# block 1

==> block_1/class_map.png <==
Bar = 20 um. Fill, decap, tap and diode cells in grey.
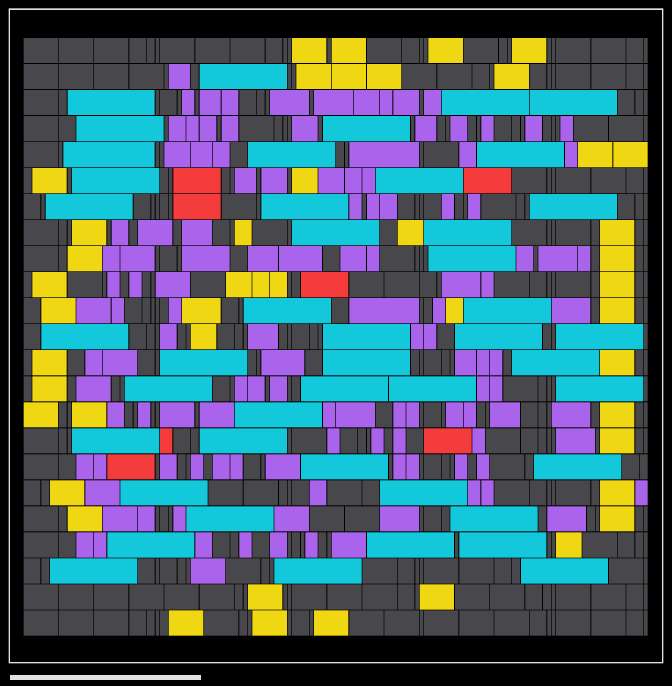
==> block_1/clock_nets.png <==
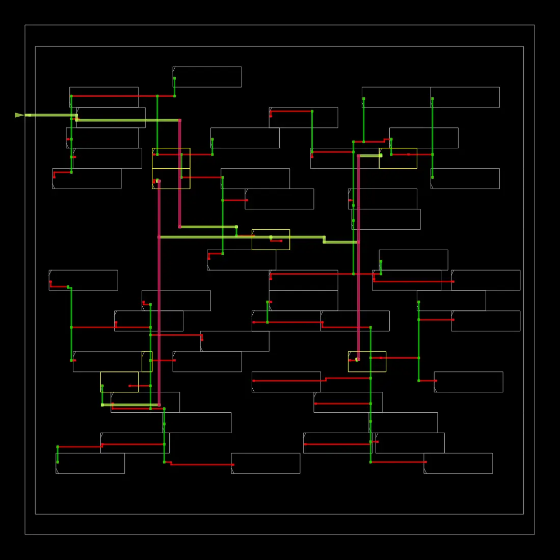
==> src/rtl/serial_subtractor_8bit_if.sv <==
// -----------------------------------------------------------------------------
// serial_subtractor_8bit_if
//
// Bundles the request and result signals of the bit-serial subtractor.
//
// Handshake: a request is accepted on a rising clock edge where start=1 and
// ready=1. x, y and bin are captured on that edge only. start is ignored
// whenever ready=0. done pulses for one cycle when diff/bout/ovf/zero have
// just been updated; those results then hold until the next completion.
//
// Signals:
//   start  requester -> subtractor   request (sampled only while ready=1)
//   x      requester -> subtractor   minuend
//   y      requester -> subtractor   subtrahend
//   bin    requester -> subtractor   borrow in
//   ready  subtractor -> requester   idle, able to accept start
//   busy   subtractor -> requester   slices in progress
//   done   subtractor -> requester   one-cycle completion pulse
//   diff   subtractor -> requester   x - y - bin modulo 2^WIDTH
//   bout   subtractor -> requester   unsigned borrow out
//   ovf    subtractor -> requester   signed overflow
//   zero   subtractor -> requester   diff == 0
// -----------------------------------------------------------------------------
interface serial_subtractor_8bit_if #(
    parameter int WIDTH = 8
);
    logic             start;
    logic [WIDTH-1:0] x;
    logic [WIDTH-1:0] y;
    logic             bin;
    logic             ready;
    logic             busy;
    logic             done;
    logic [WIDTH-1:0] diff;
    logic             bout;
    logic             ovf;
    logic             zero;

    modport master (
        output start, x, y, bin,
        input  ready, busy, done, diff, bout, ovf, zero
    );

    modport slave (
        input  start, x, y, bin,
        output ready, busy, done, diff, bout, ovf, zero
    );
endinterface

==> src/rtl/serial_subtractor_8bit.sv <==
// -----------------------------------------------------------------------------
// serial_subtractor_8bit
//
// Bit-serial two's-complement subtractor: diff = x - y - bin, one bit slice per
// clock through a single full-adder slice fed with the inverted subtrahend.
// The initial carry is ~bin, so the slice chain evaluates x + ~y + 1 - bin.
//
// Ports:
//   clk        rising-edge clock
//   rst        asynchronous active-high reset
//   bus        request/result bundle (slave side), see serial_subtractor_8bit_if
//   dbg_state  current FSM state for observation: 0 IDLE, 1 RUN, 2 DONE
//
// Timing: start accepted at edge E0; slices run on E1..E(WIDTH); results and
// the done pulse appear after E(WIDTH); ready returns at E(WIDTH+1).
// -----------------------------------------------------------------------------
module serial_subtractor_8bit #(
    parameter int WIDTH = 8
) (
    input  logic                     clk,
    input  logic                     rst,
    serial_subtractor_8bit_if.slave  bus,
    output logic [1:0]               dbg_state
);

    localparam int CW = (WIDTH > 2) ? $clog2(WIDTH) : 1;

    typedef enum logic [1:0] {
        S_IDLE = 2'd0,
        S_RUN  = 2'd1,
        S_DONE = 2'd2
    } state_t;

    state_t           state_q, state_d;
    logic [WIDTH-1:0] xs_q, xs_d;
    logic [WIDTH-1:0] ys_q, ys_d;
    logic [WIDTH-1:0] res_q, res_d;
    logic [CW-1:0]    cnt_q, cnt_d;
    logic             c_q, c_d;
    logic             xsign_q, xsign_d;
    logic             ysign_q, ysign_d;
    logic [WIDTH-1:0] diff_q, diff_d;
    logic             bout_q, bout_d;
    logic             ovf_q, ovf_d;
    logic             zero_q, zero_d;
    logic             ready_q, ready_d;
    logic             busy_q, busy_d;
    logic             done_q, done_d;

    // Full-adder slice on the current LSBs, with the subtrahend bit inverted.
    logic             slice_a;
    logic             slice_b;
    logic             slice_s;
    logic             slice_c;
    logic [WIDTH-1:0] res_shift;

    always_comb begin
        slice_a   = xs_q[0];
        slice_b   = ~ys_q[0];
        slice_s   = slice_a ^ slice_b ^ c_q;
        slice_c   = (slice_a & slice_b) | (slice_a & c_q) | (slice_b & c_q);
        res_shift = {slice_s, res_q[WIDTH-1:1]};
    end

    always_comb begin
        state_d = state_q;
        xs_d    = xs_q;
        ys_d    = ys_q;
        res_d   = res_q;
        cnt_d   = cnt_q;
        c_d     = c_q;
        xsign_d = xsign_q;
        ysign_d = ysign_q;
        diff_d  = diff_q;
        bout_d  = bout_q;
        ovf_d   = ovf_q;
        zero_d  = zero_q;
        ready_d = ready_q;
        busy_d  = busy_q;
        done_d  = done_q;

        case (state_q)
            S_IDLE: begin
                if (bus.start) begin
                    xs_d    = bus.x;
                    ys_d    = bus.y;
                    c_d     = ~bus.bin;
                    cnt_d   = '0;
                    xsign_d = bus.x[WIDTH-1];
                    ysign_d = bus.y[WIDTH-1];
                    state_d = S_RUN;
                    ready_d = 1'b0;
                    busy_d  = 1'b1;
                end
            end
            S_RUN: begin
                xs_d  = xs_q >> 1;
                ys_d  = ys_q >> 1;
                res_d = res_shift;
                c_d   = slice_c;
                cnt_d = cnt_q + CW'(1);
                if (cnt_q == CW'(WIDTH - 1)) begin
                    // Last slice: commit all four results together so they
                    // are never observed in a mixed old/new state.
                    state_d = S_DONE;
                    busy_d  = 1'b0;
                    done_d  = 1'b1;
                    diff_d  = res_shift;
                    bout_d  = ~slice_c;
                    ovf_d   = (xsign_q ^ ysign_q) & (res_shift[WIDTH-1] ^ xsign_q);
                    zero_d  = (res_shift == '0);
                end
            end
            S_DONE: begin
                state_d = S_IDLE;
                done_d  = 1'b0;
                ready_d = 1'b1;
            end
            default: begin
                state_d = S_IDLE;
                ready_d = 1'b1;
                busy_d  = 1'b0;
                done_d  = 1'b0;
            end
        endcase
    end

    always_ff @(posedge clk or posedge rst) begin
        if (rst) begin
            state_q <= S_IDLE;
            xs_q    <= '0;
            ys_q    <= '0;
            res_q   <= '0;
            cnt_q   <= '0;
            c_q     <= 1'b0;
            xsign_q <= 1'b0;
            ysign_q <= 1'b0;
            diff_q  <= '0;
            bout_q  <= 1'b0;
            ovf_q   <= 1'b0;
            zero_q  <= 1'b0;
            ready_q <= 1'b1;
            busy_q  <= 1'b0;
            done_q  <= 1'b0;
        end else begin
            state_q <= state_d;
            xs_q    <= xs_d;
            ys_q    <= ys_d;
            res_q   <= res_d;
            cnt_q   <= cnt_d;
            c_q     <= c_d;
            xsign_q <= xsign_d;
            ysign_q <= ysign_d;
            diff_q  <= diff_d;
            bout_q  <= bout_d;
            ovf_q   <= ovf_d;
            zero_q  <= zero_d;
            ready_q <= ready_d;
            busy_q  <= busy_d;
            done_q  <= done_d;
        end
    end

    assign bus.ready = ready_q;
    assign bus.busy  = busy_q;
    assign bus.done  = done_q;
    assign bus.diff  = diff_q;
    assign bus.bout  = bout_q;
    assign bus.ovf   = ovf_q;
    assign bus.zero  = zero_q;
    assign dbg_state = state_q;

endmodule

==> src/flat_wrapper.sv <==
// flat-port wrapper written by rule: the top's interface ports become plain ports
module serial_subtractor_8bit_flat 
#(
    parameter int WIDTH = 8
)
  (clk, rst, dbg_state, bus_start, bus_x, bus_y, bus_bin, bus_ready, bus_busy, bus_done, bus_diff, bus_bout, bus_ovf, bus_zero);
  serial_subtractor_8bit_if #(.WIDTH(WIDTH)) bus_i ();
  input  logic clk;
  input  logic rst;
  output logic [1:0] dbg_state;
  input wire logic [$bits(bus_i.start)-1:0] bus_start;
  input wire logic [$bits(bus_i.x)-1:0] bus_x;
  input wire logic [$bits(bus_i.y)-1:0] bus_y;
  input wire logic [$bits(bus_i.bin)-1:0] bus_bin;
  output wire logic [$bits(bus_i.ready)-1:0] bus_ready;
  output wire logic [$bits(bus_i.busy)-1:0] bus_busy;
  output wire logic [$bits(bus_i.done)-1:0] bus_done;
  output wire logic [$bits(bus_i.diff)-1:0] bus_diff;
  output wire logic [$bits(bus_i.bout)-1:0] bus_bout;
  output wire logic [$bits(bus_i.ovf)-1:0] bus_ovf;
  output wire logic [$bits(bus_i.zero)-1:0] bus_zero;
  assign bus_i.start = bus_start;
  assign bus_i.x = bus_x;
  assign bus_i.y = bus_y;
  assign bus_i.bin = bus_bin;
  assign bus_ready = bus_i.ready;
  assign bus_busy = bus_i.busy;
  assign bus_done = bus_i.done;
  assign bus_diff = bus_i.diff;
  assign bus_bout = bus_i.bout;
  assign bus_ovf = bus_i.ovf;
  assign bus_zero = bus_i.zero;
  serial_subtractor_8bit #(.WIDTH(WIDTH)) u_core (.clk(clk), .rst(rst), .bus(bus_i), .dbg_state(dbg_state));
endmodule
==> config.mk <==
export PLATFORM = sky130hd
export DESIGN_NAME = serial_subtractor_8bit_flat
export DESIGN_NICKNAME = d
export VERILOG_FILES = /design/src/rtl/serial_subtractor_8bit_if.sv /design/src/rtl/serial_subtractor_8bit.sv /design/src/flat_wrapper.sv
export SDC_FILE = /design/constraint.sdc
export NUM_CORES = 1
export LEC_CHECK = 0
export CORE_UTILIZATION = 45
export CTS_CLUSTER_SIZE = 40
export DETAILED_ROUTE_END_ITERATION = 6
export GPL_TIMING_DRIVEN = 0
export MAX_ROUTING_LAYER = met4
export PLACE_DENSITY = 0.75
export RECOVER_POWER = 25
export SLEW_MARGIN = 20
export SYNTH_ARGS = -nofsm -noshare
export SYNTH_HDL_FRONTEND = slang
export SYNTH_SLANG_ARGS = --single-unit
==> constraint.sdc <==
create_clock -name clk -period 2 [get_ports clk]
set_input_delay 0.6 -clock clk [delete_from_list [all_inputs] [get_ports clk]]
set_output_delay 0.6 -clock clk [all_outputs]
set_load 0.01 [all_outputs]
==> run_results.csv <==
group,metric,value,unit
cells_and_area,dominant_cells,"registers",
floorplanning,rows,23,
outcome,status,"finished, final reports clean",
worst_setup_path,path_depth,1,
synth,ys_warn_count,0,
synth,largest_area_cell,"dfrtp_1",
cells_and_area,n_all_buffers,45,
synth,top_cells_by_area,"dfrtp_1, nand2_1, mux2i_1",
worst_setup_path,startpoint,"u_core.bus.ready",
final_timing,period_needed,1960,ps
synth,syn_avg_cell_area,11.1,um^2
drt,wl_met2,1690,um
global_routing,globalRouteOverflowTotal,0,
drt,wl_met3,158,um
final_timing,worstMarginPinSlew,597,ps
cts,clk_pin_slew,80,ps
cells_and_area,fin_cells,270,
power_and_ir_drop,ir_worst_vdd,0.792,mV
global_routing,busiest_layer,"met2",
cells_and_area,final-seq-area,0.00113,mm^2
drt,wl,3600,um
floorplanning,die_w,68.2,um
worst_setup_path,cp.required,1400,ps
power_and_ir_drop,swShare,0.343,
synth,simple_gate_share,0.140,
place,placed_area,0.00240,mm^2
cts,htreeDepth,2,
synth,ys_chip_area,0.00197,mm^2
cells_and_area,n_all_inverters,5,
drt,top_layer_used,"met4",
worst_setup_path,critPathBufInv,1,
worst_setup_path,cp-start-kind,"flop",
cells_and_area,n_antenna_cell,0,
cells_and_area,buf_share,0.169,
global_routing,grt.met3_usage,0.0450,
synth,mux_share,0.128,
synth,most_common_cell,"dfrtp_1",
floorplanning,die_y,68.2,um
job,warnings,26,
synth,syn_nets,200,
cells_and_area,lay_top_count,"dfrtp_1",
global_routing,use_met1,0.239,
min_path,holdPathEnd,"u_core.ys_q[1]",
global_routing,gr-usage-all-layers,0.196,
cts,cts_hold_buf,0,
synth,yosysTopAreaCellShare,0.559,
power_and_ir_drop,power_density,1490,mW/mm^2
cts,post_cts_buffers,0,
About block_1/class_map.png:
legend:
  yellow:
    class: remaining buffers and delay cells
    cells: 45
    share_of_their_area: 17%
  red:
    class: clock drivers and dummy loads
    cells: 7
    share_of_their_area: 3.6%
  purple:
    class: remaining logic cells
    cells: 123
    share_of_their_area: 32%
  cyan:
    class: registers
    cells: 45
    share_of_their_area: 47%

About block_1/clock_nets.png:
worst skew pair latency: 300 ps
TritonCTS Sinks: 45
clock network power: 0.565 mW


# block 2

==> block_2/gates.png <==
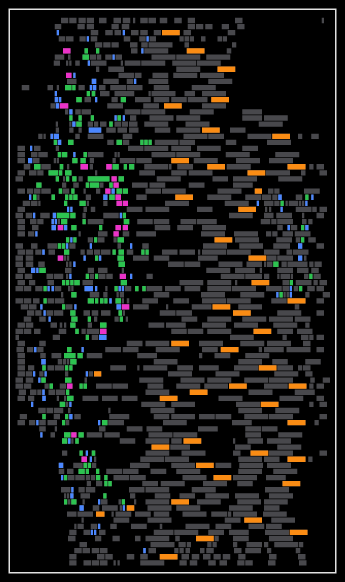
==> block_2/clock_nets.png <==
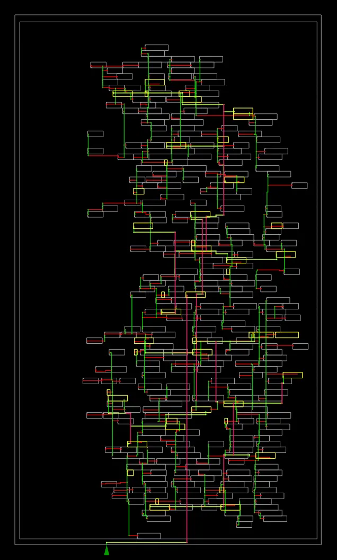
==> block_2/floorplan.png <==
Pins as bars on the die edge.
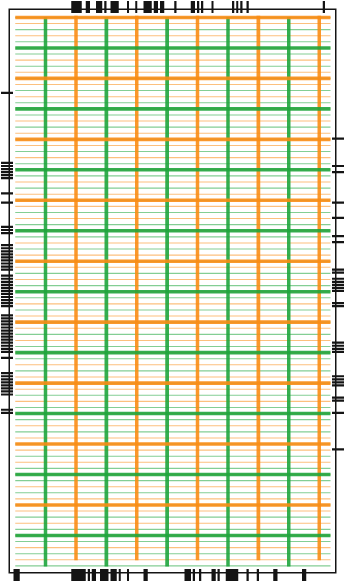
$ cat src/rtl/fpu_resp_stub_if.sv
// Request/result bundle between an FPU requester and the FPU responder.
//
// Handshake semantics:
//   request: a transfer happens at a rising edge where valid_i & ready_o are
//   both 1; operands, op, rm, fn and user are sampled at that edge.
//   result: valid_o is asserted only while stall_i is low, and the consumer
//   takes the head result in every cycle valid_o is 1 (no separate ready).
interface fpu_resp_stub_if #(
  parameter int W    = 32,
  parameter int OP_W = 4,
  parameter int RM_W = 3,
  parameter int UW   = 8
);
  logic            valid_i;
  logic            ready_o;
  logic [OP_W-1:0] op_i;
  logic [W-1:0]    operand_a_i;
  logic [W-1:0]    operand_b_i;
  logic [W-1:0]    operand_c_i;
  logic [RM_W-1:0] rm_i;
  logic            fn_i;
  logic [UW-1:0]   user_i;
  logic            stall_i;
  logic            valid_o;
  logic [W-1:0]    result_o;
  logic [4:0]      fflags_o;
  logic [UW-1:0]   user_o;
  logic            error_o;

  modport slave (
    input  valid_i, op_i, operand_a_i, operand_b_i, operand_c_i, rm_i, fn_i,
           user_i, stall_i,
    output ready_o, valid_o, result_o, fflags_o, user_o, error_o
  );

  modport master (
    output valid_i, op_i, operand_a_i, operand_b_i, operand_c_i, rm_i, fn_i,
           user_i, stall_i,
    input  ready_o, valid_o, result_o, fflags_o, user_o, error_o
  );
endinterface

$ cat src/rtl/fpu_resp_stub.sv
// Deterministic FPU stand-in: computes a simple integer result at accept,
// delays it through a fixed LAT-stage pipeline and buffers it in a DEPTH-entry
// FIFO. A credit counter covering pipeline + FIFO guarantees no overflow.
module fpu_resp_stub #(
  parameter int W     = 32,
  parameter int OP_W  = 4,
  parameter int RM_W  = 3,
  parameter int UW    = 8,
  parameter int LAT   = 3,
  parameter int DEPTH = 4
) (
  input logic            clk,
  input logic            rst,
  fpu_resp_stub_if.slave bus
);

  localparam int PW = (DEPTH > 1) ? $clog2(DEPTH) : 1;
  localparam int CW = $clog2(DEPTH + 1);
  localparam logic [CW-1:0] DEPTH_C = CW'(DEPTH);
  localparam logic [PW-1:0] LAST_P  = PW'(DEPTH - 1);

  typedef struct packed {
    logic [W-1:0]  res;
    logic [4:0]    flags;
    logic [UW-1:0] user;
    logic          err;
  } entry_t;

  entry_t          new_e;
  entry_t          head_e;
  logic            accept;
  logic            pop;
  logic            fifo_wr;
  logic            valid_o_w;
  logic            ready_o_w;
  logic [CW-1:0]   cnt_q, cnt_d;
  logic [CW-1:0]   fcnt_q, fcnt_d;
  logic [PW-1:0]   wr_ptr_q, wr_ptr_d;
  logic [PW-1:0]   rd_ptr_q, rd_ptr_d;
  logic [LAT-1:0]  pv_q;
  entry_t          pe_q [LAT];
  entry_t          mem_q [DEPTH];

  // Rounding mode is accepted on the interface but has no effect here.
  logic unused_rm;
  assign unused_rm = ^bus.rm_i;

  // Result of the request currently offered on the interface.
  always_comb begin
    new_e      = '0;
    new_e.user = bus.user_i;
    if (bus.op_i[OP_W-1:2] == '0) begin
      case (bus.op_i[1:0])
        2'd0:    new_e.res = bus.operand_a_i + bus.operand_b_i;
        2'd1:    new_e.res = bus.operand_a_i - bus.operand_b_i;
        2'd2:    new_e.res = bus.operand_a_i ^ bus.operand_b_i ^ bus.operand_c_i;
        default: new_e.res = bus.operand_c_i;
      endcase
      if (bus.fn_i) new_e.res[W-1] = ~new_e.res[W-1];
    end else begin
      new_e.res   = '1;
      new_e.flags = 5'b10000;
      new_e.err   = 1'b1;
    end
  end

  // Handshake and credit/FIFO next-state logic. ready_o sees stall_i through
  // valid_o on purpose: a pop in the same cycle frees a credit.
  always_comb begin
    head_e    = mem_q[rd_ptr_q];
    fifo_wr   = pv_q[LAT-1];
    valid_o_w = !rst && (fcnt_q != '0) && !bus.stall_i;
    ready_o_w = !rst && ((cnt_q < DEPTH_C) || valid_o_w);
    accept    = bus.valid_i && ready_o_w;
    pop       = valid_o_w;

    cnt_d = cnt_q;
    case ({accept, pop})
      2'b10:   cnt_d = cnt_q + 1'b1;
      2'b01:   cnt_d = cnt_q - 1'b1;
      default: cnt_d = cnt_q;
    endcase

    fcnt_d = fcnt_q;
    case ({fifo_wr, pop})
      2'b10:   fcnt_d = fcnt_q + 1'b1;
      2'b01:   fcnt_d = fcnt_q - 1'b1;
      default: fcnt_d = fcnt_q;
    endcase

    wr_ptr_d = wr_ptr_q;
    if (fifo_wr) wr_ptr_d = (wr_ptr_q == LAST_P) ? '0 : wr_ptr_q + 1'b1;
    rd_ptr_d = rd_ptr_q;
    if (pop) rd_ptr_d = (rd_ptr_q == LAST_P) ? '0 : rd_ptr_q + 1'b1;
  end

  // Control state: credits, FIFO occupancy, pointers, pipeline valids.
  always_ff @(posedge clk) begin
    if (rst) begin
      cnt_q    <= '0;
      fcnt_q   <= '0;
      wr_ptr_q <= '0;
      rd_ptr_q <= '0;
      pv_q     <= '0;
    end else begin
      cnt_q    <= cnt_d;
      fcnt_q   <= fcnt_d;
      wr_ptr_q <= wr_ptr_d;
      rd_ptr_q <= rd_ptr_d;
      pv_q[0]  <= accept;
      for (int i = 1; i < LAT; i++) pv_q[i] <= pv_q[i-1];
    end
  end

  // Pipeline payload: always shifts; only the valid bits matter after reset.
  always_ff @(posedge clk) begin
    pe_q[0] <= new_e;
    for (int i = 1; i < LAT; i++) pe_q[i] <= pe_q[i-1];
  end

  // FIFO storage, written by the last pipeline stage.
  always_ff @(posedge clk) begin
    if (fifo_wr) mem_q[wr_ptr_q] <= pe_q[LAT-1];
  end

  // Credits cover the pipeline, so a write into a full FIFO cannot happen.
  always_ff @(posedge clk) begin
    if (!rst && fifo_wr && !pop) assert (fcnt_q != DEPTH_C);
  end

  assign bus.ready_o  = ready_o_w;
  assign bus.valid_o  = valid_o_w;
  assign bus.result_o = valid_o_w ? head_e.res   : '0;
  assign bus.fflags_o = valid_o_w ? head_e.flags : '0;
  assign bus.user_o   = valid_o_w ? head_e.user  : '0;
  assign bus.error_o  = valid_o_w ? head_e.err   : 1'b0;

endmodule

$ cat src/flat_wrapper.sv
// flat-port wrapper written by rule: the top's interface ports become plain ports
module fpu_resp_stub_flat 
#(
  parameter int W     = 32,
  parameter int OP_W  = 4,
  parameter int RM_W  = 3,
  parameter int UW    = 8,
  parameter int LAT   = 3,
  parameter int DEPTH = 4
)
  (clk, rst, bus_valid_i, bus_op_i, bus_operand_a_i, bus_operand_b_i, bus_operand_c_i, bus_rm_i, bus_fn_i, bus_user_i, bus_stall_i, bus_ready_o, bus_valid_o, bus_result_o, bus_fflags_o, bus_user_o, bus_error_o);
  fpu_resp_stub_if #(.W(W), .OP_W(OP_W), .RM_W(RM_W), .UW(UW)) bus_i ();
  input logic clk;
  input logic rst;
  input wire logic [$bits(bus_i.valid_i)-1:0] bus_valid_i;
  input wire logic [$bits(bus_i.op_i)-1:0] bus_op_i;
  input wire logic [$bits(bus_i.operand_a_i)-1:0] bus_operand_a_i;
  input wire logic [$bits(bus_i.operand_b_i)-1:0] bus_operand_b_i;
  input wire logic [$bits(bus_i.operand_c_i)-1:0] bus_operand_c_i;
  input wire logic [$bits(bus_i.rm_i)-1:0] bus_rm_i;
  input wire logic [$bits(bus_i.fn_i)-1:0] bus_fn_i;
  input wire logic [$bits(bus_i.user_i)-1:0] bus_user_i;
  input wire logic [$bits(bus_i.stall_i)-1:0] bus_stall_i;
  output wire logic [$bits(bus_i.ready_o)-1:0] bus_ready_o;
  output wire logic [$bits(bus_i.valid_o)-1:0] bus_valid_o;
  output wire logic [$bits(bus_i.result_o)-1:0] bus_result_o;
  output wire logic [$bits(bus_i.fflags_o)-1:0] bus_fflags_o;
  output wire logic [$bits(bus_i.user_o)-1:0] bus_user_o;
  output wire logic [$bits(bus_i.error_o)-1:0] bus_error_o;
  assign bus_i.valid_i = bus_valid_i;
  assign bus_i.op_i = bus_op_i;
  assign bus_i.operand_a_i = bus_operand_a_i;
  assign bus_i.operand_b_i = bus_operand_b_i;
  assign bus_i.operand_c_i = bus_operand_c_i;
  assign bus_i.rm_i = bus_rm_i;
  assign bus_i.fn_i = bus_fn_i;
  assign bus_i.user_i = bus_user_i;
  assign bus_i.stall_i = bus_stall_i;
  assign bus_ready_o = bus_i.ready_o;
  assign bus_valid_o = bus_i.valid_o;
  assign bus_result_o = bus_i.result_o;
  assign bus_fflags_o = bus_i.fflags_o;
  assign bus_user_o = bus_i.user_o;
  assign bus_error_o = bus_i.error_o;
  fpu_resp_stub #(.W(W), .OP_W(OP_W), .RM_W(RM_W), .UW(UW), .LAT(LAT), .DEPTH(DEPTH)) u_core (.clk(clk), .rst(rst), .bus(bus_i));
endmodule
$ cat config.mk
export PLATFORM = sky130hd
export DESIGN_NAME = fpu_resp_stub_flat
export DESIGN_NICKNAME = d
export VERILOG_FILES = /design/src/rtl/fpu_resp_stub_if.sv /design/src/rtl/fpu_resp_stub.sv /design/src/flat_wrapper.sv
export SDC_FILE = /design/constraint.sdc
export NUM_CORES = 1
export LEC_CHECK = 0
export CAP_MARGIN = 15
export CORE_ASPECT_RATIO = 1.75
export CORE_MARGIN = 2
export CORE_UTILIZATION = 37
export CTS_CLUSTER_DIAMETER = 120
export DETAILED_ROUTE_END_ITERATION = 16
export HOLD_SLACK_MARGIN = 0.12
export SLEW_MARGIN = 5
export SYNTH_ARGS = -nofsm -noshare
export SYNTH_HDL_FRONTEND = slang
export SYNTH_SLANG_ARGS = --single-unit
$ cat constraint.sdc
create_clock -name clk -period 11.7 [get_ports clk]
set_clock_uncertainty 0.2 [all_clocks]
set_input_delay 2.34 -clock clk [delete_from_list [all_inputs] [get_ports clk]]
set_output_delay 2.34 -clock clk [all_outputs]
set_load 0.01 [all_outputs]
==> run_results.csv <==
group,metric,value,unit
power_and_ir_drop,power_density,145,mW/mm^2
floorplanning,rows,90,
drt,postRouteAntennaNets,0,
synth,top_cells_by_area,"edfxtp_1, dfxtp_1, mux4_2",
final_timing,max-slew-margin-rel,0.328,
power_and_ir_drop,switchingPower,0.523,mW
synth,ys_chip_area,0.0129,mm^2
job,maxCapViolCount,0,
synth,ys_seq_share,0.597,
place,dpl.cell_count,1583,
drt,vias,7926,
synth,largest_area_cell,"edfxtp_1",
cts,root_buffer,"clkbuf_16",
synth,ys_cells,997,
cells_and_area,n_fill_cell,3236,
drt,dr.pass1.iters,5,
worst_setup_path,crit_type,"primary input to output pin",
final_timing,final.period_utilization,0.637,
place,gp_congestion,0.882,
floorplanning,dieArea,0.0364,mm^2
synth,ys_warn_count,0,
drt,vias_per_cell,4.87,
worst_setup_path,crit_path_max_fanout,26,
synth,most_common_cell,"edfxtp_1",
cts,clk_pin_slew,60,ps
power_and_ir_drop,ir_worst_vdd,0.0812,mV
global_routing,busiest_layer,"met2",
global_routing,use_met1,0.173,
synth,synthFlopType,"edfxtp_1",
cells_and_area,final-seq-area,0.00769,mm^2
outcome,status,"finished, final reports clean",
power_and_ir_drop,p_int,1.76,mW
place,port_buffers,156,
cells_and_area,n_antenna_cell,0,
worst_setup_path,crit_end,"bus_fflags_o[4]",
synth,syn_avg_cell_area,12.9,um^2
## Picture notes: block_2/gates.png
legend:
  blue:
    family: nor cells
    cells: 107
    where: spread over the die
  magenta:
    family: non-inverting ao/oa cells
    cells: 22
  orange:
    family: mux cells
    cells: 45
  green:
    family: aoi and oai cells
    cells: 154

## Picture notes: block_2/clock_nets.png
total CTS buffers: 25
worst skew pair latency: 520 ps
clock network power: 0.808 mW

## Picture notes: block_2/floorplan.png
legend:
  orange:
    net: VDD
  green:
    net: VSS
signal pins: 164
met5 straps: 18
met4 straps: 10
rows: 90


# block 3

==> block_3/ff_map.png <==
Other sequential cells in the stronger grey, the rest of the logic in the fainter grey.
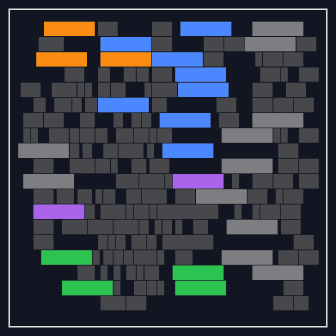
==> block_3/class_map.png <==
Bar = 20 um. Fill, decap, tap and diode cells in grey.
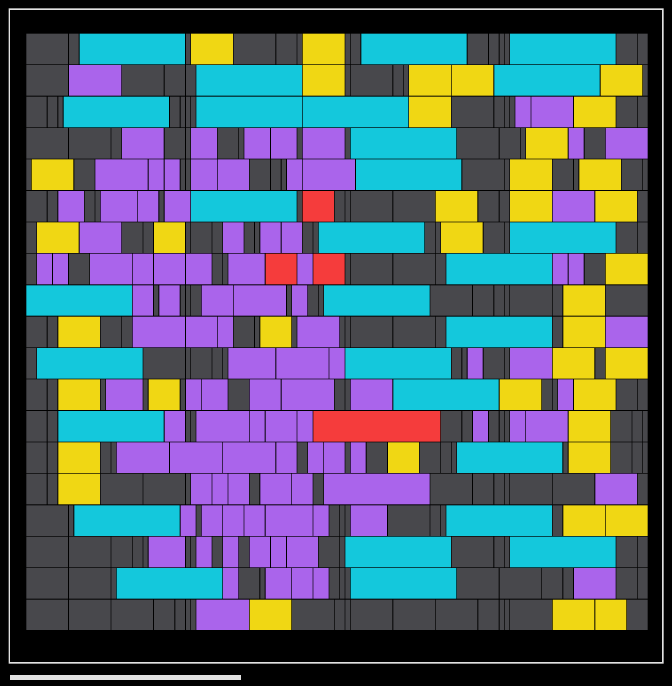
==> block_3/gates.png <==
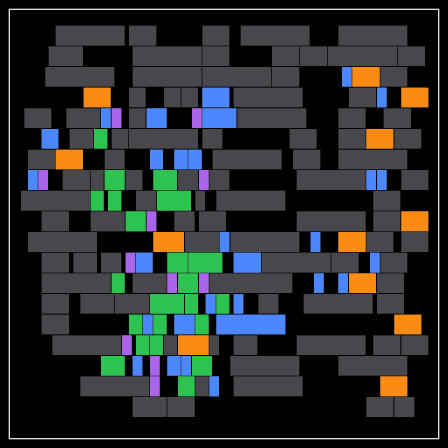
==> config.mk <==
export PLATFORM = sky130hd
export DESIGN_NAME = led_matrix_scan_flat
export DESIGN_NICKNAME = d
export VERILOG_FILES = /design/src/rtl/led_matrix_scan_if.sv /design/src/rtl/led_matrix_scan.sv /design/src/flat_wrapper.sv
export SDC_FILE = /design/constraint.sdc
export NUM_CORES = 1
export LEC_CHECK = 0
export ABC_AREA = 0
export CORE_UTILIZATION = 48
export CTS_CLUSTER_SIZE = 20
export DETAILED_ROUTE_END_ITERATION = 6
export PLACE_DENSITY = 0.78
export SLEW_MARGIN = 5
export SYNTH_ARGS = -nofsm -noshare
export SYNTH_HDL_FRONTEND = slang
export SYNTH_SLANG_ARGS = --single-unit
==> constraint.sdc <==
create_clock -name clk -period 2.2 [get_ports clk]
set_input_delay 0.55 -clock clk [delete_from_list [all_inputs] [get_ports clk]]
set_output_delay 0.55 -clock clk [all_outputs]
set_load 0.01 [all_outputs]
==> src/rtl/led_matrix_scan_if.sv <==
// led_matrix_scan_if: scan strobe, frame-buffer read handshake and matrix drive signals.
interface led_matrix_scan_if #(
    parameter int ROWS = 8,
    parameter int COLS = 8,
    localparam int RW = ROWS > 1 ? $clog2(ROWS) : 1
);
    logic            scan_tick;
    logic            enable;
    logic            rd_req;
    logic [RW-1:0]   rd_row;
    logic [COLS-1:0] rd_data;
    logic            rd_valid;
    logic [ROWS-1:0] row_sel;
    logic [COLS-1:0] col_data;
    logic            frame_done;
    logic            overrun;

    modport master (
        output scan_tick, enable, rd_data, rd_valid,
        input  rd_req, rd_row, row_sel, col_data, frame_done, overrun
    );

    modport slave (
        input  scan_tick, enable, rd_data, rd_valid,
        output rd_req, rd_row, row_sel, col_data, frame_done, overrun
    );
endinterface

==> src/rtl/led_matrix_scan.sv <==
// led_matrix_scan: row-at-a-time 8x8 matrix scanner with blanking and frame-buffer fetch.
module led_matrix_scan #(
    parameter int ROWS         = 8,
    parameter int COLS         = 8,
    parameter int BLANK_CYCLES = 16
) (
    input  logic                 clk,
    input  logic                 rst_n,
    led_matrix_scan_if.slave     bus
);
    localparam int RW = ROWS > 1 ? $clog2(ROWS) : 1;
    localparam int CW = BLANK_CYCLES > 1 ? $clog2(BLANK_CYCLES) : 1;

    typedef enum logic [1:0] {IDLE, BLANK, FETCH, SHOW} state_t;

    state_t          state, state_nx;
    logic [RW-1:0]   row_idx, row_nx;
    logic [CW-1:0]   cnt, cnt_nx;
    logic [ROWS-1:0] row_sel_nx;
    logic [COLS-1:0] col_nx;
    logic            done_nx, ovr_nx, tick;

    assign tick = bus.enable && bus.scan_tick;

    always_ff @(posedge clk or negedge rst_n) begin
        if (!rst_n) begin
            state          <= IDLE;
            row_idx        <= '0;
            cnt            <= '0;
            bus.rd_req     <= 1'b0;
            bus.rd_row     <= '0;
            bus.row_sel    <= '0;
            bus.col_data   <= '0;
            bus.frame_done <= 1'b0;
            bus.overrun    <= 1'b0;
        end else begin
            state          <= state_nx;
            row_idx        <= row_nx;
            cnt            <= cnt_nx;
            bus.rd_req     <= state_nx == FETCH;
            bus.rd_row     <= row_nx;
            bus.row_sel    <= row_sel_nx;
            bus.col_data   <= col_nx;
            bus.frame_done <= done_nx;
            bus.overrun    <= ovr_nx;
        end
    end

    // disable wins over every other event and parks the scanner at row 0
    always_comb begin
        state_nx = state;
        row_nx   = row_idx;
        cnt_nx   = cnt;
        if (!bus.enable) begin
            state_nx = IDLE;
            row_nx   = '0;
            cnt_nx   = '0;
        end else begin
            case (state)
                IDLE: if (tick) begin
                    state_nx = BLANK;
                    cnt_nx   = CW'(BLANK_CYCLES - 1);
                end
                BLANK: if (cnt == '0) state_nx = FETCH;
                       else cnt_nx = cnt - 1'b1;
                FETCH: if (bus.rd_valid) state_nx = SHOW;
                SHOW: if (tick) begin
                    state_nx = BLANK;
                    cnt_nx   = CW'(BLANK_CYCLES - 1);
                    row_nx   = row_idx == RW'(ROWS - 1) ? '0 : row_idx + 1'b1;
                end
                default: state_nx = IDLE;
            endcase
        end
    end

    always_comb begin
        row_sel_nx = state_nx == SHOW ? ROWS'(1) << row_nx : '0;
        col_nx     = state_nx != SHOW ? '0 : state == FETCH ? bus.rd_data : bus.col_data;
        done_nx    = tick && state == SHOW && row_idx == RW'(ROWS - 1);
        ovr_nx     = bus.overrun || (tick && (state == BLANK || state == FETCH));
    end
endmodule

==> src/flat_wrapper.sv <==
// flat-port wrapper written by rule: the top's interface ports become plain ports
module led_matrix_scan_flat 
#(
    parameter int ROWS         = 8,
    parameter int COLS         = 8,
    parameter int BLANK_CYCLES = 16
)
  (clk, rst_n, bus_scan_tick, bus_enable, bus_rd_data, bus_rd_valid, bus_rd_req, bus_rd_row, bus_row_sel, bus_col_data, bus_frame_done, bus_overrun);
  led_matrix_scan_if #(.ROWS(ROWS), .COLS(COLS)) bus_i ();
  input  logic clk;
  input  logic rst_n;
  input wire logic [$bits(bus_i.scan_tick)-1:0] bus_scan_tick;
  input wire logic [$bits(bus_i.enable)-1:0] bus_enable;
  input wire logic [$bits(bus_i.rd_data)-1:0] bus_rd_data;
  input wire logic [$bits(bus_i.rd_valid)-1:0] bus_rd_valid;
  output wire logic [$bits(bus_i.rd_req)-1:0] bus_rd_req;
  output wire logic [$bits(bus_i.rd_row)-1:0] bus_rd_row;
  output wire logic [$bits(bus_i.row_sel)-1:0] bus_row_sel;
  output wire logic [$bits(bus_i.col_data)-1:0] bus_col_data;
  output wire logic [$bits(bus_i.frame_done)-1:0] bus_frame_done;
  output wire logic [$bits(bus_i.overrun)-1:0] bus_overrun;
  assign bus_i.scan_tick = bus_scan_tick;
  assign bus_i.enable = bus_enable;
  assign bus_i.rd_data = bus_rd_data;
  assign bus_i.rd_valid = bus_rd_valid;
  assign bus_rd_req = bus_i.rd_req;
  assign bus_rd_row = bus_i.rd_row;
  assign bus_row_sel = bus_i.row_sel;
  assign bus_col_data = bus_i.col_data;
  assign bus_frame_done = bus_i.frame_done;
  assign bus_overrun = bus_i.overrun;
  led_matrix_scan #(.ROWS(ROWS), .COLS(COLS), .BLANK_CYCLES(BLANK_CYCLES)) u_core (.clk(clk), .rst_n(rst_n), .bus(bus_i));
endmodule
==> run_results.csv <==
group,metric,value,unit
outcome,status,"finished, final reports clean",
cells_and_area,top_regs,"u_core.bus.col_data (8), u_core.bus.row_sel (8), u_core.cnt (4)",
global_routing,met2_usage,0.337,
power_and_ir_drop,p_clk_frac,0.190,
cts,clock_sinks,28,
synth,syn-cell-area,0.00142,mm^2
worst_setup_path,crit_family,"AND-OR/OR-AND gates",
final_timing,drv_slew,0,
global_routing,use_met1,0.252,
final_timing,fin_ws,257,ps
synth,syn_nets,150,
worst_setup_path,crit_chain,"inv_1 -> ha_1 -> a21boi_0 -> a21o_1 -> nand3_2 -> nor4_2",
cells_and_area,final-seq-area,701,um^2
place,place_hpwl,2130,um
synth,synthAdderAreaFrac,0.0616,
power_and_ir_drop,power_top_consumer,"combinational logic",
power_and_ir_drop,seq_power,0.662,mW
power_and_ir_drop,p_clk,0.331,mW
power_and_ir_drop,total_power,1.74,mW
drt,top_layer_used,"met4",
drt,wl_met3,195,um
cells_and_area,utilization,0.673,
drt,vias,1089,
worst_setup_path,worstReg2RegStart,"u_core.state[0]",
synth,async_flop_share,1.00,
min_path,worstHoldStart,"u_core.bus.overrun",
synth,ys_chip_area,0.00142,mm^2
cts,clk-insertion-delay-late,310,ps
worst_setup_path,r2r-end,"u_core.bus.row_sel[2]",
global_routing,grt_max_degree,29,
place,dpl.cell_count,197,
synth,ys_seq_share,0.493,
drt,drc,0,
place,post-place-ws,38.5,ps
cells_and_area,n_all_buffers,39,
power_and_ir_drop,p_int,1.10,mW
cts,cts_buffers,3,
cells_and_area,ff_count,28,
floorplanning,die_y,56.4,um
worst_setup_path,r2r_slack,260,ps
cells_and_area,comb_share,0.353,
synth,xor_share,0,
worst_setup_path,rr_worst_depth,6,
Notes on block_3/ff_map.png above:
legend:
  purple:
    name_in_the_netlist: u_core.state
    flops: 2
  orange:
    name_in_the_netlist: u_core.bus.rd_row
    flops: 3
  blue:
    name_in_the_netlist: u_core.bus.row_sel
    flops: 8
    where: top centre
  green:
    name_in_the_netlist: u_core.cnt
    flops: 4

Notes on block_3/class_map.png above:
legend:
  red:
    class: clock drivers and dummy loads
    cells: 4
    share_of_their_area: 2.9%
  purple:
    class: remaining logic cells
    cells: 99
    share_of_their_area: 38%
  yellow:
    class: remaining buffers and delay cells
    cells: 39
    share_of_their_area: 21%
  cyan:
    class: registers
    cells: 28
    share_of_their_area: 38%

Notes on block_3/gates.png above:
legend:
  blue:
    family: nor cells
    cells: 29
  green:
    family: aoi and oai cells
    cells: 22
  purple:
    family: inv cells
    cells: 11
  orange:
    family: mux cells
    cells: 12


# block 4

`src/rtl/cpu_defs_pkg.sv`:
```
// Shared LA32R types and constants for the address translation path.
package cpu_defs;

    localparam int TLB_ENTRY_NUM = 16;

    typedef enum logic [1:0] {
        LOOKUP_FETCH = 2'd0,
        LOOKUP_LOAD  = 2'd1,
        LOOKUP_STORE = 2'd2
    } lookup_t;

    typedef enum logic [1:0] {
        BYTE      = 2'd0,
        HALF_WORD = 2'd1,
        WORD      = 2'd2
    } byte_type_t;

    typedef logic [1:0]  mat_t;
    typedef logic [31:0] phy_t;

    localparam logic [5:0] ECODE_PIL  = 6'h01;
    localparam logic [5:0] ECODE_PIS  = 6'h02;
    localparam logic [5:0] ECODE_PIF  = 6'h03;
    localparam logic [5:0] ECODE_PME  = 6'h04;
    localparam logic [5:0] ECODE_PPI  = 6'h07;
    localparam logic [5:0] ECODE_ADE  = 6'h08;
    localparam logic [5:0] ECODE_ALE  = 6'h09;
    localparam logic [5:0] ECODE_TLBR = 6'h3F;

    typedef struct packed {
        logic        valid;
        logic [14:0] esubcode_ecode;
        logic [31:0] badv;
    } excp_pass_t;

    typedef struct packed {
        logic        v;
        logic        d;
        mat_t        mat;
        logic [1:0]  plv;
        logic [19:0] ppn;
    } tlb_page_t;

    typedef struct packed {
        logic        e;
        logic [9:0]  asid;
        logic        g;
        logic [5:0]  ps;
        logic [18:0] vppn;
        tlb_page_t   p0;
        tlb_page_t   p1;
    } tlb_entry_t;

    typedef struct packed {
        logic [1:0] datm;
        logic [1:0] datf;
        logic       pg;
        logic       da;
        logic [1:0] plv;
    } crmd_t;

    typedef struct packed {
        logic [9:0] asid;
    } asid_t;

    typedef struct packed {
        logic [2:0] vseg;
        logic [2:0] pseg;
        mat_t       mat;
        logic       plv3;
        logic       plv0;
    } dmw_t;

    typedef struct packed {
        crmd_t crmd;
        asid_t asid;
        dmw_t  dmw0;
        dmw_t  dmw1;
    } csr_t;

    // esubcode is always zero for the faults this port can raise
    function automatic logic [14:0] ecode_word(input logic [5:0] ecode);
        return {9'd0, ecode};
    endfunction

endpackage

```
`src/rtl/tlb_match.sv`:
```
// Single TLB entry compare: hit flag, odd-page select and page-size flag.
module tlb_match
    import cpu_defs::*;
(
    input  tlb_entry_t  entry,
    input  logic [31:12] va_hi,
    input  logic [9:0]  asid,
    output logic        hit,
    output logic        odd_sel,
    output logic        ps_huge
);

    logic is_4k;
    logic vpn_eq;

    always_comb begin
        is_4k   = (entry.ps == 6'd12);
        ps_huge = (entry.ps == 6'd21);
        vpn_eq  = 1'b0;
        if (is_4k) begin
            vpn_eq = (entry.vppn == va_hi[31:13]);
        end else if (ps_huge) begin
            vpn_eq = (entry.vppn[18:9] == va_hi[31:22]);
        end
        hit     = entry.e & (entry.g | (entry.asid == asid)) & vpn_eq;
        odd_sel = ps_huge ? va_hi[21] : va_hi[12];
    end

endmodule

```
`src/rtl/addr_trans.sv`:
```
// LA32R VA->PA translation (DA / DMW / TLB) with prioritised fault report.
// ADDR_TRANS_PERF_EN adds registered lookup and TLB-refill counters.
module addr_trans
    import cpu_defs::*;
#(
    parameter int TLB_ENTRY_NUM = cpu_defs::TLB_ENTRY_NUM
) (
    input  logic       clk,
    input  logic       rst,
    input  logic       en,
    input  logic [31:0] va,
    input  lookup_t    lookup_type,
    input  byte_type_t byte_type,
    input  csr_t       rd_csr,
    input  tlb_entry_t tlb_entrys [TLB_ENTRY_NUM],
    output mat_t       mat,
    output phy_t       pa,
    output excp_pass_t excp
`ifdef ADDR_TRANS_PERF_EN
    ,
    output logic [31:0] perf_lookup_cnt,
    output logic [31:0] perf_tlbr_cnt
`endif
);

    logic [TLB_ENTRY_NUM-1:0] hit_vec;
    logic [TLB_ENTRY_NUM-1:0] odd_vec;
    logic [TLB_ENTRY_NUM-1:0] huge_vec;

    for (genvar i = 0; i < TLB_ENTRY_NUM; i++) begin : g_match
        tlb_match u_match (
            .entry   (tlb_entrys[i]),
            .va_hi   (va[31:12]),
            .asid    (rd_csr.asid.asid),
            .hit     (hit_vec[i]),
            .odd_sel (odd_vec[i]),
            .ps_huge (huge_vec[i])
        );
    end

    logic      direct;
    logic      is_fetch;
    logic      is_store;
    logic      dmw0_hit;
    logic      dmw1_hit;
    logic      tlb_path;
    logic      tlb_hit;
    logic      sel_huge;
    tlb_page_t sel_page;
    logic      misalign;
    logic      fault;
    logic      tlbr;
    logic [5:0] ecode;

    always_comb begin
        direct   = rd_csr.crmd.da & ~rd_csr.crmd.pg;
        is_fetch = (lookup_type == LOOKUP_FETCH);
        is_store = (lookup_type == LOOKUP_STORE);

        dmw0_hit = (va[31:29] == rd_csr.dmw0.vseg) &
                   (((rd_csr.crmd.plv == 2'd0) & rd_csr.dmw0.plv0) |
                    ((rd_csr.crmd.plv == 2'd3) & rd_csr.dmw0.plv3));
        dmw1_hit = (va[31:29] == rd_csr.dmw1.vseg) &
                   (((rd_csr.crmd.plv == 2'd0) & rd_csr.dmw1.plv0) |
                    ((rd_csr.crmd.plv == 2'd3) & rd_csr.dmw1.plv3));
        tlb_path = ~direct & ~dmw0_hit & ~dmw1_hit;

        // Walk from the top so the lowest matching index is the one kept
        tlb_hit  = 1'b0;
        sel_huge = 1'b0;
        sel_page = '0;
        for (int i = TLB_ENTRY_NUM - 1; i >= 0; i--) begin
            if (hit_vec[i]) begin
                tlb_hit  = 1'b1;
                sel_huge = huge_vec[i];
                sel_page = odd_vec[i] ? tlb_entrys[i].p1 : tlb_entrys[i].p0;
            end
        end

        if (direct) begin
            pa  = va;
            mat = is_fetch ? rd_csr.crmd.datf : rd_csr.crmd.datm;
        end else if (dmw0_hit) begin
            pa  = {rd_csr.dmw0.pseg, va[28:0]};
            mat = rd_csr.dmw0.mat;
        end else if (dmw1_hit) begin
            pa  = {rd_csr.dmw1.pseg, va[28:0]};
            mat = rd_csr.dmw1.mat;
        end else if (tlb_hit) begin
            pa  = sel_huge ? {sel_page.ppn[19:9], va[20:0]} : {sel_page.ppn, va[11:0]};
            mat = sel_page.mat;
        end else begin
            pa  = va;
            mat = 2'b00;
        end

        case (byte_type)
            HALF_WORD: misalign = va[0];
            WORD:      misalign = (va[1:0] != 2'b00);
            default:   misalign = 1'b0;
        endcase

        tlbr  = 1'b0;
        ecode = 6'd0;
        if (is_fetch && va[1:0] != 2'b00) begin
            ecode = ECODE_ADE;
        end else if (!is_fetch && misalign) begin
            ecode = ECODE_ALE;
        end else if (tlb_path) begin
            if (!tlb_hit) begin
                tlbr  = 1'b1;
                ecode = ECODE_TLBR;
            end else if (!sel_page.v) begin
                ecode = is_fetch ? ECODE_PIF : (is_store ? ECODE_PIS : ECODE_PIL);
            end else if (rd_csr.crmd.plv > sel_page.plv) begin
                ecode = ECODE_PPI;
            end else if (is_store && !sel_page.d) begin
                ecode = ECODE_PME;
            end
        end
        fault = (ecode != 6'd0);

        excp.valid          = en & fault;
        excp.esubcode_ecode = ecode_word(ecode);
        excp.badv           = va;
    end

`ifdef ADDR_TRANS_PERF_EN
    logic [31:0] lookup_cnt_q, lookup_cnt_d;
    logic [31:0] tlbr_cnt_q,   tlbr_cnt_d;

    always_comb begin
        lookup_cnt_d = lookup_cnt_q + {31'd0, en & tlb_path};
        tlbr_cnt_d   = tlbr_cnt_q   + {31'd0, en & tlbr};
    end

    always_ff @(posedge clk or posedge rst) begin
        if (rst) begin
            lookup_cnt_q <= '0;
            tlbr_cnt_q   <= '0;
        end else begin
            lookup_cnt_q <= lookup_cnt_d;
            tlbr_cnt_q   <= tlbr_cnt_d;
        end
    end

    assign perf_lookup_cnt = lookup_cnt_q;
    assign perf_tlbr_cnt   = tlbr_cnt_q;
`else
    // Clock and reset only feed the optional counters
    logic unused_clk_rst;
    assign unused_clk_rst = &{1'b0, clk, rst, tlbr};
`endif

endmodule

```
`config.mk`:
```
export PLATFORM = sky130hd
export DESIGN_NAME = addr_trans
export DESIGN_NICKNAME = d
export VERILOG_FILES = /design/src/rtl/cpu_defs_pkg.sv /design/src/rtl/tlb_match.sv /design/src/rtl/addr_trans.sv
export SDC_FILE = /design/constraint.sdc
export NUM_CORES = 1
export LEC_CHECK = 0
export CORE_AREA = 2 2 618 620
export DETAILED_ROUTE_END_ITERATION = 8
export DIE_AREA = 0 0 620 622
export SYNTH_ARGS = -nofsm -noshare
export SYNTH_HDL_FRONTEND = slang
export SYNTH_SLANG_ARGS = --single-unit
```
`constraint.sdc`:
```
create_clock -name vclk -period 11.35
set_input_delay 1.7025 -clock vclk [all_inputs]
set_output_delay 1.7025 -clock vclk [all_outputs]
set_load 0.02 [all_outputs]
```
==> run_results.csv <==
group,metric,value,unit
global_routing,globalRouteOverflowTotal,0,
floorplanning,ios,1583,
min_path,holdPathEnd,"pa[10]",
worst_setup_path,cp-start-kind,"primary input",
final_timing,max-slew-margin-rel,0.00869,
outcome,status,"finished, final reports clean",
floorplanning,fp.coreArea,0.378,mm^2
global_routing,grt_max_degree,42,
final_timing,fin_tns_setup,0,ps
cells_and_area,lay_top_count,"clkdlybuf4s50_1",
cts,cts_resized,1,
place,port_buffers,1542,
floorplanning,fp-utilization,0.0441,
worst_setup_path,cp.required,9650,ps
power_and_ir_drop,power_density,34.6,mW/mm^2
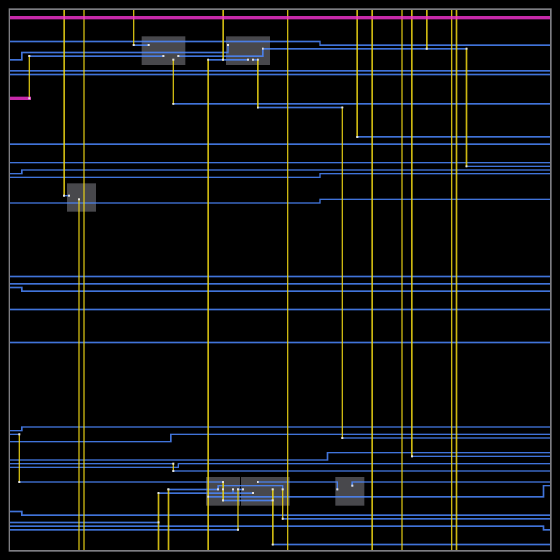
(block_4/closeup.png)
Window x 130 to 180, y 442 to 492 um. Cells in grey, sequential cells in the stronger grey; small squares are vias.
legend:
  blue:
    layer: M1
  magenta:
    layer: M3
  yellow:
    layer: M2
cells with their middle in the window: 6
most frequent: buf_4 (2)
sequential cells in the window: 0

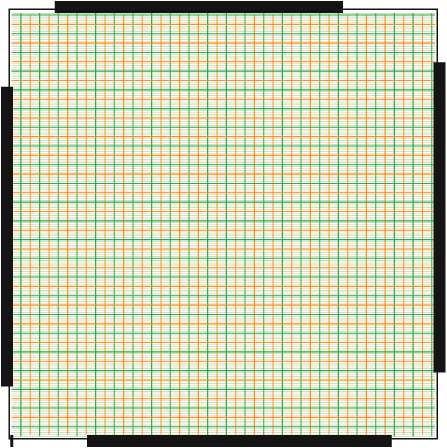
(block_4/floorplan.png)
Pins as bars on the die edge.
legend:
  green:
    net: VSS
  orange:
    net: VDD
rows: 226
met5 straps: 45
met1 rails: 227
met4 straps: 45

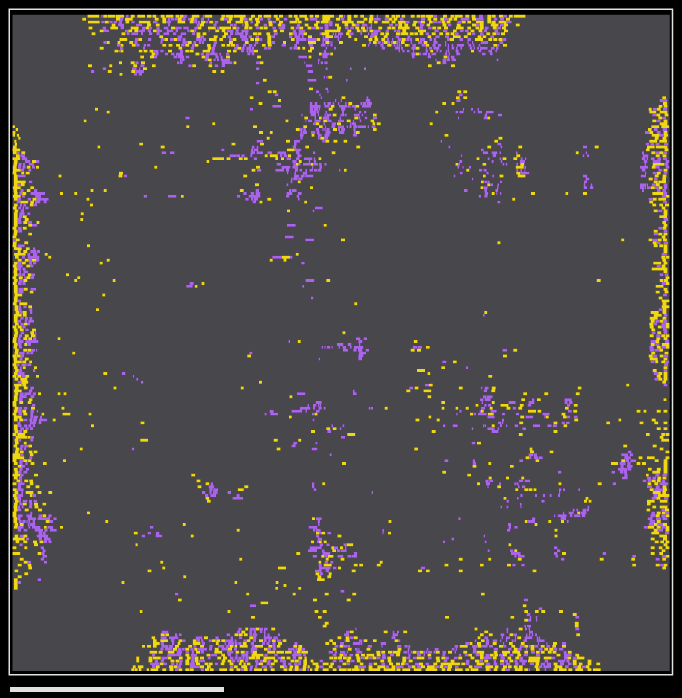
(block_4/class_map.png)
Bar = 200 um. Fill, decap, tap and diode cells in grey.
legend:
  yellow:
    class: remaining buffers and delay cells
    cells: 1,779
    share_of_their_area: 52%
  purple:
    class: remaining logic cells
    cells: 2,053
    share_of_their_area: 48%


# block 5

==> block_5/floorplan.png <==
Pins as bars on the die edge.
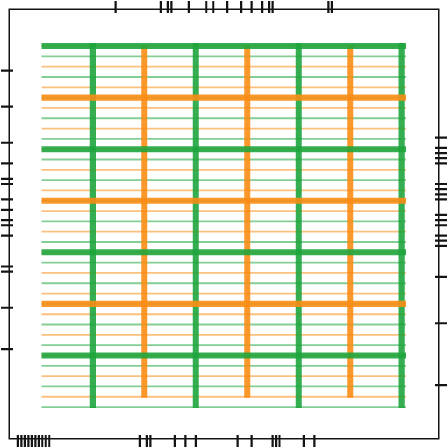
==> block_5/clock_nets.png <==
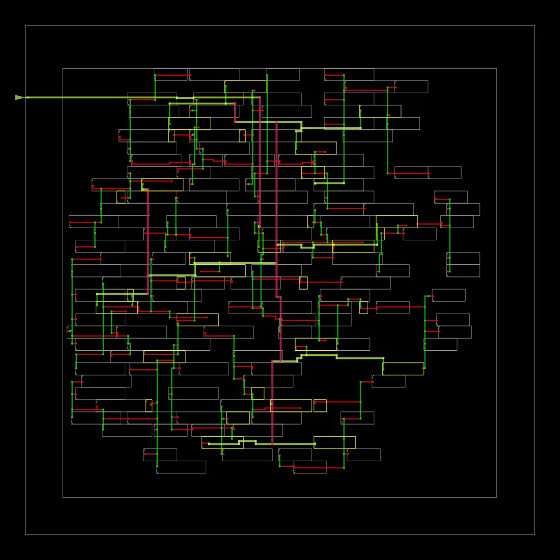
==> block_5/ff_map.png <==
Other sequential cells in the stronger grey, the rest of the logic in the fainter grey.
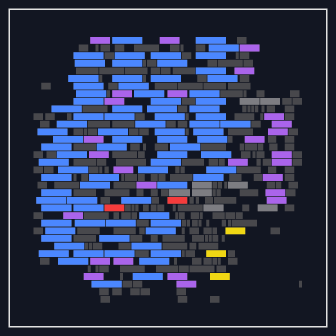
===== config.mk =====
export PLATFORM = sky130hd
export DESIGN_NAME = dbg_cmd_tx
export DESIGN_NICKNAME = d
export VERILOG_FILES = /design/src/rtl/dbg_cmd_pkg.sv /design/src/rtl/dbg_cmd_fifo.sv /design/src/rtl/dbg_cmd_tx.sv
export SDC_FILE = /design/constraint.sdc
export NUM_CORES = 1
export LEC_CHECK = 0
export CAP_MARGIN = 10
export CORE_MARGIN = 8
export CORE_UTILIZATION = 50
export CTS_CLUSTER_SIZE = 20
export DETAILED_ROUTE_END_ITERATION = 12
export PLACE_DENSITY = 0.8
export SLEW_MARGIN = 0
export SYNTH_ARGS = -nofsm -noshare
export SYNTH_HDL_FRONTEND = slang
export SYNTH_HIERARCHICAL = 1
export SYNTH_SLANG_ARGS = --single-unit

===== constraint.sdc =====
create_clock -name clk -period 3.2 [get_ports clk]
set_input_delay 0.64 -clock clk [delete_from_list [all_inputs] [get_ports clk]]
set_output_delay 0.64 -clock clk [all_outputs]
set_load 0.05 [all_outputs]

===== src/rtl/dbg_cmd_pkg.sv =====
// Shared widths, op/state enums, the queued-request struct and the command-word encoder
// for the debug-governor command transmitter.
package dbg_cmd_pkg;

  localparam int CMD_DATA_W = 16;
  localparam int CMD_OP_W   = 10;
  localparam int CMD_W      = 27;
  localparam int OP_IDX_W   = 4;

  typedef enum logic [OP_IDX_W-1:0] {
    OP_PAUSE_ON   = 4'd0,
    OP_PAUSE_OFF  = 4'd1,
    OP_DROP_ON    = 4'd2,
    OP_DROP_OFF   = 4'd3,
    OP_INJECT_ON  = 4'd4,
    OP_INJECT_OFF = 4'd5,
    OP_LOG_ON     = 4'd6,
    OP_LOG_OFF    = 4'd7,
    OP_LOG_CLR    = 4'd8,
    OP_LOG_RD     = 4'd9
  } dbg_op_e;

  typedef enum logic [1:0] {
    IDLE      = 2'd0,
    SEND      = 2'd1,
    WAIT_DONE = 2'd2
  } tx_state_e;

  // One queued request: 4 + 16 + 1 = 21 bits.
  typedef struct packed {
    logic [OP_IDX_W-1:0]   op;
    logic [CMD_DATA_W-1:0] data;
    logic                  cont;
  } req_t;

  function automatic logic [CMD_W-1:0] encode_cmd(
    input logic [OP_IDX_W-1:0]   op,
    input logic [CMD_DATA_W-1:0] data,
    input logic                  cont
  );
    logic [CMD_OP_W-1:0] onehot;
    onehot = CMD_OP_W'(1) << op;
    return {data, onehot, cont};
  endfunction

endpackage


===== src/rtl/dbg_cmd_fifo.sv =====
// Generic synchronous FIFO with push/pop, full/empty and occupancy count.
// Latency: pushed entry visible at pop_dat the cycle after the push edge.
// Backpressure: push ignored while full, pop ignored while empty; push+pop on one edge keeps count.
module dbg_cmd_fifo #(
  parameter int WIDTH  = 21,
  parameter int DEPTH  = 4,
  localparam int AW    = $clog2(DEPTH),
  localparam int CW    = AW + 1
) (
  input  logic             clk,
  input  logic             rst,
  input  logic             push,
  input  logic [WIDTH-1:0] push_dat,
  input  logic             pop,
  output logic [WIDTH-1:0] pop_dat,
  output logic             full,
  output logic             empty,
  output logic [CW-1:0]    count
);

  logic [WIDTH-1:0] mem [DEPTH];
  logic [AW-1:0]    wr_ptr;
  logic [AW-1:0]    rd_ptr;
  logic             push_ok;
  logic             pop_ok;

  assign full    = (count == CW'(DEPTH));
  assign empty   = (count == '0);
  assign push_ok = push && !full;
  assign pop_ok  = pop && !empty;
  assign pop_dat = mem[rd_ptr];

  always_ff @(posedge clk) begin
    if (rst) begin
      wr_ptr <= '0;
      rd_ptr <= '0;
      count  <= '0;
    end else begin
      if (push_ok) wr_ptr <= wr_ptr + 1'b1;
      if (pop_ok)  rd_ptr <= rd_ptr + 1'b1;
      case ({push_ok, pop_ok})
        2'b10:   count <= count + 1'b1;
        2'b01:   count <= count - 1'b1;
        default: count <= count;
      endcase
    end
  end

  // Storage needs no reset; occupancy alone decides what is valid.
  always_ff @(posedge clk) begin
    if (push_ok) mem[wr_ptr] <= push_dat;
  end

endmodule


===== src/rtl/dbg_cmd_tx.sv =====
// Debug-governor command transmitter: queues host requests and sends encoded 27-bit words.
// Latency: request at edge N -> cmd_out_TVALID after edge N+2; >=1 IDLE cycle between commands.
// Backpressure: req_ready = !full; with DBG_CMD_TX_WAIT_DONE_EN each command also waits for done_in or timeout.
module dbg_cmd_tx
  import dbg_cmd_pkg::*;
#(
  parameter int FIFO_DEPTH     = 4,
  parameter int TIMEOUT_CYCLES = 1024,
  parameter int TO_W           = 11,
  localparam int CNT_W         = $clog2(FIFO_DEPTH) + 1
) (
  input  logic             clk,
  input  logic             rst,
  input  logic             req_valid,
  output logic             req_ready,
  input  logic [3:0]       req_op,
  input  logic [15:0]      req_data,
  input  logic             req_cont,
  output logic [26:0]      cmd_out_TDATA,
  output logic             cmd_out_TVALID,
  input  logic             cmd_out_TREADY,
  input  logic [9:0]       done_in,
  output logic             busy,
  output logic [CNT_W-1:0] pending,
  output logic             cmd_done,
  output logic             cmd_timeout,
  output logic             err_badop
);

  tx_state_e  state;
  tx_state_e  state_nxt;
  req_t       push_dat;
  req_t       head_dat;
  logic       fifo_full;
  logic       fifo_empty;
  logic       fifo_pop;
  logic       req_acc;
  logic       bad_op;
  logic       head_vld_q;
  logic       done_set;
  logic [CMD_W-1:0] cmd_word;

  assign push_dat = '{op: req_op, data: req_data, cont: req_cont};
  assign req_acc  = req_valid && req_ready;
  assign bad_op   = (req_op > OP_LOG_RD);

  dbg_cmd_fifo #(
    .WIDTH ($bits(req_t)),
    .DEPTH (FIFO_DEPTH)
  ) u_fifo (
    .clk      (clk),
    .rst      (rst),
    .push     (req_acc && !bad_op),
    .push_dat (push_dat),
    .pop      (fifo_pop),
    .pop_dat  (head_dat),
    .full     (fifo_full),
    .empty    (fifo_empty),
    .count    (pending)
  );

  assign req_ready      = !fifo_full;
  assign cmd_out_TVALID = (state == SEND);
  assign cmd_out_TDATA  = cmd_word;
  assign busy           = (state != IDLE) || !fifo_empty;

`ifdef DBG_CMD_TX_WAIT_DONE_EN
  logic [OP_IDX_W-1:0] op_q;
  logic [TO_W-1:0]     to_cnt;
  logic                op_done;
  logic                to_expired;
  logic                to_clr;
  logic                to_set;

  assign op_done    = done_in[op_q];
  assign to_expired = (to_cnt == TO_W'(TIMEOUT_CYCLES - 1));
`else
  logic unused_done;
  localparam int unused_to_cfg = TIMEOUT_CYCLES + TO_W;
  assign unused_done = ^done_in;
  assign cmd_timeout = 1'b0;
`endif

  always_comb begin
    state_nxt = state;
    fifo_pop  = 1'b0;
    done_set  = 1'b0;
`ifdef DBG_CMD_TX_WAIT_DONE_EN
    to_clr    = 1'b0;
    to_set    = 1'b0;
`endif
    case (state)
      IDLE: begin
        // head_vld_q lags the FIFO by a cycle, staging the head before launch.
        if (head_vld_q && !fifo_empty) begin
          fifo_pop  = 1'b1;
          state_nxt = SEND;
        end
      end
      SEND: begin
        if (cmd_out_TREADY) begin
`ifdef DBG_CMD_TX_WAIT_DONE_EN
          if (op_done) begin
            done_set  = 1'b1;
            state_nxt = IDLE;
          end else begin
            to_clr    = 1'b1;
            state_nxt = WAIT_DONE;
          end
`else
          done_set  = 1'b1;
          state_nxt = IDLE;
`endif
        end
      end
`ifdef DBG_CMD_TX_WAIT_DONE_EN
      WAIT_DONE: begin
        if (op_done) begin
          done_set  = 1'b1;
          state_nxt = IDLE;
        end else if (to_expired) begin
          to_set    = 1'b1;
          state_nxt = IDLE;
        end
      end
`endif
      default: state_nxt = IDLE;
    endcase
  end

  always_ff @(posedge clk) begin
    if (rst) begin
      state      <= IDLE;
      cmd_word   <= '0;
      head_vld_q <= 1'b0;
      cmd_done   <= 1'b0;
      err_badop  <= 1'b0;
    end else begin
      state      <= state_nxt;
      head_vld_q <= !fifo_empty;
      cmd_done   <= done_set;
      err_badop  <= req_acc && bad_op;
      if (fifo_pop) cmd_word <= encode_cmd(head_dat.op, head_dat.data, head_dat.cont);
    end
  end

`ifdef DBG_CMD_TX_WAIT_DONE_EN
  always_ff @(posedge clk) begin
    if (rst) begin
      op_q        <= '0;
      to_cnt      <= '0;
      cmd_timeout <= 1'b0;
    end else begin
      cmd_timeout <= to_set;
      if (fifo_pop) op_q <= head_dat.op;
      if (to_clr) begin
        to_cnt <= '0;
      end else if (state == WAIT_DONE) begin
        to_cnt <= to_cnt + 1'b1;
      end
    end
  end
`endif

endmodule


==> run_results.csv <==
group,metric,value,unit
synth,ys_chip_area,0.00469,mm^2
global_routing,grt_max_degree,28,
synth,ys_top_logic_family,"multiplexers",
final_timing,setup_viol,0,
place,dpl.cell_count,438,
cells_and_area,final-seq-area,0.00332,mm^2
global_routing,gr-usage-all-layers,0.153,
final_timing,fin_ws,299,ps
place,placed_area,0.00542,mm^2
power_and_ir_drop,switchingPower,0.795,mW
worst_setup_path,rr_worst_depth,12,
place,post-place-ws,144,ps
synth,yosysUniqueCellTypes,35,
drt,dr.pass1.iters,4,
power_and_ir_drop,p_leak,2.01,nW
final_timing,hold_violations,0,
synth,yosysTopAreaCellShare,0.538,
cells_and_area,max_flop_register,"u_fifo/mem",
synth,syn_avg_cell_area,17.5,um^2
cells_and_area,clkCellAreaFrac,0.0892,
floorplanning,ios,71,
cts,cts_hold_buf,0,
cells_and_area,n_all_buffers,71,
synth,mux_share,0.139,
cells_and_area,fin_area,0.00595,mm^2
worst_setup_path,worstPathArrival,2260,ps
power_and_ir_drop,p_clk_frac,0.457,
cells_and_area,syn2layout_area_growth,26.8,%
synth,common_cells,"edfxtp_1, dfxtp_1, nor2_1",
cts,clk_path_buf_depth,2,
worst_setup_path,startpoint,"u_fifo/count[0]",
outcome,status,"finished, final reports clean",
power_and_ir_drop,comb_power,0.237,mW
power_and_ir_drop,power_top_consumer,"registers",
global_routing,grt_pass1_vias,2738,
drt,wl_per_cell,19.2,um
final_timing,fin_tns_setup,0,ps
synth,syn_nets,309,
worst_setup_path,critical-path-max-stage-delay,720,ps
cts,post_cts_buffers,0,
min_path,worstHoldStart,"cmd_out_TDATA[5]",
floorplanning,tap_cells,111,
worst_setup_path,path_depth,3,
cells_and_area,comb_share,0.207,
power_and_ir_drop,p_int,2.92,mW
synth,xor_share,0.00560,
power_and_ir_drop,p_clk,1.70,mW
worst_setup_path,cp-start-kind,"flop",
synth,simple_gate_share,0.0686,
global_routing,globalRouteOverflowTotal,0,
synth,ys_seq_elements,124,
drt,wl,9020,um
cells_and_area,ff_count,124,
worst_setup_path,critPathBufInv,1,
drt,drc,0,
worst_setup_path,cp.required,2560,ps
synth,synthFlopType,"edfxtp_1",
place,port_buffers,59,
final_timing,hold_slack,474,ps
Notes on block_5/floorplan.png above:
legend:
  green:
    net: VSS
  orange:
    net: VDD
met4 straps: 7
signal pins: 71
rows: 35
met5 straps: 7
met1 rails: 36

Notes on block_5/clock_nets.png above:
worst skew pair latency: 520 ps
Layout Skew: 5.45 ps
TritonCTS Sinks: 124

Notes on block_5/ff_map.png above:
legend:
  blue:
    name_in_the_netlist: u_fifo/mem
    flops: 84
  red:
    name_in_the_netlist: u_fifo/wr_ptr
    flops: 2
  yellow:
    name_in_the_netlist: u_fifo/count
    flops: 3
  purple:
    name_in_the_netlist: cmd_out_TDATA
    flops: 27


# block 6

**src/rtl/voice_allocator_if.sv**
```systemverilog
// Note-event handshake between the host PIO bridge and the voice allocator.
// The host side drives events; the allocator answers with ev_ready.
interface voice_allocator_if #(
    parameter int NOTE_W = 7,
    parameter int AMP_W  = 16
);
    logic              ev_valid;
    logic              ev_ready;
    logic              ev_on;
    logic [NOTE_W-1:0] ev_note;
    logic [AMP_W-1:0]  ev_amp;

    modport master (output ev_valid, ev_on, ev_note, ev_amp, input ev_ready);
    modport slave  (input ev_valid, ev_on, ev_note, ev_amp, output ev_ready);
endinterface

```
**src/rtl/voice_allocator.sv**
```systemverilog
// Polyphonic voice scheduler: retrigger / free / oldest-steal allocation,
// sequencing a shared registered note->increment ROM per note-on.
module voice_allocator #(
    parameter int NUM_VOICES = 4,
    parameter int NOTE_W     = 7,
    parameter int INC_W      = 24,
    parameter int AMP_W      = 16
) (
    input  logic                        Clk,
    input  logic                        Reset,
    voice_allocator_if.slave            ev,
    output logic [NOTE_W-1:0]           rom_addr,
    input  logic [INC_W-1:0]            rom_data,
    output logic [NUM_VOICES*INC_W-1:0] voice_F,
    output logic [NUM_VOICES*AMP_W-1:0] voice_A,
    output logic [NUM_VOICES-1:0]       voice_key_on,
    output logic [NUM_VOICES-1:0]       voice_load,
    output logic [7:0]                  steal_count
);
    localparam int IDX_W = $clog2(NUM_VOICES);

    typedef enum logic [1:0] {IDLE, SEARCH, LOOKUP, CAPTURE} state_t;
    state_t state_reg, state_next;

    logic              lat_on_reg;
    logic [NOTE_W-1:0] lat_note_reg;
    logic [AMP_W-1:0]  lat_amp_reg;
    logic [IDX_W-1:0]  chosen_reg;
    logic [NOTE_W-1:0] rom_addr_reg;
    logic [7:0]        steal_reg;

    logic [NUM_VOICES-1:0] key_on_reg;
    logic [NUM_VOICES-1:0] load_reg;
    logic [NOTE_W-1:0]     note_reg [NUM_VOICES];
    logic [IDX_W-1:0]      rank_reg [NUM_VOICES];
    logic [INC_W-1:0]      f_reg    [NUM_VOICES];
    logic [AMP_W-1:0]      a_reg    [NUM_VOICES];

    logic [NUM_VOICES-1:0] match_vec, free_vec, oldest_vec;
    logic                  match_any, free_any;
    logic [IDX_W-1:0]      match_idx, free_idx, oldest_idx, pick_idx;
    logic [IDX_W-1:0]      chosen_rank;
    logic                  ready_c;

    genvar gi;
    generate
        for (gi = 0; gi < NUM_VOICES; gi++) begin : g_voice
            assign match_vec[gi]  = key_on_reg[gi] && (note_reg[gi] == lat_note_reg);
            assign free_vec[gi]   = ~key_on_reg[gi];
            assign oldest_vec[gi] = (rank_reg[gi] == IDX_W'(NUM_VOICES - 1));
            assign voice_F[gi*INC_W +: INC_W] = f_reg[gi];
            assign voice_A[gi*AMP_W +: AMP_W] = a_reg[gi];
        end
    endgenerate

    // Lowest index wins within each category, hence the descending scan.
    always_comb begin
        match_any  = |match_vec;
        free_any   = |free_vec;
        match_idx  = '0;
        free_idx   = '0;
        oldest_idx = '0;
        for (int i = NUM_VOICES - 1; i >= 0; i--) begin
            if (match_vec[i])  match_idx  = IDX_W'(i);
            if (free_vec[i])   free_idx   = IDX_W'(i);
            if (oldest_vec[i]) oldest_idx = IDX_W'(i);
        end
        pick_idx = match_any ? match_idx : (free_any ? free_idx : oldest_idx);
    end

    assign chosen_rank = rank_reg[chosen_reg];

    always_ff @(posedge Clk) begin
        if (Reset) state_reg <= IDLE;
        else       state_reg <= state_next;
    end

    always_comb begin
        state_next = state_reg;
        case (state_reg)
            IDLE:    if (ev.ev_valid) state_next = SEARCH;
            SEARCH:  state_next = lat_on_reg ? LOOKUP : IDLE;
            LOOKUP:  state_next = CAPTURE;
            CAPTURE: state_next = IDLE;
            default: state_next = IDLE;
        endcase
    end

    always_comb begin
        ready_c = (state_reg == IDLE) && !Reset;
    end

    assign ev.ev_ready   = ready_c;
    assign rom_addr      = rom_addr_reg;
    assign steal_count   = steal_reg;
    assign voice_key_on  = key_on_reg;
    assign voice_load    = load_reg;

    always_ff @(posedge Clk) begin
        if (Reset) begin
            lat_on_reg   <= 1'b0;
            lat_note_reg <= '0;
            lat_amp_reg  <= '0;
            chosen_reg   <= '0;
            rom_addr_reg <= '0;
            steal_reg    <= '0;
        end else begin
            if (ready_c && ev.ev_valid) begin
                // Zero-amplitude note-on is a release in disguise.
                lat_on_reg   <= ev.ev_on && (ev.ev_amp != '0);
                lat_note_reg <= ev.ev_note;
                lat_amp_reg  <= ev.ev_amp;
            end
            if (state_reg == SEARCH && lat_on_reg) begin
                chosen_reg   <= pick_idx;
                rom_addr_reg <= lat_note_reg;
                if (!match_any && !free_any && steal_reg != 8'hFF)
                    steal_reg <= steal_reg + 8'd1;
            end
        end
    end

    // Note-off keeps F/A/note so the release tail holds pitch.
    always_ff @(posedge Clk) begin
        if (Reset) begin
            key_on_reg <= '0;
            load_reg   <= '0;
            for (int i = 0; i < NUM_VOICES; i++) begin
                note_reg[i] <= '0;
                rank_reg[i] <= IDX_W'(i);
                f_reg[i]    <= '0;
                a_reg[i]    <= '0;
            end
        end else begin
            load_reg <= '0;
            for (int i = 0; i < NUM_VOICES; i++) begin
                if (state_reg == SEARCH && !lat_on_reg && match_vec[i])
                    key_on_reg[i] <= 1'b0;
                if (state_reg == CAPTURE) begin
                    if (chosen_reg == IDX_W'(i)) begin
                        f_reg[i]      <= rom_data;
                        a_reg[i]      <= lat_amp_reg;
                        note_reg[i]   <= lat_note_reg;
                        key_on_reg[i] <= 1'b1;
                        load_reg[i]   <= 1'b1;
                        rank_reg[i]   <= '0;
                    end else if (rank_reg[i] < chosen_rank) begin
                        rank_reg[i] <= rank_reg[i] + 1'b1;
                    end
                end
            end
        end
    end
endmodule

```
**src/flat_wrapper.sv**
```systemverilog
// flat-port wrapper written by rule: the top's interface ports become plain ports
module voice_allocator_flat 
#(
    parameter int NUM_VOICES = 4,
    parameter int NOTE_W     = 7,
    parameter int INC_W      = 24,
    parameter int AMP_W      = 16
)
  (Clk, Reset, rom_addr, rom_data, voice_F, voice_A, voice_key_on, voice_load, steal_count, ev_ev_valid, ev_ev_on, ev_ev_note, ev_ev_amp, ev_ev_ready);
  voice_allocator_if #(.NOTE_W(NOTE_W), .AMP_W(AMP_W)) ev_i ();
  input  logic Clk;
  input  logic Reset;
  output logic [NOTE_W-1:0] rom_addr;
  input  logic [INC_W-1:0] rom_data;
  output logic [NUM_VOICES*INC_W-1:0] voice_F;
  output logic [NUM_VOICES*AMP_W-1:0] voice_A;
  output logic [NUM_VOICES-1:0] voice_key_on;
  output logic [NUM_VOICES-1:0] voice_load;
  output logic [7:0] steal_count;
  input wire logic [$bits(ev_i.ev_valid)-1:0] ev_ev_valid;
  input wire logic [$bits(ev_i.ev_on)-1:0] ev_ev_on;
  input wire logic [$bits(ev_i.ev_note)-1:0] ev_ev_note;
  input wire logic [$bits(ev_i.ev_amp)-1:0] ev_ev_amp;
  output wire logic [$bits(ev_i.ev_ready)-1:0] ev_ev_ready;
  assign ev_i.ev_valid = ev_ev_valid;
  assign ev_i.ev_on = ev_ev_on;
  assign ev_i.ev_note = ev_ev_note;
  assign ev_i.ev_amp = ev_ev_amp;
  assign ev_ev_ready = ev_i.ev_ready;
  voice_allocator #(.NUM_VOICES(NUM_VOICES), .NOTE_W(NOTE_W), .INC_W(INC_W), .AMP_W(AMP_W)) u_core (.Clk(Clk), .Reset(Reset), .ev(ev_i), .rom_addr(rom_addr), .rom_data(rom_data), .voice_F(voice_F), .voice_A(voice_A), .voice_key_on(voice_key_on), .voice_load(voice_load), .steal_count(steal_count));
endmodule
```
**config.mk**
```make
export PLATFORM = sky130hd
export DESIGN_NAME = voice_allocator_flat
export DESIGN_NICKNAME = d
export VERILOG_FILES = /design/src/rtl/voice_allocator_if.sv /design/src/rtl/voice_allocator.sv /design/src/flat_wrapper.sv
export SDC_FILE = /design/constraint.sdc
export NUM_CORES = 1
export LEC_CHECK = 0
export ABC_AREA = 1
export CORE_ASPECT_RATIO = 1.25
export CORE_MARGIN = 2
export CORE_UTILIZATION = 48
export DETAILED_ROUTE_END_ITERATION = 8
export HOLD_SLACK_MARGIN = 0.02
export PLACE_DENSITY = 0.77
export SLEW_MARGIN = 20
export SYNTH_ARGS = -nofsm -noshare
export SYNTH_HDL_FRONTEND = slang
export SYNTH_SLANG_ARGS = --single-unit
```
**constraint.sdc**
```tcl
create_clock -name Clk -period 6.15 [get_ports Clk]
set_input_delay 1.5375 -clock Clk [delete_from_list [all_inputs] [get_ports Clk]]
set_output_delay 1.5375 -clock Clk [all_outputs]
set_load 0.02 [all_outputs]
```
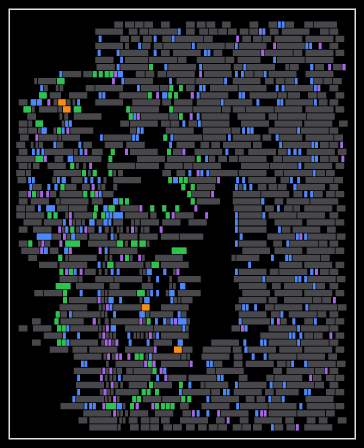
(block_6/gates.png)
legend:
  orange:
    family: xor and xnor cells
    cells: 4
  blue:
    family: nor cells
    cells: 258
    where: spread over the die
  purple:
    family: inv cells
    cells: 99
    where: spread over the die
  green:
    family: aoi and oai cells
    cells: 96

==> run_results.csv <==
group,metric,value,unit
power_and_ir_drop,p_comb_frac,0.080,
final_timing,rsz0062_at_grt,"no",
power_and_ir_drop,p_int,2.92,mW
cells_and_area,n_all_inverters,99,
worst_setup_path,cp.required,4610,ps
job,warnings,26,
place,placed_area,0.0125,mm^2
worst_setup_path,crit_chain,"clkdlybuf4s50_1 -> nor2_1 -> inv_1 -> nor2_1 -> clkdlybuf4s50_1",
synth,postSynthCellCount,897,
synth,synthAdderAreaFrac,0.0113,
floorplanning,die_y,165,um
final_timing,setup_viol,0,
power_and_ir_drop,comb_power,0.300,mW
global_routing,globalRouteOverflowTotal,0,
final_timing,finClkSkew,14.1,ps
synth,ys_top_logic_family,"simple AND/OR/NAND/NOR gates",
worst_setup_path,r2r-end,"u_core.f_reg[0][12]",
synth,syn_avg_cell_area,11.1,um^2
cts,cts_buffers,24,
worst_setup_path,crit_end,"ev_ev_ready",
power_and_ir_drop,swShare,0.222,
global_routing,antenna_found_initial,1,
final_timing,max-slew-margin-rel,0.289,
cells_and_area,clkCellAreaFrac,0.0644,
drt,wl,25700,um
outcome,status,"finished, final reports clean",
global_routing,gr-usage-all-layers,0.229,
synth,ys_cells,897,
cells_and_area,lay_top_count,"clkdlybuf4s50_1",
final_timing,period_needed,4840,ps
cts,clock_sinks,249,
drt,wl_per_cell,18.1,um
worst_setup_path,crit_family,"buffers and inverters",
synth,yosysTopAreaCellShare,0.593,
synth,synthFlopType,"edfxtp_1",
final_timing,fmax,0.206,GHz
final_timing,fin_ws,1310,ps
place,port_buffers,234,
cts,cts_tree,"yes",
worst_setup_path,r2r_slack,3590,ps
final_timing,hold_slack,485,ps
cells_and_area,n_fill_cell,1551,
floorplanning,die_w,133,um
worst_setup_path,path_depth,5,
power_and_ir_drop,power_density,281,mW/mm^2
place,dpl.cell_count,1372,
cells_and_area,utilization,0.662,
worst_setup_path,rr_worst_depth,7,
floorplanning,dieArea,0.0218,mm^2
floorplanning,fp.coreArea,0.0202,mm^2
cts,htreeDepth,1,
cts,clk-insertion-delay-late,510,ps
synth,syn-cell-area,0.00992,mm^2
cells_and_area,syn2layout_area_growth,34.6,%
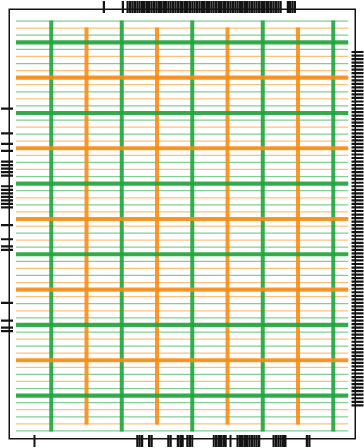
(block_6/floorplan.png)
Pins as bars on the die edge.
legend:
  orange:
    net: VDD
  green:
    net: VSS
rows: 58
met4 straps: 9


# block 7

## config.mk

```make
export PLATFORM = sky130hd
export DESIGN_NAME = hazard_forward_unit
export DESIGN_NICKNAME = d
export VERILOG_FILES = /design/src/rtl/hazard_forward_unit.sv
export SDC_FILE = /design/constraint.sdc
export NUM_CORES = 1
export LEC_CHECK = 0
export ABC_CLOCK_PERIOD_IN_PS = 3200
export CAP_MARGIN = 30
export CORE_UTILIZATION = 55
export DETAILED_ROUTE_END_ITERATION = 10
export HOLD_SLACK_MARGIN = 0.02
export PLACE_DENSITY = 0.84
export SLEW_MARGIN = 20
export SYNTH_ARGS = -nofsm -noshare
export SYNTH_HDL_FRONTEND = slang
export SYNTH_SLANG_ARGS = --single-unit
```

## constraint.sdc

```tcl
create_clock -name clk -period 3.2 [get_ports clk]
set_input_delay 0.48 -clock clk [delete_from_list [all_inputs] [get_ports clk]]
set_output_delay 0.48 -clock clk [all_outputs]
set_load 0.01 [all_outputs]
```

## src/rtl/hazard_forward_unit.sv

```systemverilog
// Hazard and forwarding controller for the 5-stage MIPS pipeline.
// Tracks shadow EX/MEM/WB destination state to produce EX operand forwarding
// selects, load-use and multiplier stalls, and IF/ID and ID/EX flushes.
// Optional feature macro: BRANCH_FWD_EN (ID-stage branch operand forwarding
// and branch stall); the default build leaves it out.
module hazard_forward_unit #(
    parameter int unsigned MUL_LAT = 4
) (
    input  logic       clk,
    input  logic       reset,
    input  logic [4:0] rs_d,
    input  logic [4:0] rt_d,
    input  logic [4:0] writereg_d,
    input  logic       regwrite_d,
    input  logic       memtoreg_d,
    input  logic       mul_d,
    input  logic       branch_d,
    input  logic       branch_taken_d,
`ifdef BRANCH_FWD_EN
    output logic       forward_ad,
    output logic       forward_bd,
`endif
    output logic [1:0] forward_ae,
    output logic [1:0] forward_be,
    output logic       stall_f,
    output logic       stall_d,
    output logic       stall_e,
    output logic       flush_d,
    output logic       flush_e,
    output logic       mdu_busy
);

    localparam int unsigned CntW = $clog2(MUL_LAT) + 1;
    localparam logic [CntW-1:0] CntMax = CntW'(MUL_LAT - 1);

    typedef enum logic {StIdle, StBusy} mdu_state_e;

    // Shadow pipeline state
    logic [4:0] rs_e_q, rs_e_d, rt_e_q, rt_e_d, writereg_e_q, writereg_e_d;
    logic       regwrite_e_q, regwrite_e_d, memtoreg_e_q, memtoreg_e_d;
    logic       mul_e_q, mul_e_d;
    logic [4:0] writereg_m_q, writereg_m_d, writereg_w_q, writereg_w_d;
    logic       regwrite_m_q, regwrite_m_d, regwrite_w_q, regwrite_w_d;
    logic       memtoreg_m_q, memtoreg_m_d;

    mdu_state_e          state_q, state_d;
    logic [CntW-1:0]     cnt_q, cnt_d;

    logic mdu_stall, lwstall, branchstall;

    function automatic logic [1:0] fwd_sel(input logic [4:0] src,
                                           input logic       rw_m,
                                           input logic [4:0] wr_m,
                                           input logic       rw_w,
                                           input logic [4:0] wr_w);
        if (src != '0 && rw_m && wr_m == src) begin
            return 2'b10;
        end else if (src != '0 && rw_w && wr_w == src) begin
            return 2'b01;
        end
        return 2'b00;
    endfunction

    // Hazard detection, stall/flush and forwarding select decode
    always_comb begin
        mdu_stall = mul_e_q && (cnt_q < CntMax);
        // A mul that also carries a load tag is treated purely as a mul
        lwstall = memtoreg_e_q && !mul_e_q && (writereg_e_q != '0) &&
                  ((writereg_e_q == rs_d) || (writereg_e_q == rt_d));
`ifdef BRANCH_FWD_EN
        branchstall = branch_d &&
            ((regwrite_e_q && (writereg_e_q != '0) &&
              ((writereg_e_q == rs_d) || (writereg_e_q == rt_d))) ||
             (memtoreg_m_q && ((writereg_m_q == rs_d) || (writereg_m_q == rt_d))));
        forward_ad = (rs_d != '0) && regwrite_m_q && (writereg_m_q == rs_d);
        forward_bd = (rt_d != '0) && regwrite_m_q && (writereg_m_q == rt_d);
`else
        branchstall = 1'b0;
`endif
        stall_e = mdu_stall;
        stall_f = lwstall | mdu_stall | branchstall;
        stall_d = stall_f;
        // The multiplier hold wins: EX is never bubbled while it is held
        flush_e = (lwstall | branchstall) & ~stall_e;
        // Reset gate keeps every output low while reset is asserted
        flush_d = branch_taken_d & ~stall_d & ~reset;
        forward_ae = fwd_sel(rs_e_q, regwrite_m_q, writereg_m_q, regwrite_w_q, writereg_w_q);
        forward_be = fwd_sel(rt_e_q, regwrite_m_q, writereg_m_q, regwrite_w_q, writereg_w_q);
        mdu_busy = (state_q == StBusy);
    end

    // Shadow register next state: EX hold wins over EX bubble
    always_comb begin
        rs_e_d       = rs_d;
        rt_e_d       = rt_d;
        writereg_e_d = writereg_d;
        regwrite_e_d = regwrite_d;
        memtoreg_e_d = memtoreg_d;
        mul_e_d      = mul_d;
        writereg_m_d = writereg_e_q;
        regwrite_m_d = regwrite_e_q;
        memtoreg_m_d = memtoreg_e_q;
        writereg_w_d = writereg_m_q;
        regwrite_w_d = regwrite_m_q;
        if (stall_e) begin
            rs_e_d       = rs_e_q;
            rt_e_d       = rt_e_q;
            writereg_e_d = writereg_e_q;
            regwrite_e_d = regwrite_e_q;
            memtoreg_e_d = memtoreg_e_q;
            mul_e_d      = mul_e_q;
            writereg_m_d = '0;
            regwrite_m_d = 1'b0;
            memtoreg_m_d = 1'b0;
        end else if (flush_e) begin
            rs_e_d       = '0;
            rt_e_d       = '0;
            writereg_e_d = '0;
            regwrite_e_d = 1'b0;
            memtoreg_e_d = 1'b0;
            mul_e_d      = 1'b0;
        end
    end

    // Multiplier occupancy FSM next state
    always_comb begin
        if (mdu_stall) begin
            cnt_d   = cnt_q + 1'b1;
            state_d = StBusy;
        end else begin
            cnt_d   = '0;
            state_d = StIdle;
        end
    end

    // Shadow pipeline registers
    always_ff @(posedge clk or posedge reset) begin
        if (reset) begin
            rs_e_q       <= '0;
            rt_e_q       <= '0;
            writereg_e_q <= '0;
            regwrite_e_q <= 1'b0;
            memtoreg_e_q <= 1'b0;
            mul_e_q      <= 1'b0;
            writereg_m_q <= '0;
            regwrite_m_q <= 1'b0;
            memtoreg_m_q <= 1'b0;
            writereg_w_q <= '0;
            regwrite_w_q <= 1'b0;
        end else begin
            rs_e_q       <= rs_e_d;
            rt_e_q       <= rt_e_d;
            writereg_e_q <= writereg_e_d;
            regwrite_e_q <= regwrite_e_d;
            memtoreg_e_q <= memtoreg_e_d;
            mul_e_q      <= mul_e_d;
            writereg_m_q <= writereg_m_d;
            regwrite_m_q <= regwrite_m_d;
            memtoreg_m_q <= memtoreg_m_d;
            writereg_w_q <= writereg_w_d;
            regwrite_w_q <= regwrite_w_d;
        end
    end

    // Multiplier FSM state and counter
    always_ff @(posedge clk or posedge reset) begin
        if (reset) begin
            state_q <= StIdle;
            cnt_q   <= '0;
        end else begin
            state_q <= state_d;
            cnt_q   <= cnt_d;
        end
    end

`ifndef BRANCH_FWD_EN
    // Branch forwarding is absent, so the branch and MEM load tags go unused
    logic unused_branch;
    assign unused_branch = branch_d ^ memtoreg_m_q;
`endif

endmodule

```

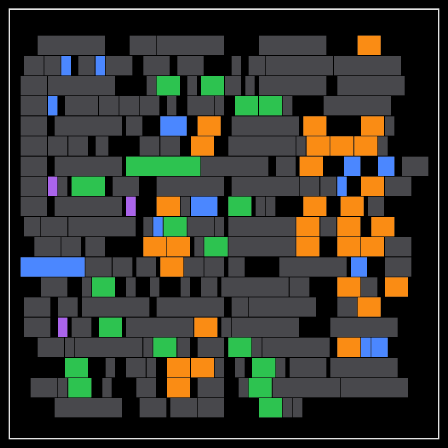
(block_7/gates.png)
legend:
  green:
    family: aoi and oai cells
    cells: 18
  blue:
    family: nor cells
    cells: 13
    where: spread over the die
  orange:
    family: xor and xnor cells
    cells: 30
  purple:
    family: inv cells
    cells: 3

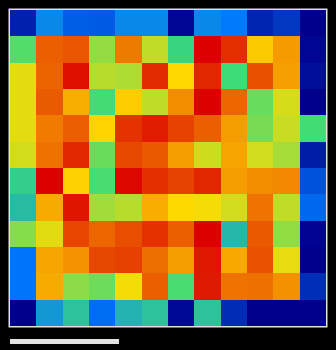
(block_7/util_map.png)
Bar = 20 um. The die is cut into 12 by 12 equal tiles; dark blue is low, red is high, 0 to 100% covered.
nearly empty tiles: 7.6%
fullest tile: 100%
tiles over 75% full: 49%
mean over tiles: 63%
densest ninth of the die: centre

==> run_results.csv <==
group,metric,value,unit
final_timing,drv_slew,0,
worst_setup_path,cp.required,2720,ps
power_and_ir_drop,ir_worst_vdd,0.737,mV
cells_and_area,sh_seq_area,0.394,
global_routing,grt_max_degree,35,
floorplanning,ios,32,
cts,cts_tree,"yes",
drt,wl_met1,1340,um
power_and_ir_drop,total_power,2.23,mW
final_timing,rsz0062_at_grt,"no",
final_timing,max-slew-margin-rel,0.735,
cts,cts_hold_buf,0,
worst_setup_path,crit_family,"buffers and inverters",
place,gp_congestion,0.863,
cts,post_cts_buffers,3,
worst_setup_path,critPathBufInv,3,
cells_and_area,utilization,0.757,
power_and_ir_drop,pwr-share-seq,0.400,
global_routing,met2_usage,0.404,
final_timing,fin_ws,118,ps
power_and_ir_drop,seq_power,0.893,mW
cells_and_area,ff_count,34,
place,post-place-ws,-36.2,ps
cts,clk_path_buf_depth,2,
cts,htreeDepth,2,
cells_and_area,final-seq-area,851,um^2
cells_and_area,clkCellAreaFrac,0.0295,
worst_setup_path,critical-path-max-stage-delay,530,ps
synth,aoi_share,0.109,
worst_setup_path,crit_end,"flush_e",
cells_and_area,logic_area,812,um^2
global_routing,busiest_layer,"met2",
synth,syn_nets,184,
drt,postRouteAntennaNets,0,
global_routing,grt.met3_usage,0.0580,
floorplanning,die_w,57.8,um
cells_and_area,syn2layout_area_growth,26.0,%
power_and_ir_drop,switchingPower,0.925,mW
outcome,status,"finished, final reports clean",

# block 8

==> block_8/clock_nets.png <==
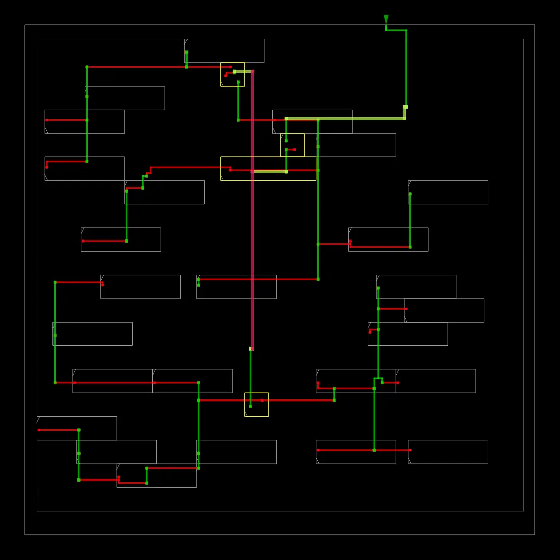
==> config.mk <==
export PLATFORM = sky130hd
export DESIGN_NAME = uart_rx_drain_ctrl
export DESIGN_NICKNAME = d
export VERILOG_FILES = /design/src/rtl/uart_rx_drain_ctrl_pkg.sv /design/src/rtl/uart_err_accum.sv /design/src/rtl/uart_rx_drain_ctrl.sv
export SDC_FILE = /design/constraint.sdc
export NUM_CORES = 1
export LEC_CHECK = 0
export ABC_AREA = 1
export CAP_MARGIN = 0
export CORE_MARGIN = 1
export CORE_UTILIZATION = 40
export DETAILED_ROUTE_END_ITERATION = 10
export PLACE_DENSITY = 0.76
export SYNTH_ARGS = -nofsm -noshare
export SYNTH_HDL_FRONTEND = slang
export SYNTH_HIERARCHICAL = 1
export SYNTH_SLANG_ARGS = --single-unit
==> constraint.sdc <==
create_clock -name clk_i -period 1.3 [get_ports clk_i]
set_input_delay 0.39 -clock clk_i [delete_from_list [all_inputs] [get_ports clk_i]]
set_output_delay 0.39 -clock clk_i [all_outputs]
set_load 0.01 [all_outputs]
==> src/rtl/uart_rx_drain_ctrl_pkg.sv <==
// Shared types and constants for the UART RX drain sequencer.
package uart_rx_drain_ctrl_pkg;

  typedef enum logic [1:0] {
    IDLE     = 2'd0,
    FETCH    = 2'd1,
    HOLD     = 2'd2,
    CFG_WAIT = 2'd3
  } state_e;

  // Bit positions inside every 3-bit error vector: {parity, overrun, frame}.
  localparam int unsigned FRAME   = 0;
  localparam int unsigned OVERRUN = 1;
  localparam int unsigned PARITY  = 2;

  localparam int unsigned ERR_W = 3;

endpackage

==> src/rtl/uart_err_accum.sv <==
// Sticky error status plus saturating error-character counter.
// A clear and a set in the same cycle: the set wins (status bit set, count = 1).
module uart_err_accum #(
  parameter int unsigned CNT_WIDTH = 8
) (
  input  logic                 clk_i,
  input  logic                 rst_n_i,
  input  logic                 upd_i,
  input  logic [2:0]           flags_i,
  input  logic                 clear_i,
  output logic [2:0]           status_o,
  output logic [CNT_WIDTH-1:0] count_o
);

  logic [2:0]           status_q, status_d;
  logic [CNT_WIDTH-1:0] count_q, count_d, count_base;
  logic                 hit;

  assign hit = upd_i & (|flags_i);

  // Clear first, then apply this cycle's flags on top of the cleared value.
  always_comb begin
    status_d   = clear_i ? 3'b000 : status_q;
    count_base = clear_i ? '0 : count_q;
    count_d    = count_base;
    if (upd_i) begin
      status_d = status_d | flags_i;
    end
    if (hit && (count_base != {CNT_WIDTH{1'b1}})) begin
      count_d = count_base + CNT_WIDTH'(1);
    end
  end

  // Status and counter registers.
  always_ff @(posedge clk_i or negedge rst_n_i) begin
    if (!rst_n_i) begin
      status_q <= 3'b000;
      count_q  <= '0;
    end else begin
      status_q <= status_d;
      count_q  <= count_d;
    end
  end

  assign status_o = status_q;
  assign count_o  = count_q;

endmodule

==> src/rtl/uart_rx_drain_ctrl.sv <==
// Drains the UART RX FWFT FIFO into a valid/ready holding register and
// mediates the receiver's configuration request toward the host.
// Optional feature macro: UART_RX_ERR_DROP_EN (drop characters with errors).
//
// state    | meaning
// IDLE     | waiting for config request or a non-empty FIFO
// FETCH    | pop strobe this cycle, character captured at the edge
// HOLD     | character held on data_o until data_ready_i
// CFG_WAIT | cfg_irq_o raised, waiting for host ack or request withdrawal
module uart_rx_drain_ctrl
  import uart_rx_drain_ctrl_pkg::*;
#(
  parameter int unsigned ERR_CNT_WIDTH = 8
) (
  input  logic                     clk_i,
  input  logic                     rst_n_i,
  input  logic                     enable_i,
  input  logic                     rx_fifo_empty_i,
  input  logic [7:0]               rx_data_i,
  input  logic                     frame_error_i,
  input  logic                     parity_error_i,
  input  logic                     overrun_error_i,
  output logic                     rx_fifo_read_o,
  input  logic                     config_req_i,
  output logic                     request_ack_o,
  input  logic                     cfg_ack_i,
  output logic [7:0]               data_o,
  output logic [2:0]               data_err_o,
  output logic                     data_valid_o,
  input  logic                     data_ready_i,
  input  logic                     err_clear_i,
  output logic [2:0]               err_status_o,
  output logic [ERR_CNT_WIDTH-1:0] err_count_o,
  output logic                     cfg_irq_o,
  output logic                     irq_o
);

  state_e          state_q, state_d;
  logic [7:0]      data_q, data_d;
  logic            valid_q, valid_d;
  logic            ack_q, ack_d;
  logic [ERR_W-1:0] flags;
  logic            fetch_ok;

  assign flags[FRAME]   = frame_error_i;
  assign flags[OVERRUN] = overrun_error_i;
  assign flags[PARITY]  = parity_error_i;
  assign fetch_ok       = enable_i & ~rx_fifo_empty_i;

`ifndef UART_RX_ERR_DROP_EN
  logic [2:0] data_err_q, data_err_d;
`endif

  // Next-state and holding-register update.
  always_comb begin
    state_d = state_q;
    data_d  = data_q;
    valid_d = valid_q;
    ack_d   = 1'b0;
`ifndef UART_RX_ERR_DROP_EN
    data_err_d = data_err_q;
`endif
    unique case (state_q)
      IDLE: begin
        if (config_req_i) begin
          state_d = CFG_WAIT;
        end else if (fetch_ok) begin
          state_d = FETCH;
        end
      end
      FETCH: begin
`ifdef UART_RX_ERR_DROP_EN
        // Dropped characters return through IDLE: the FIFO's empty flag does
        // not reflect this pop until next cycle, so a direct re-fetch could
        // pop an empty FIFO.
        if (|flags) begin
          state_d = IDLE;
        end else begin
          data_d  = rx_data_i;
          valid_d = 1'b1;
          state_d = HOLD;
        end
`else
        data_d     = rx_data_i;
        data_err_d = flags;
        valid_d    = 1'b1;
        state_d    = HOLD;
`endif
      end
      HOLD: begin
        if (data_ready_i) begin
          valid_d = 1'b0;
          if (config_req_i) begin
            state_d = CFG_WAIT;
          end else if (fetch_ok) begin
            state_d = FETCH;
          end else begin
            state_d = IDLE;
          end
        end
      end
      CFG_WAIT: begin
        if (cfg_ack_i) begin
          ack_d   = 1'b1;
          state_d = IDLE;
        end else if (!config_req_i) begin
          state_d = IDLE;
        end
      end
      default: state_d = IDLE;
    endcase
  end

  // State, holding register and acknowledge pulse.
  always_ff @(posedge clk_i or negedge rst_n_i) begin
    if (!rst_n_i) begin
      state_q <= IDLE;
      data_q  <= 8'h00;
      valid_q <= 1'b0;
      ack_q   <= 1'b0;
`ifndef UART_RX_ERR_DROP_EN
      data_err_q <= 3'b000;
`endif
    end else begin
      state_q <= state_d;
      data_q  <= data_d;
      valid_q <= valid_d;
      ack_q   <= ack_d;
`ifndef UART_RX_ERR_DROP_EN
      data_err_q <= data_err_d;
`endif
    end
  end

  uart_err_accum #(
    .CNT_WIDTH (ERR_CNT_WIDTH)
  ) u_err_accum (
    .clk_i    (clk_i),
    .rst_n_i  (rst_n_i),
    .upd_i    (state_q == FETCH),
    .flags_i  (flags),
    .clear_i  (err_clear_i),
    .status_o (err_status_o),
    .count_o  (err_count_o)
  );

  assign rx_fifo_read_o = (state_q == FETCH);
  assign cfg_irq_o      = (state_q == CFG_WAIT);
  assign request_ack_o  = ack_q;
  assign data_o         = data_q;
  assign data_valid_o   = valid_q;
`ifdef UART_RX_ERR_DROP_EN
  assign data_err_o     = 3'b000;
`else
  assign data_err_o     = data_err_q;
`endif
  assign irq_o          = cfg_irq_o | (|err_status_o);

endmodule

==> run_results.csv <==
group,metric,value,unit
final_timing,hold_violations,0,
outcome,status,"finished, violations left",
synth,top_cells_by_area,"dfrtp_1, nand2_1, inv_1",
cells_and_area,n_antenna_cell,0,
worst_setup_path,path_depth,3,
final_timing,setup_viol,32,
cells_and_area,final-seq-area,651,um^2
drt,dr.pass1.iters,4,
final_timing,fin_ws,-231,ps
worst_setup_path,cp_common_cell,"buf_6",
cells_and_area,n_all_buffers,96,
synth,edf_count,0,
synth,largest_area_cell,"dfrtp_1",
power_and_ir_drop,ir_worst_vdd,1.21,mV
place,placed_area,0.00198,mm^2
floorplanning,fp-utilization,0.422,
final_timing,period_needed,1530,ps
cts,cts_resized,123,
cells_and_area,nMultiInputCombCells,119,
cts,clock_sinks,26,
cts,post_cts_buffers,8,
cells_and_area,fin_nets,288,
synth,simple_gate_share,0.373,
cells_and_area,drive_above_1_share,0.474,
drt,vias_per_cell,4.93,
floorplanning,rows,20,
worst_setup_path,cp_slowest_cell,"dfrtp_1",
cells_and_area,syn2layout_area_growth,84.4,%
synth,common_cells,"nand2_1, dfrtp_1, inv_1",
synth,ys_top_logic_family,"simple AND/OR/NAND/NOR gates",
power_and_ir_drop,swShare,0.374,
worst_setup_path,critPathBufInv,2,
cells_and_area,lay_top_cells,"nand2_1, buf_4, dfrtp_1",
outcome,violations,"setup timing",
synth,syn-cell-area,0.00129,mm^2
drt,initialDrtViolationCount,86,
## Picture notes: block_8/clock_nets.png
worst skew pair latency: 350 ps
total CTS buffers: 3
clock network power: 0.589 mW
Layout Skew: 6.95 ps
clock buf count: 3


# block 9

==> block_9/floorplan.png <==
Pins as bars on the die edge.
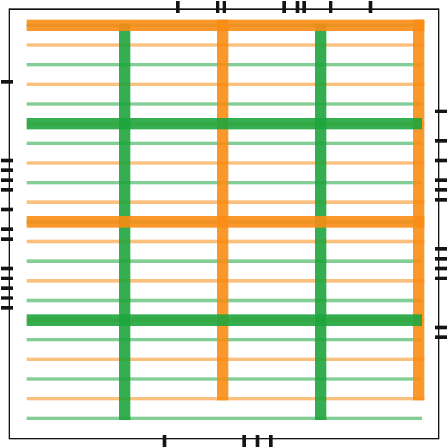
File: src/rtl/can_arbiter_n.sv
// can_arbiter_n
// CAN-style bitwise arbitration between N_NODES nodes, each with an ID_W-bit
// identifier. The identifiers are shifted out MSB first onto a modelled
// wired-AND bus, where 0 is dominant and 1 is recessive. Any node that sends
// recessive while the bus reads dominant drops out of arbitration. After ID_W
// bit-times the surviving node(s) and the received identifier are reported.
//
// Ports:
//   clk       rising-edge system clock
//   rst       synchronous active-high reset, returns the block to IDLE
//   load      starts arbitration; only sampled in IDLE, and only when req != 0
//   req       per-node participation mask, latched together with load
//   ids       packed identifiers, node i = ids[i*ID_W +: ID_W]
//   bus_bit   current wired-AND bus level (1 outside ARB)
//   busy      high in ARB and DONE
//   active    nodes still in arbitration (reads 0 outside ARB)
//   done      one-cycle pulse when winner/data/collision are valid
//   winner    surviving node(s); more than one bit set on a collision
//   data      identifier received from the bus
//   collision more than one node survived all ID_W bits
module can_arbiter_n #(
  parameter int N_NODES = 2,
  parameter int ID_W    = 8
) (
  input  logic                    clk,
  input  logic                    rst,
  input  logic                    load,
  input  logic [N_NODES-1:0]      req,
  input  logic [N_NODES*ID_W-1:0] ids,
  output logic                    bus_bit,
  output logic                    busy,
  output logic [N_NODES-1:0]      active,
  output logic                    done,
  output logic [N_NODES-1:0]      winner,
  output logic [ID_W-1:0]         data,
  output logic                    collision
);

  localparam int CW = (ID_W > 2) ? $clog2(ID_W) : 1;

  typedef enum logic [1:0] {
    IDLE = 2'd0,
    ARB  = 2'd1,
    DONE = 2'd2
  } state_t;

  state_t state, state_nxt;

  logic [ID_W-1:0]    shreg [N_NODES];
  logic [N_NODES-1:0] act_q;
  logic [N_NODES-1:0] act_nxt;
  logic [N_NODES-1:0] msb;
  logic [CW-1:0]      cnt;
  logic [ID_W-1:0]    data_q;
  logic [N_NODES-1:0] winner_q;
  logic               coll_q;
  logic               start;
  logic               last_bit;

  assign start    = (state == IDLE) && load && (req != '0);
  assign last_bit = (state == ARB) && (cnt == '0);

  // Wired-AND bus: only nodes still in arbitration pull the bus; a node that
  // has dropped out behaves as recessive.
  always_comb begin
    bus_bit = 1'b1;
    act_nxt = '0;
    for (int i = 0; i < N_NODES; i++) begin
      msb[i] = shreg[i][ID_W-1];
    end
    if (state == ARB) begin
      for (int i = 0; i < N_NODES; i++) begin
        if (act_q[i]) begin
          bus_bit = bus_bit & msb[i];
        end
      end
    end
    for (int i = 0; i < N_NODES; i++) begin
      act_nxt[i] = act_q[i] & (msb[i] == bus_bit);
    end
  end

  always_ff @(posedge clk) begin
    if (rst) begin
      state <= IDLE;
    end else begin
      state <= state_nxt;
    end
  end

  always_comb begin
    state_nxt = state;
    case (state)
      IDLE:    if (start) state_nxt = ARB;
      ARB:     if (cnt == '0) state_nxt = DONE;
      DONE:    state_nxt = IDLE;
      default: state_nxt = IDLE;
    endcase
  end

  // Datapath: latch on start, shift every ARB bit, capture the result on the
  // last bit so winner/collision are valid in the DONE cycle.
  always_ff @(posedge clk) begin
    if (rst) begin
      act_q    <= '0;
      cnt      <= '0;
      data_q   <= '0;
      winner_q <= '0;
      coll_q   <= 1'b0;
      for (int i = 0; i < N_NODES; i++) begin
        shreg[i] <= '0;
      end
    end else if (start) begin
      act_q    <= req;
      cnt      <= CW'(ID_W - 1);
      data_q   <= '0;
      winner_q <= '0;
      coll_q   <= 1'b0;
      for (int i = 0; i < N_NODES; i++) begin
        shreg[i] <= ids[i*ID_W +: ID_W];
      end
    end else if (state == ARB) begin
      act_q  <= act_nxt;
      cnt    <= cnt - CW'(1);
      data_q <= {data_q[ID_W-2:0], bus_bit};
      for (int i = 0; i < N_NODES; i++) begin
        shreg[i] <= {shreg[i][ID_W-2:0], 1'b0};
      end
      if (last_bit) begin
        winner_q <= act_nxt;
        // x & (x-1) is nonzero exactly when more than one bit is set
        coll_q   <= (act_nxt & (act_nxt - N_NODES'(1))) != '0;
      end
    end
  end

  assign busy      = (state != IDLE);
  assign done      = (state == DONE);
  assign active    = (state == ARB) ? act_q : '0;
  assign winner    = winner_q;
  assign data      = data_q;
  assign collision = coll_q;

endmodule

File: config.mk
export PLATFORM = sky130hd
export DESIGN_NAME = can_arbiter_n
export DESIGN_NICKNAME = d
export VERILOG_FILES = /design/src/rtl/can_arbiter_n.sv
export SDC_FILE = /design/constraint.sdc
export NUM_CORES = 1
export LEC_CHECK = 0
export CAP_MARGIN = 20
export CORE_MARGIN = 2
export CORE_UTILIZATION = 48
export DETAILED_ROUTE_END_ITERATION = 10
export MAX_ROUTING_LAYER = met4
export PLACE_DENSITY = 0.8
export SLEW_MARGIN = 20
export SYNTH_ARGS = -nofsm -noshare
export SYNTH_HDL_FRONTEND = slang
export SYNTH_SLANG_ARGS = --single-unit
File: constraint.sdc
create_clock -name clk -period 2.45 [get_ports clk]
set_input_delay 0.3675 -clock clk [delete_from_list [all_inputs] [get_ports clk]]
set_output_delay 0.3675 -clock clk [all_outputs]
set_load 0.02 [all_outputs]
==> run_results.csv <==
group,metric,value,unit
outcome,status,"finished, final reports clean",
worst_setup_path,cp_slowest_cell,"clkdlybuf4s50_1",
synth,syn_avg_cell_area,11.1,um^2
worst_setup_path,startpoint,"state[0]",
worst_setup_path,r2r-end,"shreg[0][12]",
cells_and_area,fin_area,0.00195,mm^2
worst_setup_path,crit_type,"flop to output pin",
cts,clk_pin_slew,90,ps
worst_setup_path,worstReg2RegStart,"state[0]",
cells_and_area,dominant_cells,"registers",
global_routing,grt.met3_usage,0.0393,
job,maxCapViolCount,0,
drt,wl,2860,um
final_timing,rsz0062_at_grt,"no",
floorplanning,die_w,59.3,um
cells_and_area,utilization,0.653,
floorplanning,rows,20,
global_routing,grt_pass1_wl,4610,um
place,dpl.cell_count,202,
cells_and_area,fin_nets,199,
## Picture notes: block_9/floorplan.png
legend:
  green:
    net: VSS
  orange:
    net: VDD
met1 rails: 21
rows: 20
met4 straps: 4
met5 straps: 4


# block 10

==> block_10/ff_map.png <==
Other sequential cells in the stronger grey, the rest of the logic in the fainter grey.
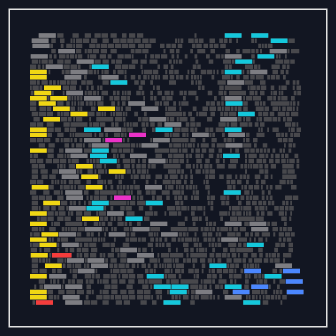
==> block_10/closeup.png <==
Window x 16 to 66, y 98 to 148 um. Cells in grey, sequential cells in the stronger grey; small squares are vias.
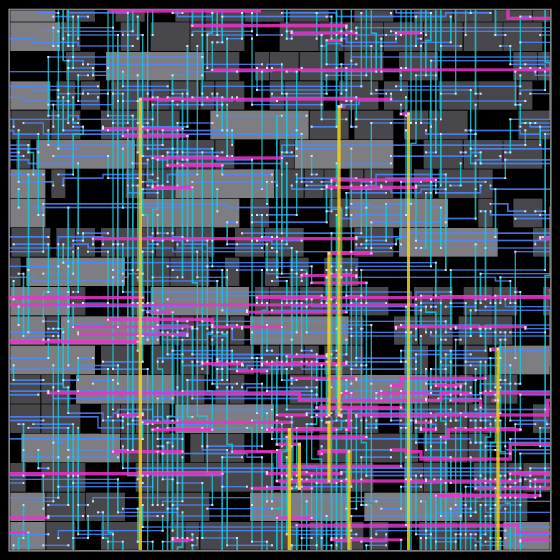
==> block_10/gates.png <==
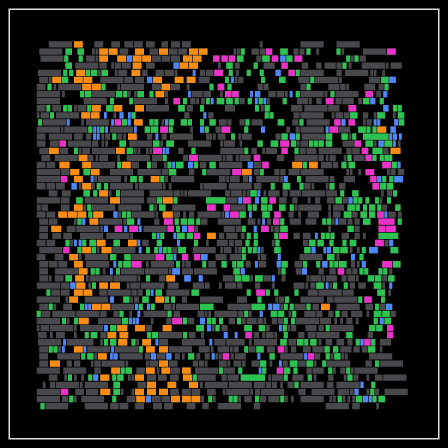
`src/rtl/fb_muldiv_if.sv`:
```
// fb_muldiv request/response bundle.
// master drives start/op/a/b; slave returns status, result and flags.
interface fb_muldiv_if #(
  parameter int XLEN = 32
) ();
  logic            start;
  logic [1:0]      op;
  logic [XLEN-1:0] a;
  logic [XLEN-1:0] b;
  logic            busy;
  logic            done;
  logic [XLEN-1:0] result;
  logic [3:0]      flags;
  logic            flags_we;

  modport master (
    output start, op, a, b,
    input  busy, done, result, flags, flags_we
  );

  modport slave (
    input  start, op, a, b,
    output busy, done, result, flags, flags_we
  );
endinterface

```
`src/rtl/fb_muldiv.sv`:
```
// Iterative unsigned MUL/MULHU/DIVU/REMU with NZCV flag output.
// Optional FB_MULDIV_EARLY_OUT_EN skips RUN for zero operands / zero divisor.
module fb_muldiv #(
  parameter int XLEN = 32,
  parameter int CNTW = 6
) (
  input  logic     clk,
  input  logic     rst,
  fb_muldiv_if.slave bus
);
  typedef enum logic [1:0] {
    IDLE = 2'd0,
    RUN  = 2'd1,
    DONE = 2'd2
  } state_t;

  localparam logic [1:0] OP_MUL = 2'b00;
  localparam logic [CNTW-1:0] LAST = CNTW'(XLEN - 1);

  state_t          state_q, state_d;
  logic [CNTW-1:0] cnt_q, cnt_d;
  logic [XLEN-1:0] hi_q, hi_d;
  logic [XLEN-1:0] lo_q, lo_d;
  logic [XLEN-1:0] md_q, md_d;
  logic [1:0]      op_q, op_d;
  logic            dz_q, dz_d;
  logic [XLEN-1:0] res_q, res_d;
  logic [3:0]      flg_q, flg_d;

  logic            accept;
  logic            dz_in;
  logic [XLEN:0]   mul_sum;
  logic [XLEN-1:0] mul_hi, mul_lo;
  logic [XLEN:0]   div_sh;
  logic [XLEN+1:0] div_df;
  logic            div_ge;
  logic [XLEN-1:0] div_hi, div_lo;
  logic [XLEN-1:0] nxt_hi, nxt_lo;
  logic [XLEN-1:0] fin_res;

  function automatic logic [3:0] flags_of(
    input logic [1:0]      op,
    input logic [XLEN-1:0] res,
    input logic [XLEN-1:0] hi,
    input logic            dz
  );
    logic c;
    c = op[1] ? dz : ((op == OP_MUL) ? (|hi) : 1'b0);
    return {res[XLEN-1], (res == '0), c, 1'b0};
  endfunction

  assign accept = bus.start && (state_q != RUN);
  assign dz_in  = (bus.b == '0);

  // hi:lo holds product (MUL) or remainder:quotient (DIV); md is the other operand
  always_comb begin
    mul_sum = {1'b0, hi_q} + (lo_q[0] ? {1'b0, md_q} : '0);
    mul_hi  = mul_sum[XLEN:1];
    mul_lo  = {mul_sum[0], lo_q[XLEN-1:1]};
    div_sh  = {hi_q, lo_q[XLEN-1]};
    // one guard bit so a shifted remainder >= 2^XLEN (b==0 case) cannot look negative
    div_df  = {1'b0, div_sh} - {2'b00, md_q};
    div_ge  = ~div_df[XLEN+1];
    div_hi  = div_ge ? div_df[XLEN-1:0] : div_sh[XLEN-1:0];
    div_lo  = {lo_q[XLEN-2:0], div_ge};
    nxt_hi  = op_q[1] ? div_hi : mul_hi;
    nxt_lo  = op_q[1] ? div_lo : mul_lo;
    fin_res = op_q[0] ? nxt_hi : nxt_lo;
  end

`ifdef FB_MULDIV_EARLY_OUT_EN
  logic            eo;
  logic [XLEN-1:0] eo_res;

  always_comb begin
    eo     = 1'b0;
    eo_res = '0;
    unique case (1'b1)
      !bus.op[1]: begin
        eo     = (bus.a == '0) || dz_in;
        eo_res = '0;
      end
      bus.op[1]: begin
        eo     = dz_in;
        eo_res = bus.op[0] ? bus.a : '1;
      end
      default: ;
    endcase
  end
`endif

  always_comb begin
    state_d = state_q;
    cnt_d   = cnt_q;
    hi_d    = hi_q;
    lo_d    = lo_q;
    md_d    = md_q;
    op_d    = op_q;
    dz_d    = dz_q;
    res_d   = res_q;
    flg_d   = flg_q;

    unique case (state_q)
      IDLE: ;
      RUN: begin
        hi_d  = nxt_hi;
        lo_d  = nxt_lo;
        cnt_d = cnt_q + 1'b1;
        if (cnt_q == LAST) begin
          state_d = DONE;
          cnt_d   = '0;
          res_d   = fin_res;
          flg_d   = flags_of(op_q, fin_res, nxt_hi, dz_q);
        end
      end
      DONE: state_d = IDLE;
      default: state_d = IDLE;
    endcase

    if (accept) begin
      state_d = RUN;
      cnt_d   = '0;
      op_d    = bus.op;
      dz_d    = dz_in;
      hi_d    = '0;
      lo_d    = bus.op[1] ? bus.a : bus.b;
      md_d    = bus.op[1] ? bus.b : bus.a;
`ifdef FB_MULDIV_EARLY_OUT_EN
      if (eo) begin
        state_d = DONE;
        res_d   = eo_res;
        flg_d   = flags_of(bus.op, eo_res, '0, dz_in);
      end
`endif
    end
  end

  always_ff @(posedge clk or posedge rst) begin
    if (rst) begin
      state_q <= IDLE;
      cnt_q   <= '0;
      hi_q    <= '0;
      lo_q    <= '0;
      md_q    <= '0;
      op_q    <= '0;
      dz_q    <= 1'b0;
      res_q   <= '0;
      flg_q   <= '0;
    end else begin
      state_q <= state_d;
      cnt_q   <= cnt_d;
      hi_q    <= hi_d;
      lo_q    <= lo_d;
      md_q    <= md_d;
      op_q    <= op_d;
      dz_q    <= dz_d;
      res_q   <= res_d;
      flg_q   <= flg_d;
    end
  end

  assign bus.busy     = (state_q == RUN);
  assign bus.done     = (state_q == DONE);
  assign bus.flags_we = (state_q == DONE);
  assign bus.result   = res_q;
  assign bus.flags    = flg_q;
endmodule
```
`src/flat_wrapper.sv`:
```
// flat-port wrapper written by rule: the top's interface ports become plain ports
module fb_muldiv_flat 
#(
  parameter int XLEN = 32,
  parameter int CNTW = 6
)
  (clk, rst, bus_start, bus_op, bus_a, bus_b, bus_busy, bus_done, bus_result, bus_flags, bus_flags_we);
  fb_muldiv_if #(.XLEN(XLEN)) bus_i ();
  input  logic clk;
  input  logic rst;
  input wire logic [$bits(bus_i.start)-1:0] bus_start;
  input wire logic [$bits(bus_i.op)-1:0] bus_op;
  input wire logic [$bits(bus_i.a)-1:0] bus_a;
  input wire logic [$bits(bus_i.b)-1:0] bus_b;
  output wire logic [$bits(bus_i.busy)-1:0] bus_busy;
  output wire logic [$bits(bus_i.done)-1:0] bus_done;
  output wire logic [$bits(bus_i.result)-1:0] bus_result;
  output wire logic [$bits(bus_i.flags)-1:0] bus_flags;
  output wire logic [$bits(bus_i.flags_we)-1:0] bus_flags_we;
  assign bus_i.start = bus_start;
  assign bus_i.op = bus_op;
  assign bus_i.a = bus_a;
  assign bus_i.b = bus_b;
  assign bus_busy = bus_i.busy;
  assign bus_done = bus_i.done;
  assign bus_result = bus_i.result;
  assign bus_flags = bus_i.flags;
  assign bus_flags_we = bus_i.flags_we;
  fb_muldiv #(.XLEN(XLEN), .CNTW(CNTW)) u_core (.clk(clk), .rst(rst), .bus(bus_i));
endmodule
```
`config.mk`:
```
export PLATFORM = sky130hd
export DESIGN_NAME = fb_muldiv_flat
export DESIGN_NICKNAME = d
export VERILOG_FILES = /design/src/rtl/fb_muldiv_if.sv /design/src/rtl/fb_muldiv.sv /design/src/flat_wrapper.sv
export SDC_FILE = /design/constraint.sdc
export NUM_CORES = 1
export LEC_CHECK = 0
export CORE_MARGIN = 10
export CORE_UTILIZATION = 60
export DETAILED_ROUTE_END_ITERATION = 6
export PLACE_DENSITY = 0.82
export SETUP_SLACK_MARGIN = 0.3
export SYNTH_ARGS = -nofsm -noshare
export SYNTH_HDL_FRONTEND = slang
export SYNTH_SLANG_ARGS = --single-unit
```
`constraint.sdc`:
```
create_clock -name clk -period 6.79 [get_ports clk]
set_input_delay 1.358 -clock clk [delete_from_list [all_inputs] [get_ports clk]]
set_output_delay 1.358 -clock clk [all_outputs]
set_load 0.01 [all_outputs]
```
==> run_results.csv <==
group,metric,value,unit
outcome,status,"finished, final reports clean",
global_routing,antenna_found_initial,0,
synth,ys_warn_count,0,
synth,largest_area_cell,"dfrtp_1",
cts,post_cts_buffers,0,
floorplanning,tap_cells,270,
cts,cts_hold_buf,0,
drt,vias,13006,
cells_and_area,sh_seq_area,0.250,
worst_setup_path,cp.required,7170,ps
worst_setup_path,worstPathArrival,5710,ps
power_and_ir_drop,swShare,0.543,
worst_setup_path,crit_chain,"ha_1 -> a21oi_1 -> o211ai_1 -> a41o_1 -> a21boi_2 -> nand2_1 -> a311oi_1 -> nand4_1 -> and4bb_1 -> a21oi_1 -> or4_1 -> nand2_1",
synth,postSynthCellCount,1544,
cts,cts_buffers,17,
cells_and_area,syn2layout_area_growth,13.5,%
place,placed_area,0.0136,mm^2
final_timing,fin_tns_setup,0,ps
synth,most_common_cell,"nand2_1",
final_timing,hold_slack,489,ps
power_and_ir_drop,pwr-share-seq,0.200,
drt,top_layer_used,"met4",
global_routing,grt_pass1_vias,12137,
synth,common_cells,"nand2_1, o21ai_0, dfrtp_1",
job,maxCapViolCount,0,
place,gp_congestion,1.05,
final_timing,drv_slew,0,
cells_and_area,n_all_inverters,52,
Notes on block_10/ff_map.png above:
legend:
  blue:
    name_in_the_netlist: u_core.cnt_q
    flops: 6
    where: lower right
  magenta:
    name_in_the_netlist: u_core.bus.flags
    flops: 3
  red:
    name_in_the_netlist: u_core.op_q
    flops: 2
  yellow:
    name_in_the_netlist: u_core.bus.result
    flops: 31
  cyan:
    name_in_the_netlist: u_core.md_q
    flops: 32

Notes on block_10/closeup.png above:
legend:
  yellow:
    layer: M4
  cyan:
    layer: M2
  magenta:
    layer: M3
  blue:
    layer: M1
netlist names of flops here include: u_core.lo_q (9), u_core.bus.result (8), u_core.md_q (3)
cells with their middle in the window: 204
most frequent: nand2_1 (32), mux2i_1 (31), o21ai_0 (25)
sequential cells in the window: 22

Notes on block_10/gates.png above:
legend:
  magenta:
    family: non-inverting ao/oa cells
    cells: 78
  blue:
    family: nor cells
    cells: 153
  orange:
    family: mux cells
    cells: 114
  green:
    family: aoi and oai cells
    cells: 425
    where: spread over the die


# block 11

==> block_11/gates.png <==
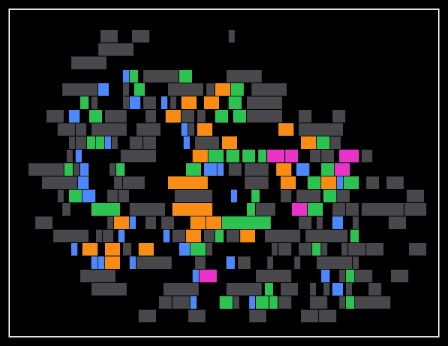
$ cat src/rtl/kcnt_pkg.sv
// Shared defaults for the programmable-modulus K counter.
// Optional lock detect is enabled by defining KCNT_LOCK_DETECT_EN.
package kcnt_pkg;

  localparam int KCNT_KW        = 8;
  localparam int KCNT_K_DEFAULT = 16;
  localparam int KCNT_LOCK_W    = 12;
  localparam int KCNT_MAX       = (2 ** KCNT_KW) - 1;

endpackage : kcnt_pkg

$ cat src/rtl/kcnt_mod_counter.sv
// One modulo-K counter with a registered one-cycle wrap pulse.
// hit flags, combinationally, that the current advance is the wrapping one.
import kcnt_pkg::*;

module kcnt_mod_counter #(
  parameter int KW = KCNT_KW
) (
  input  logic          k_clk,
  input  logic          rst,
  input  logic          clr,
  input  logic          inc,
  input  logic [KW-1:0] k,
  output logic          wrap,
  output logic          hit
);

  logic [KW-1:0] cnt;
  logic [KW-1:0] k_m1;

  // k is never zero, so k-1 never underflows
  assign k_m1 = k - KW'(1);
  assign hit  = inc && !clr && (cnt == k_m1);

  always_ff @(posedge k_clk) begin
    if (rst) begin
      cnt  <= '0;
      wrap <= 1'b0;
    end else if (clr) begin
      cnt  <= '0;
      wrap <= 1'b0;
    end else if (inc) begin
      if (cnt == k_m1) begin
        cnt  <= '0;
        wrap <= 1'b1;
      end else begin
        cnt  <= cnt + KW'(1);
        wrap <= 1'b0;
      end
    end else begin
      wrap <= 1'b0;
    end
  end

endmodule : kcnt_mod_counter

$ cat src/rtl/k_counter_prog.sv
// Programmable-modulus up/down K counter for the ADPLL loop filter.
// Define KCNT_LOCK_DETECT_EN to build the lock-window detector; otherwise locked is 0.
import kcnt_pkg::*;

module k_counter_prog #(
  parameter int KW        = KCNT_KW,
  parameter int K_DEFAULT = KCNT_K_DEFAULT,
  parameter int LOCK_W    = KCNT_LOCK_W
) (
  input  logic          k_clk,
  input  logic          rst,
  input  logic          en,
  input  logic          ud,
  input  logic          k_load,
  input  logic [KW-1:0] k_val,
  output logic          carry,
  output logic          borrow,
  output logic [KW-1:0] k_cur,
  output logic          locked
);

  logic [KW-1:0] k_reg;
  logic          up_hit;
  logic          dn_hit;

  // A zero modulus is rejected so k_reg stays >= 1
  always_ff @(posedge k_clk) begin
    if (rst) begin
      k_reg <= KW'(K_DEFAULT);
    end else if (k_load && (k_val != '0)) begin
      k_reg <= k_val;
    end
  end

  assign k_cur = k_reg;

  kcnt_mod_counter #(.KW(KW)) u_up (
    .k_clk (k_clk),
    .rst   (rst),
    .clr   (k_load),
    .inc   (en & ud),
    .k     (k_reg),
    .wrap  (carry),
    .hit   (up_hit)
  );

  kcnt_mod_counter #(.KW(KW)) u_dn (
    .k_clk (k_clk),
    .rst   (rst),
    .clr   (k_load),
    .inc   (en & ~ud),
    .k     (k_reg),
    .wrap  (borrow),
    .hit   (dn_hit)
  );

`ifdef KCNT_LOCK_DETECT_EN
  logic [LOCK_W-1:0] win;

  // Window restarts on the same edge the wrap pulse is registered
  always_ff @(posedge k_clk) begin
    if (rst) begin
      win <= '0;
    end else if (k_load || up_hit || dn_hit) begin
      win <= '0;
    end else if (en && !(&win)) begin
      win <= win + LOCK_W'(1);
    end
  end

  assign locked = &win;
`else
  logic unused_hits;
  assign unused_hits = up_hit ^ dn_hit;
  assign locked      = 1'b0;
`endif

endmodule : k_counter_prog

$ cat config.mk
export PLATFORM = sky130hd
export DESIGN_NAME = k_counter_prog
export DESIGN_NICKNAME = d
export VERILOG_FILES = /design/src/rtl/kcnt_pkg.sv /design/src/rtl/kcnt_mod_counter.sv /design/src/rtl/k_counter_prog.sv
export SDC_FILE = /design/constraint.sdc
export NUM_CORES = 1
export LEC_CHECK = 0
export CAP_MARGIN = 20
export CORE_ASPECT_RATIO = 0.75
export CORE_MARGIN = 2
export CORE_UTILIZATION = 31
export CTS_CLUSTER_DIAMETER = 200
export DETAILED_ROUTE_END_ITERATION = 10
export PLACE_DENSITY = 0.57
export SETUP_SLACK_MARGIN = 0.1
export SLEW_MARGIN = 10
export SYNTH_ARGS = -nofsm -noshare
export SYNTH_HDL_FRONTEND = slang
export SYNTH_SLANG_ARGS = --single-unit
$ cat constraint.sdc
create_clock -name k_clk -period 2.5 [get_ports k_clk]
set_input_delay 0.625 -clock k_clk [delete_from_list [all_inputs] [get_ports k_clk]]
set_output_delay 0.625 -clock k_clk [all_outputs]
set_load 0.05 [all_outputs]
==> run_results.csv <==
group,metric,value,unit
outcome,status,"finished, final reports clean",
place,placed_area,0.00199,mm^2
cts,root_buffer,"clkbuf_8",
worst_setup_path,r2r_slack,130,ps
synth,syn_avg_cell_area,8.34,um^2
cells_and_area,dominant_cells,"multi-input combinational cells",
final_timing,hold_violations,0,
synth,ys_seq_elements,26,
cells_and_area,ff_count,26,
drt,vias,1456,
power_and_ir_drop,p_leak,0.773,nW
drt,wl_met2,1530,um
worst_setup_path,rr_worst_depth,8,
synth,edf_count,0,
place,gp_congestion,0.791,
synth,async_flop_share,0,
min_path,hold_path_class,"flop to flop",
worst_setup_path,cp.required,2670,ps
final_timing,finClkSkew,2.80,ps
place,port_buffers,22,
power_and_ir_drop,total_power,0.936,mW
min_path,holdPathEnd,"k_cur[2]",
global_routing,grt_pass1_vias,1348,
cells_and_area,comb_share,0.502,
cells_and_area,clock_buffers,4,
global_routing,globalRouteOverflowTotal,0,
synth,largest_area_cell,"dfxtp_1",
synth,top_cells_by_area,"dfxtp_1, xor2_1, nand2_1",
cells_and_area,nMultiInputCombCells,154,
synth,xor_share,0.142,
synth,common_cells,"nand2_1, dfxtp_1, nor2_1",
cts,clk_pin_slew,90,ps
cells_and_area,fin_cells,287,
synth,aoi_share,0.212,
synth,synthAdderAreaFrac,0.0232,
final_timing,drv_slew,0,
synth,postSynthCellCount,194,
global_routing,gr-usage-all-layers,0.145,
global_routing,met2_usage,0.201,
worst_setup_path,critical-path-max-stage-delay,480,ps
cts,clk-insertion-delay-late,270,ps
power_and_ir_drop,power_top_consumer,"registers",
global_routing,grt.met3_usage,0.0372,
worst_setup_path,path_depth,8,
drt,wl_met1,2180,um
cells_and_area,fin_nets,244,
worst_setup_path,worstReg2RegStart,"k_cur[0]",
cells_and_area,syn2layout_area_growth,28.7,%
synth,mux_share,0,
place,place_hpwl,3070,um
synth,ys_cells,194,
worst_setup_path,cp_slowest_cell,"or4b_4",
About block_11/gates.png:
legend:
  orange:
    family: xor and xnor cells
    cells: 23
  green:
    family: aoi and oai cells
    cells: 39
  magenta:
    family: non-inverting ao/oa cells
    cells: 6
  blue:
    family: nor cells
    cells: 32



==> gallery <==
Clock wiring as the flow saved it.
image #1
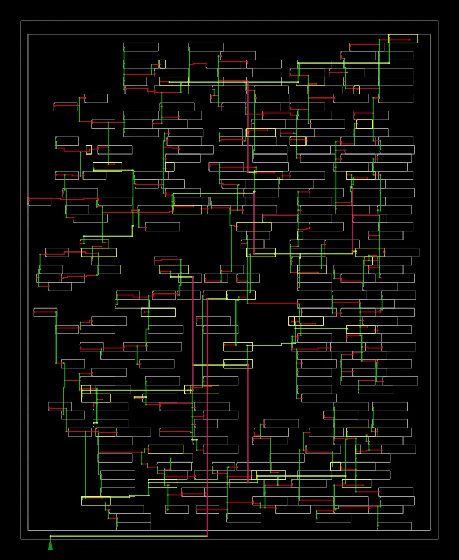
image #2
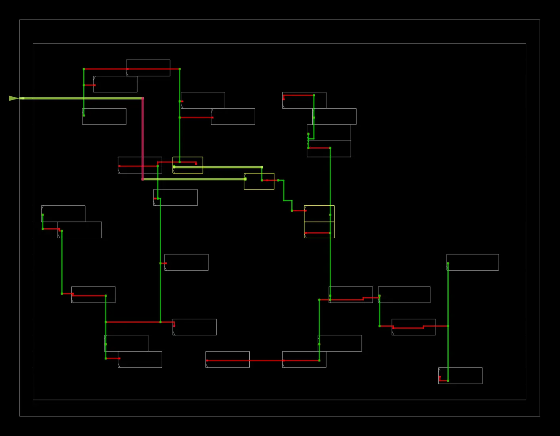
image #3
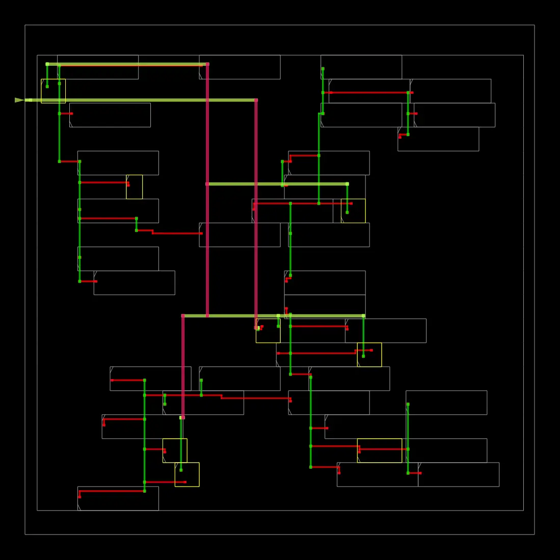
image #4
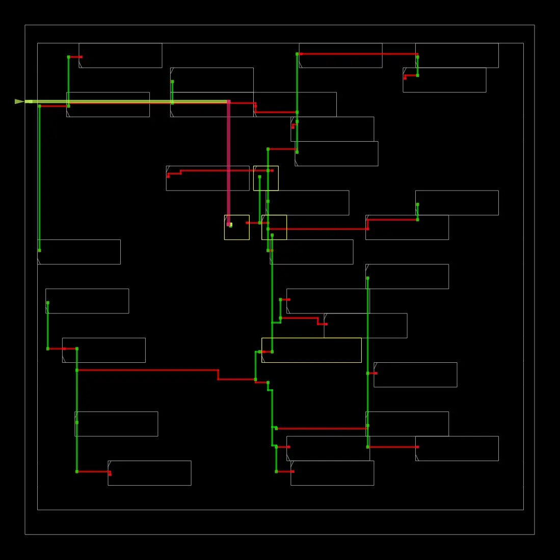
image #5
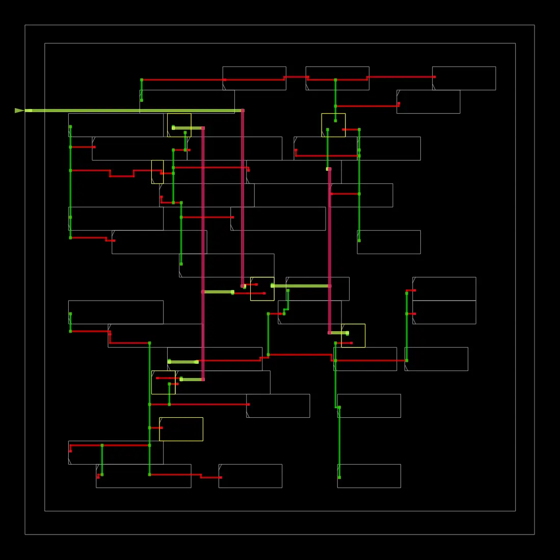
For block 11, see image #2.
For block 9, see image #5.
For block 6, see image #1.
For block 7, see image #3.
For block 3, see image #4.
- most clock buffers: image #1


## Gallery

Floorplan with the power grid.
Pins as bars on the die edge.
(a)
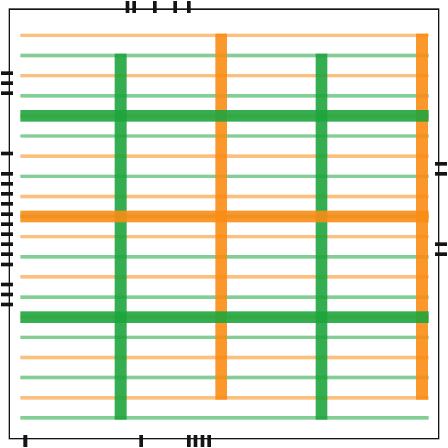
(b)
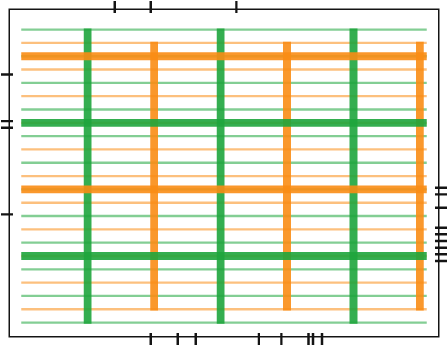
(c)
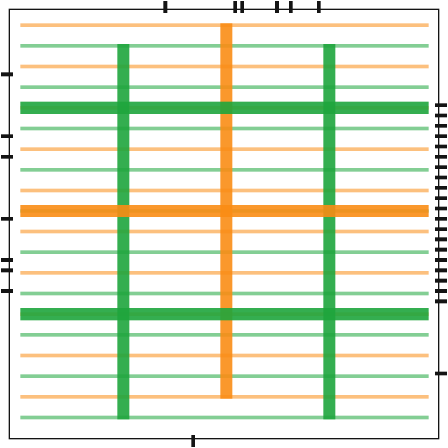
(d)
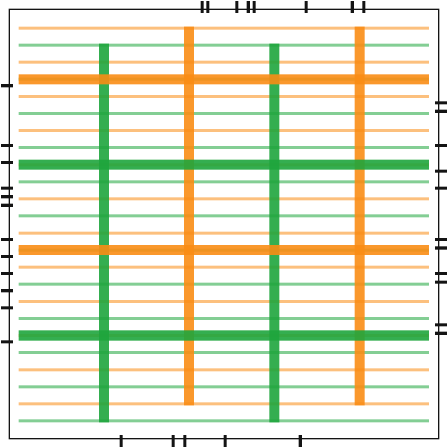
(e)
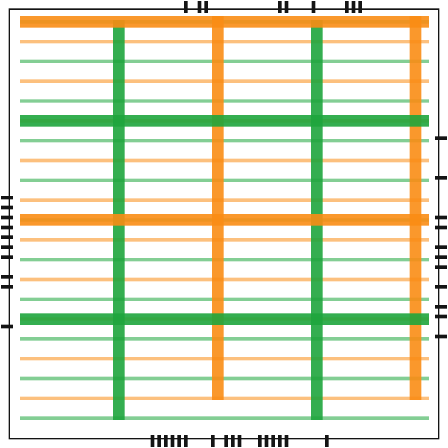
(f)
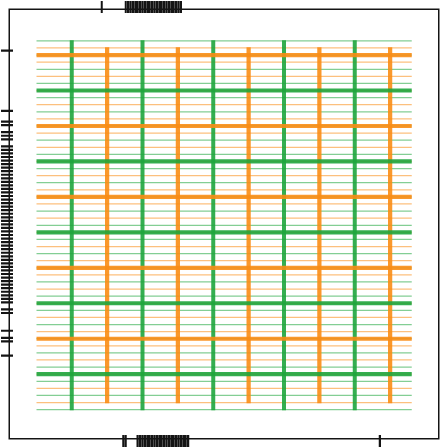
- most pins: (f)
- largest die: (f)
- (d) = block 1
- (b) = block 11
- (e) = block 8
- (a) = block 7
- (f) = block 10
- (c) = block 3

Power is estimated from default activity; no workload was simulated.
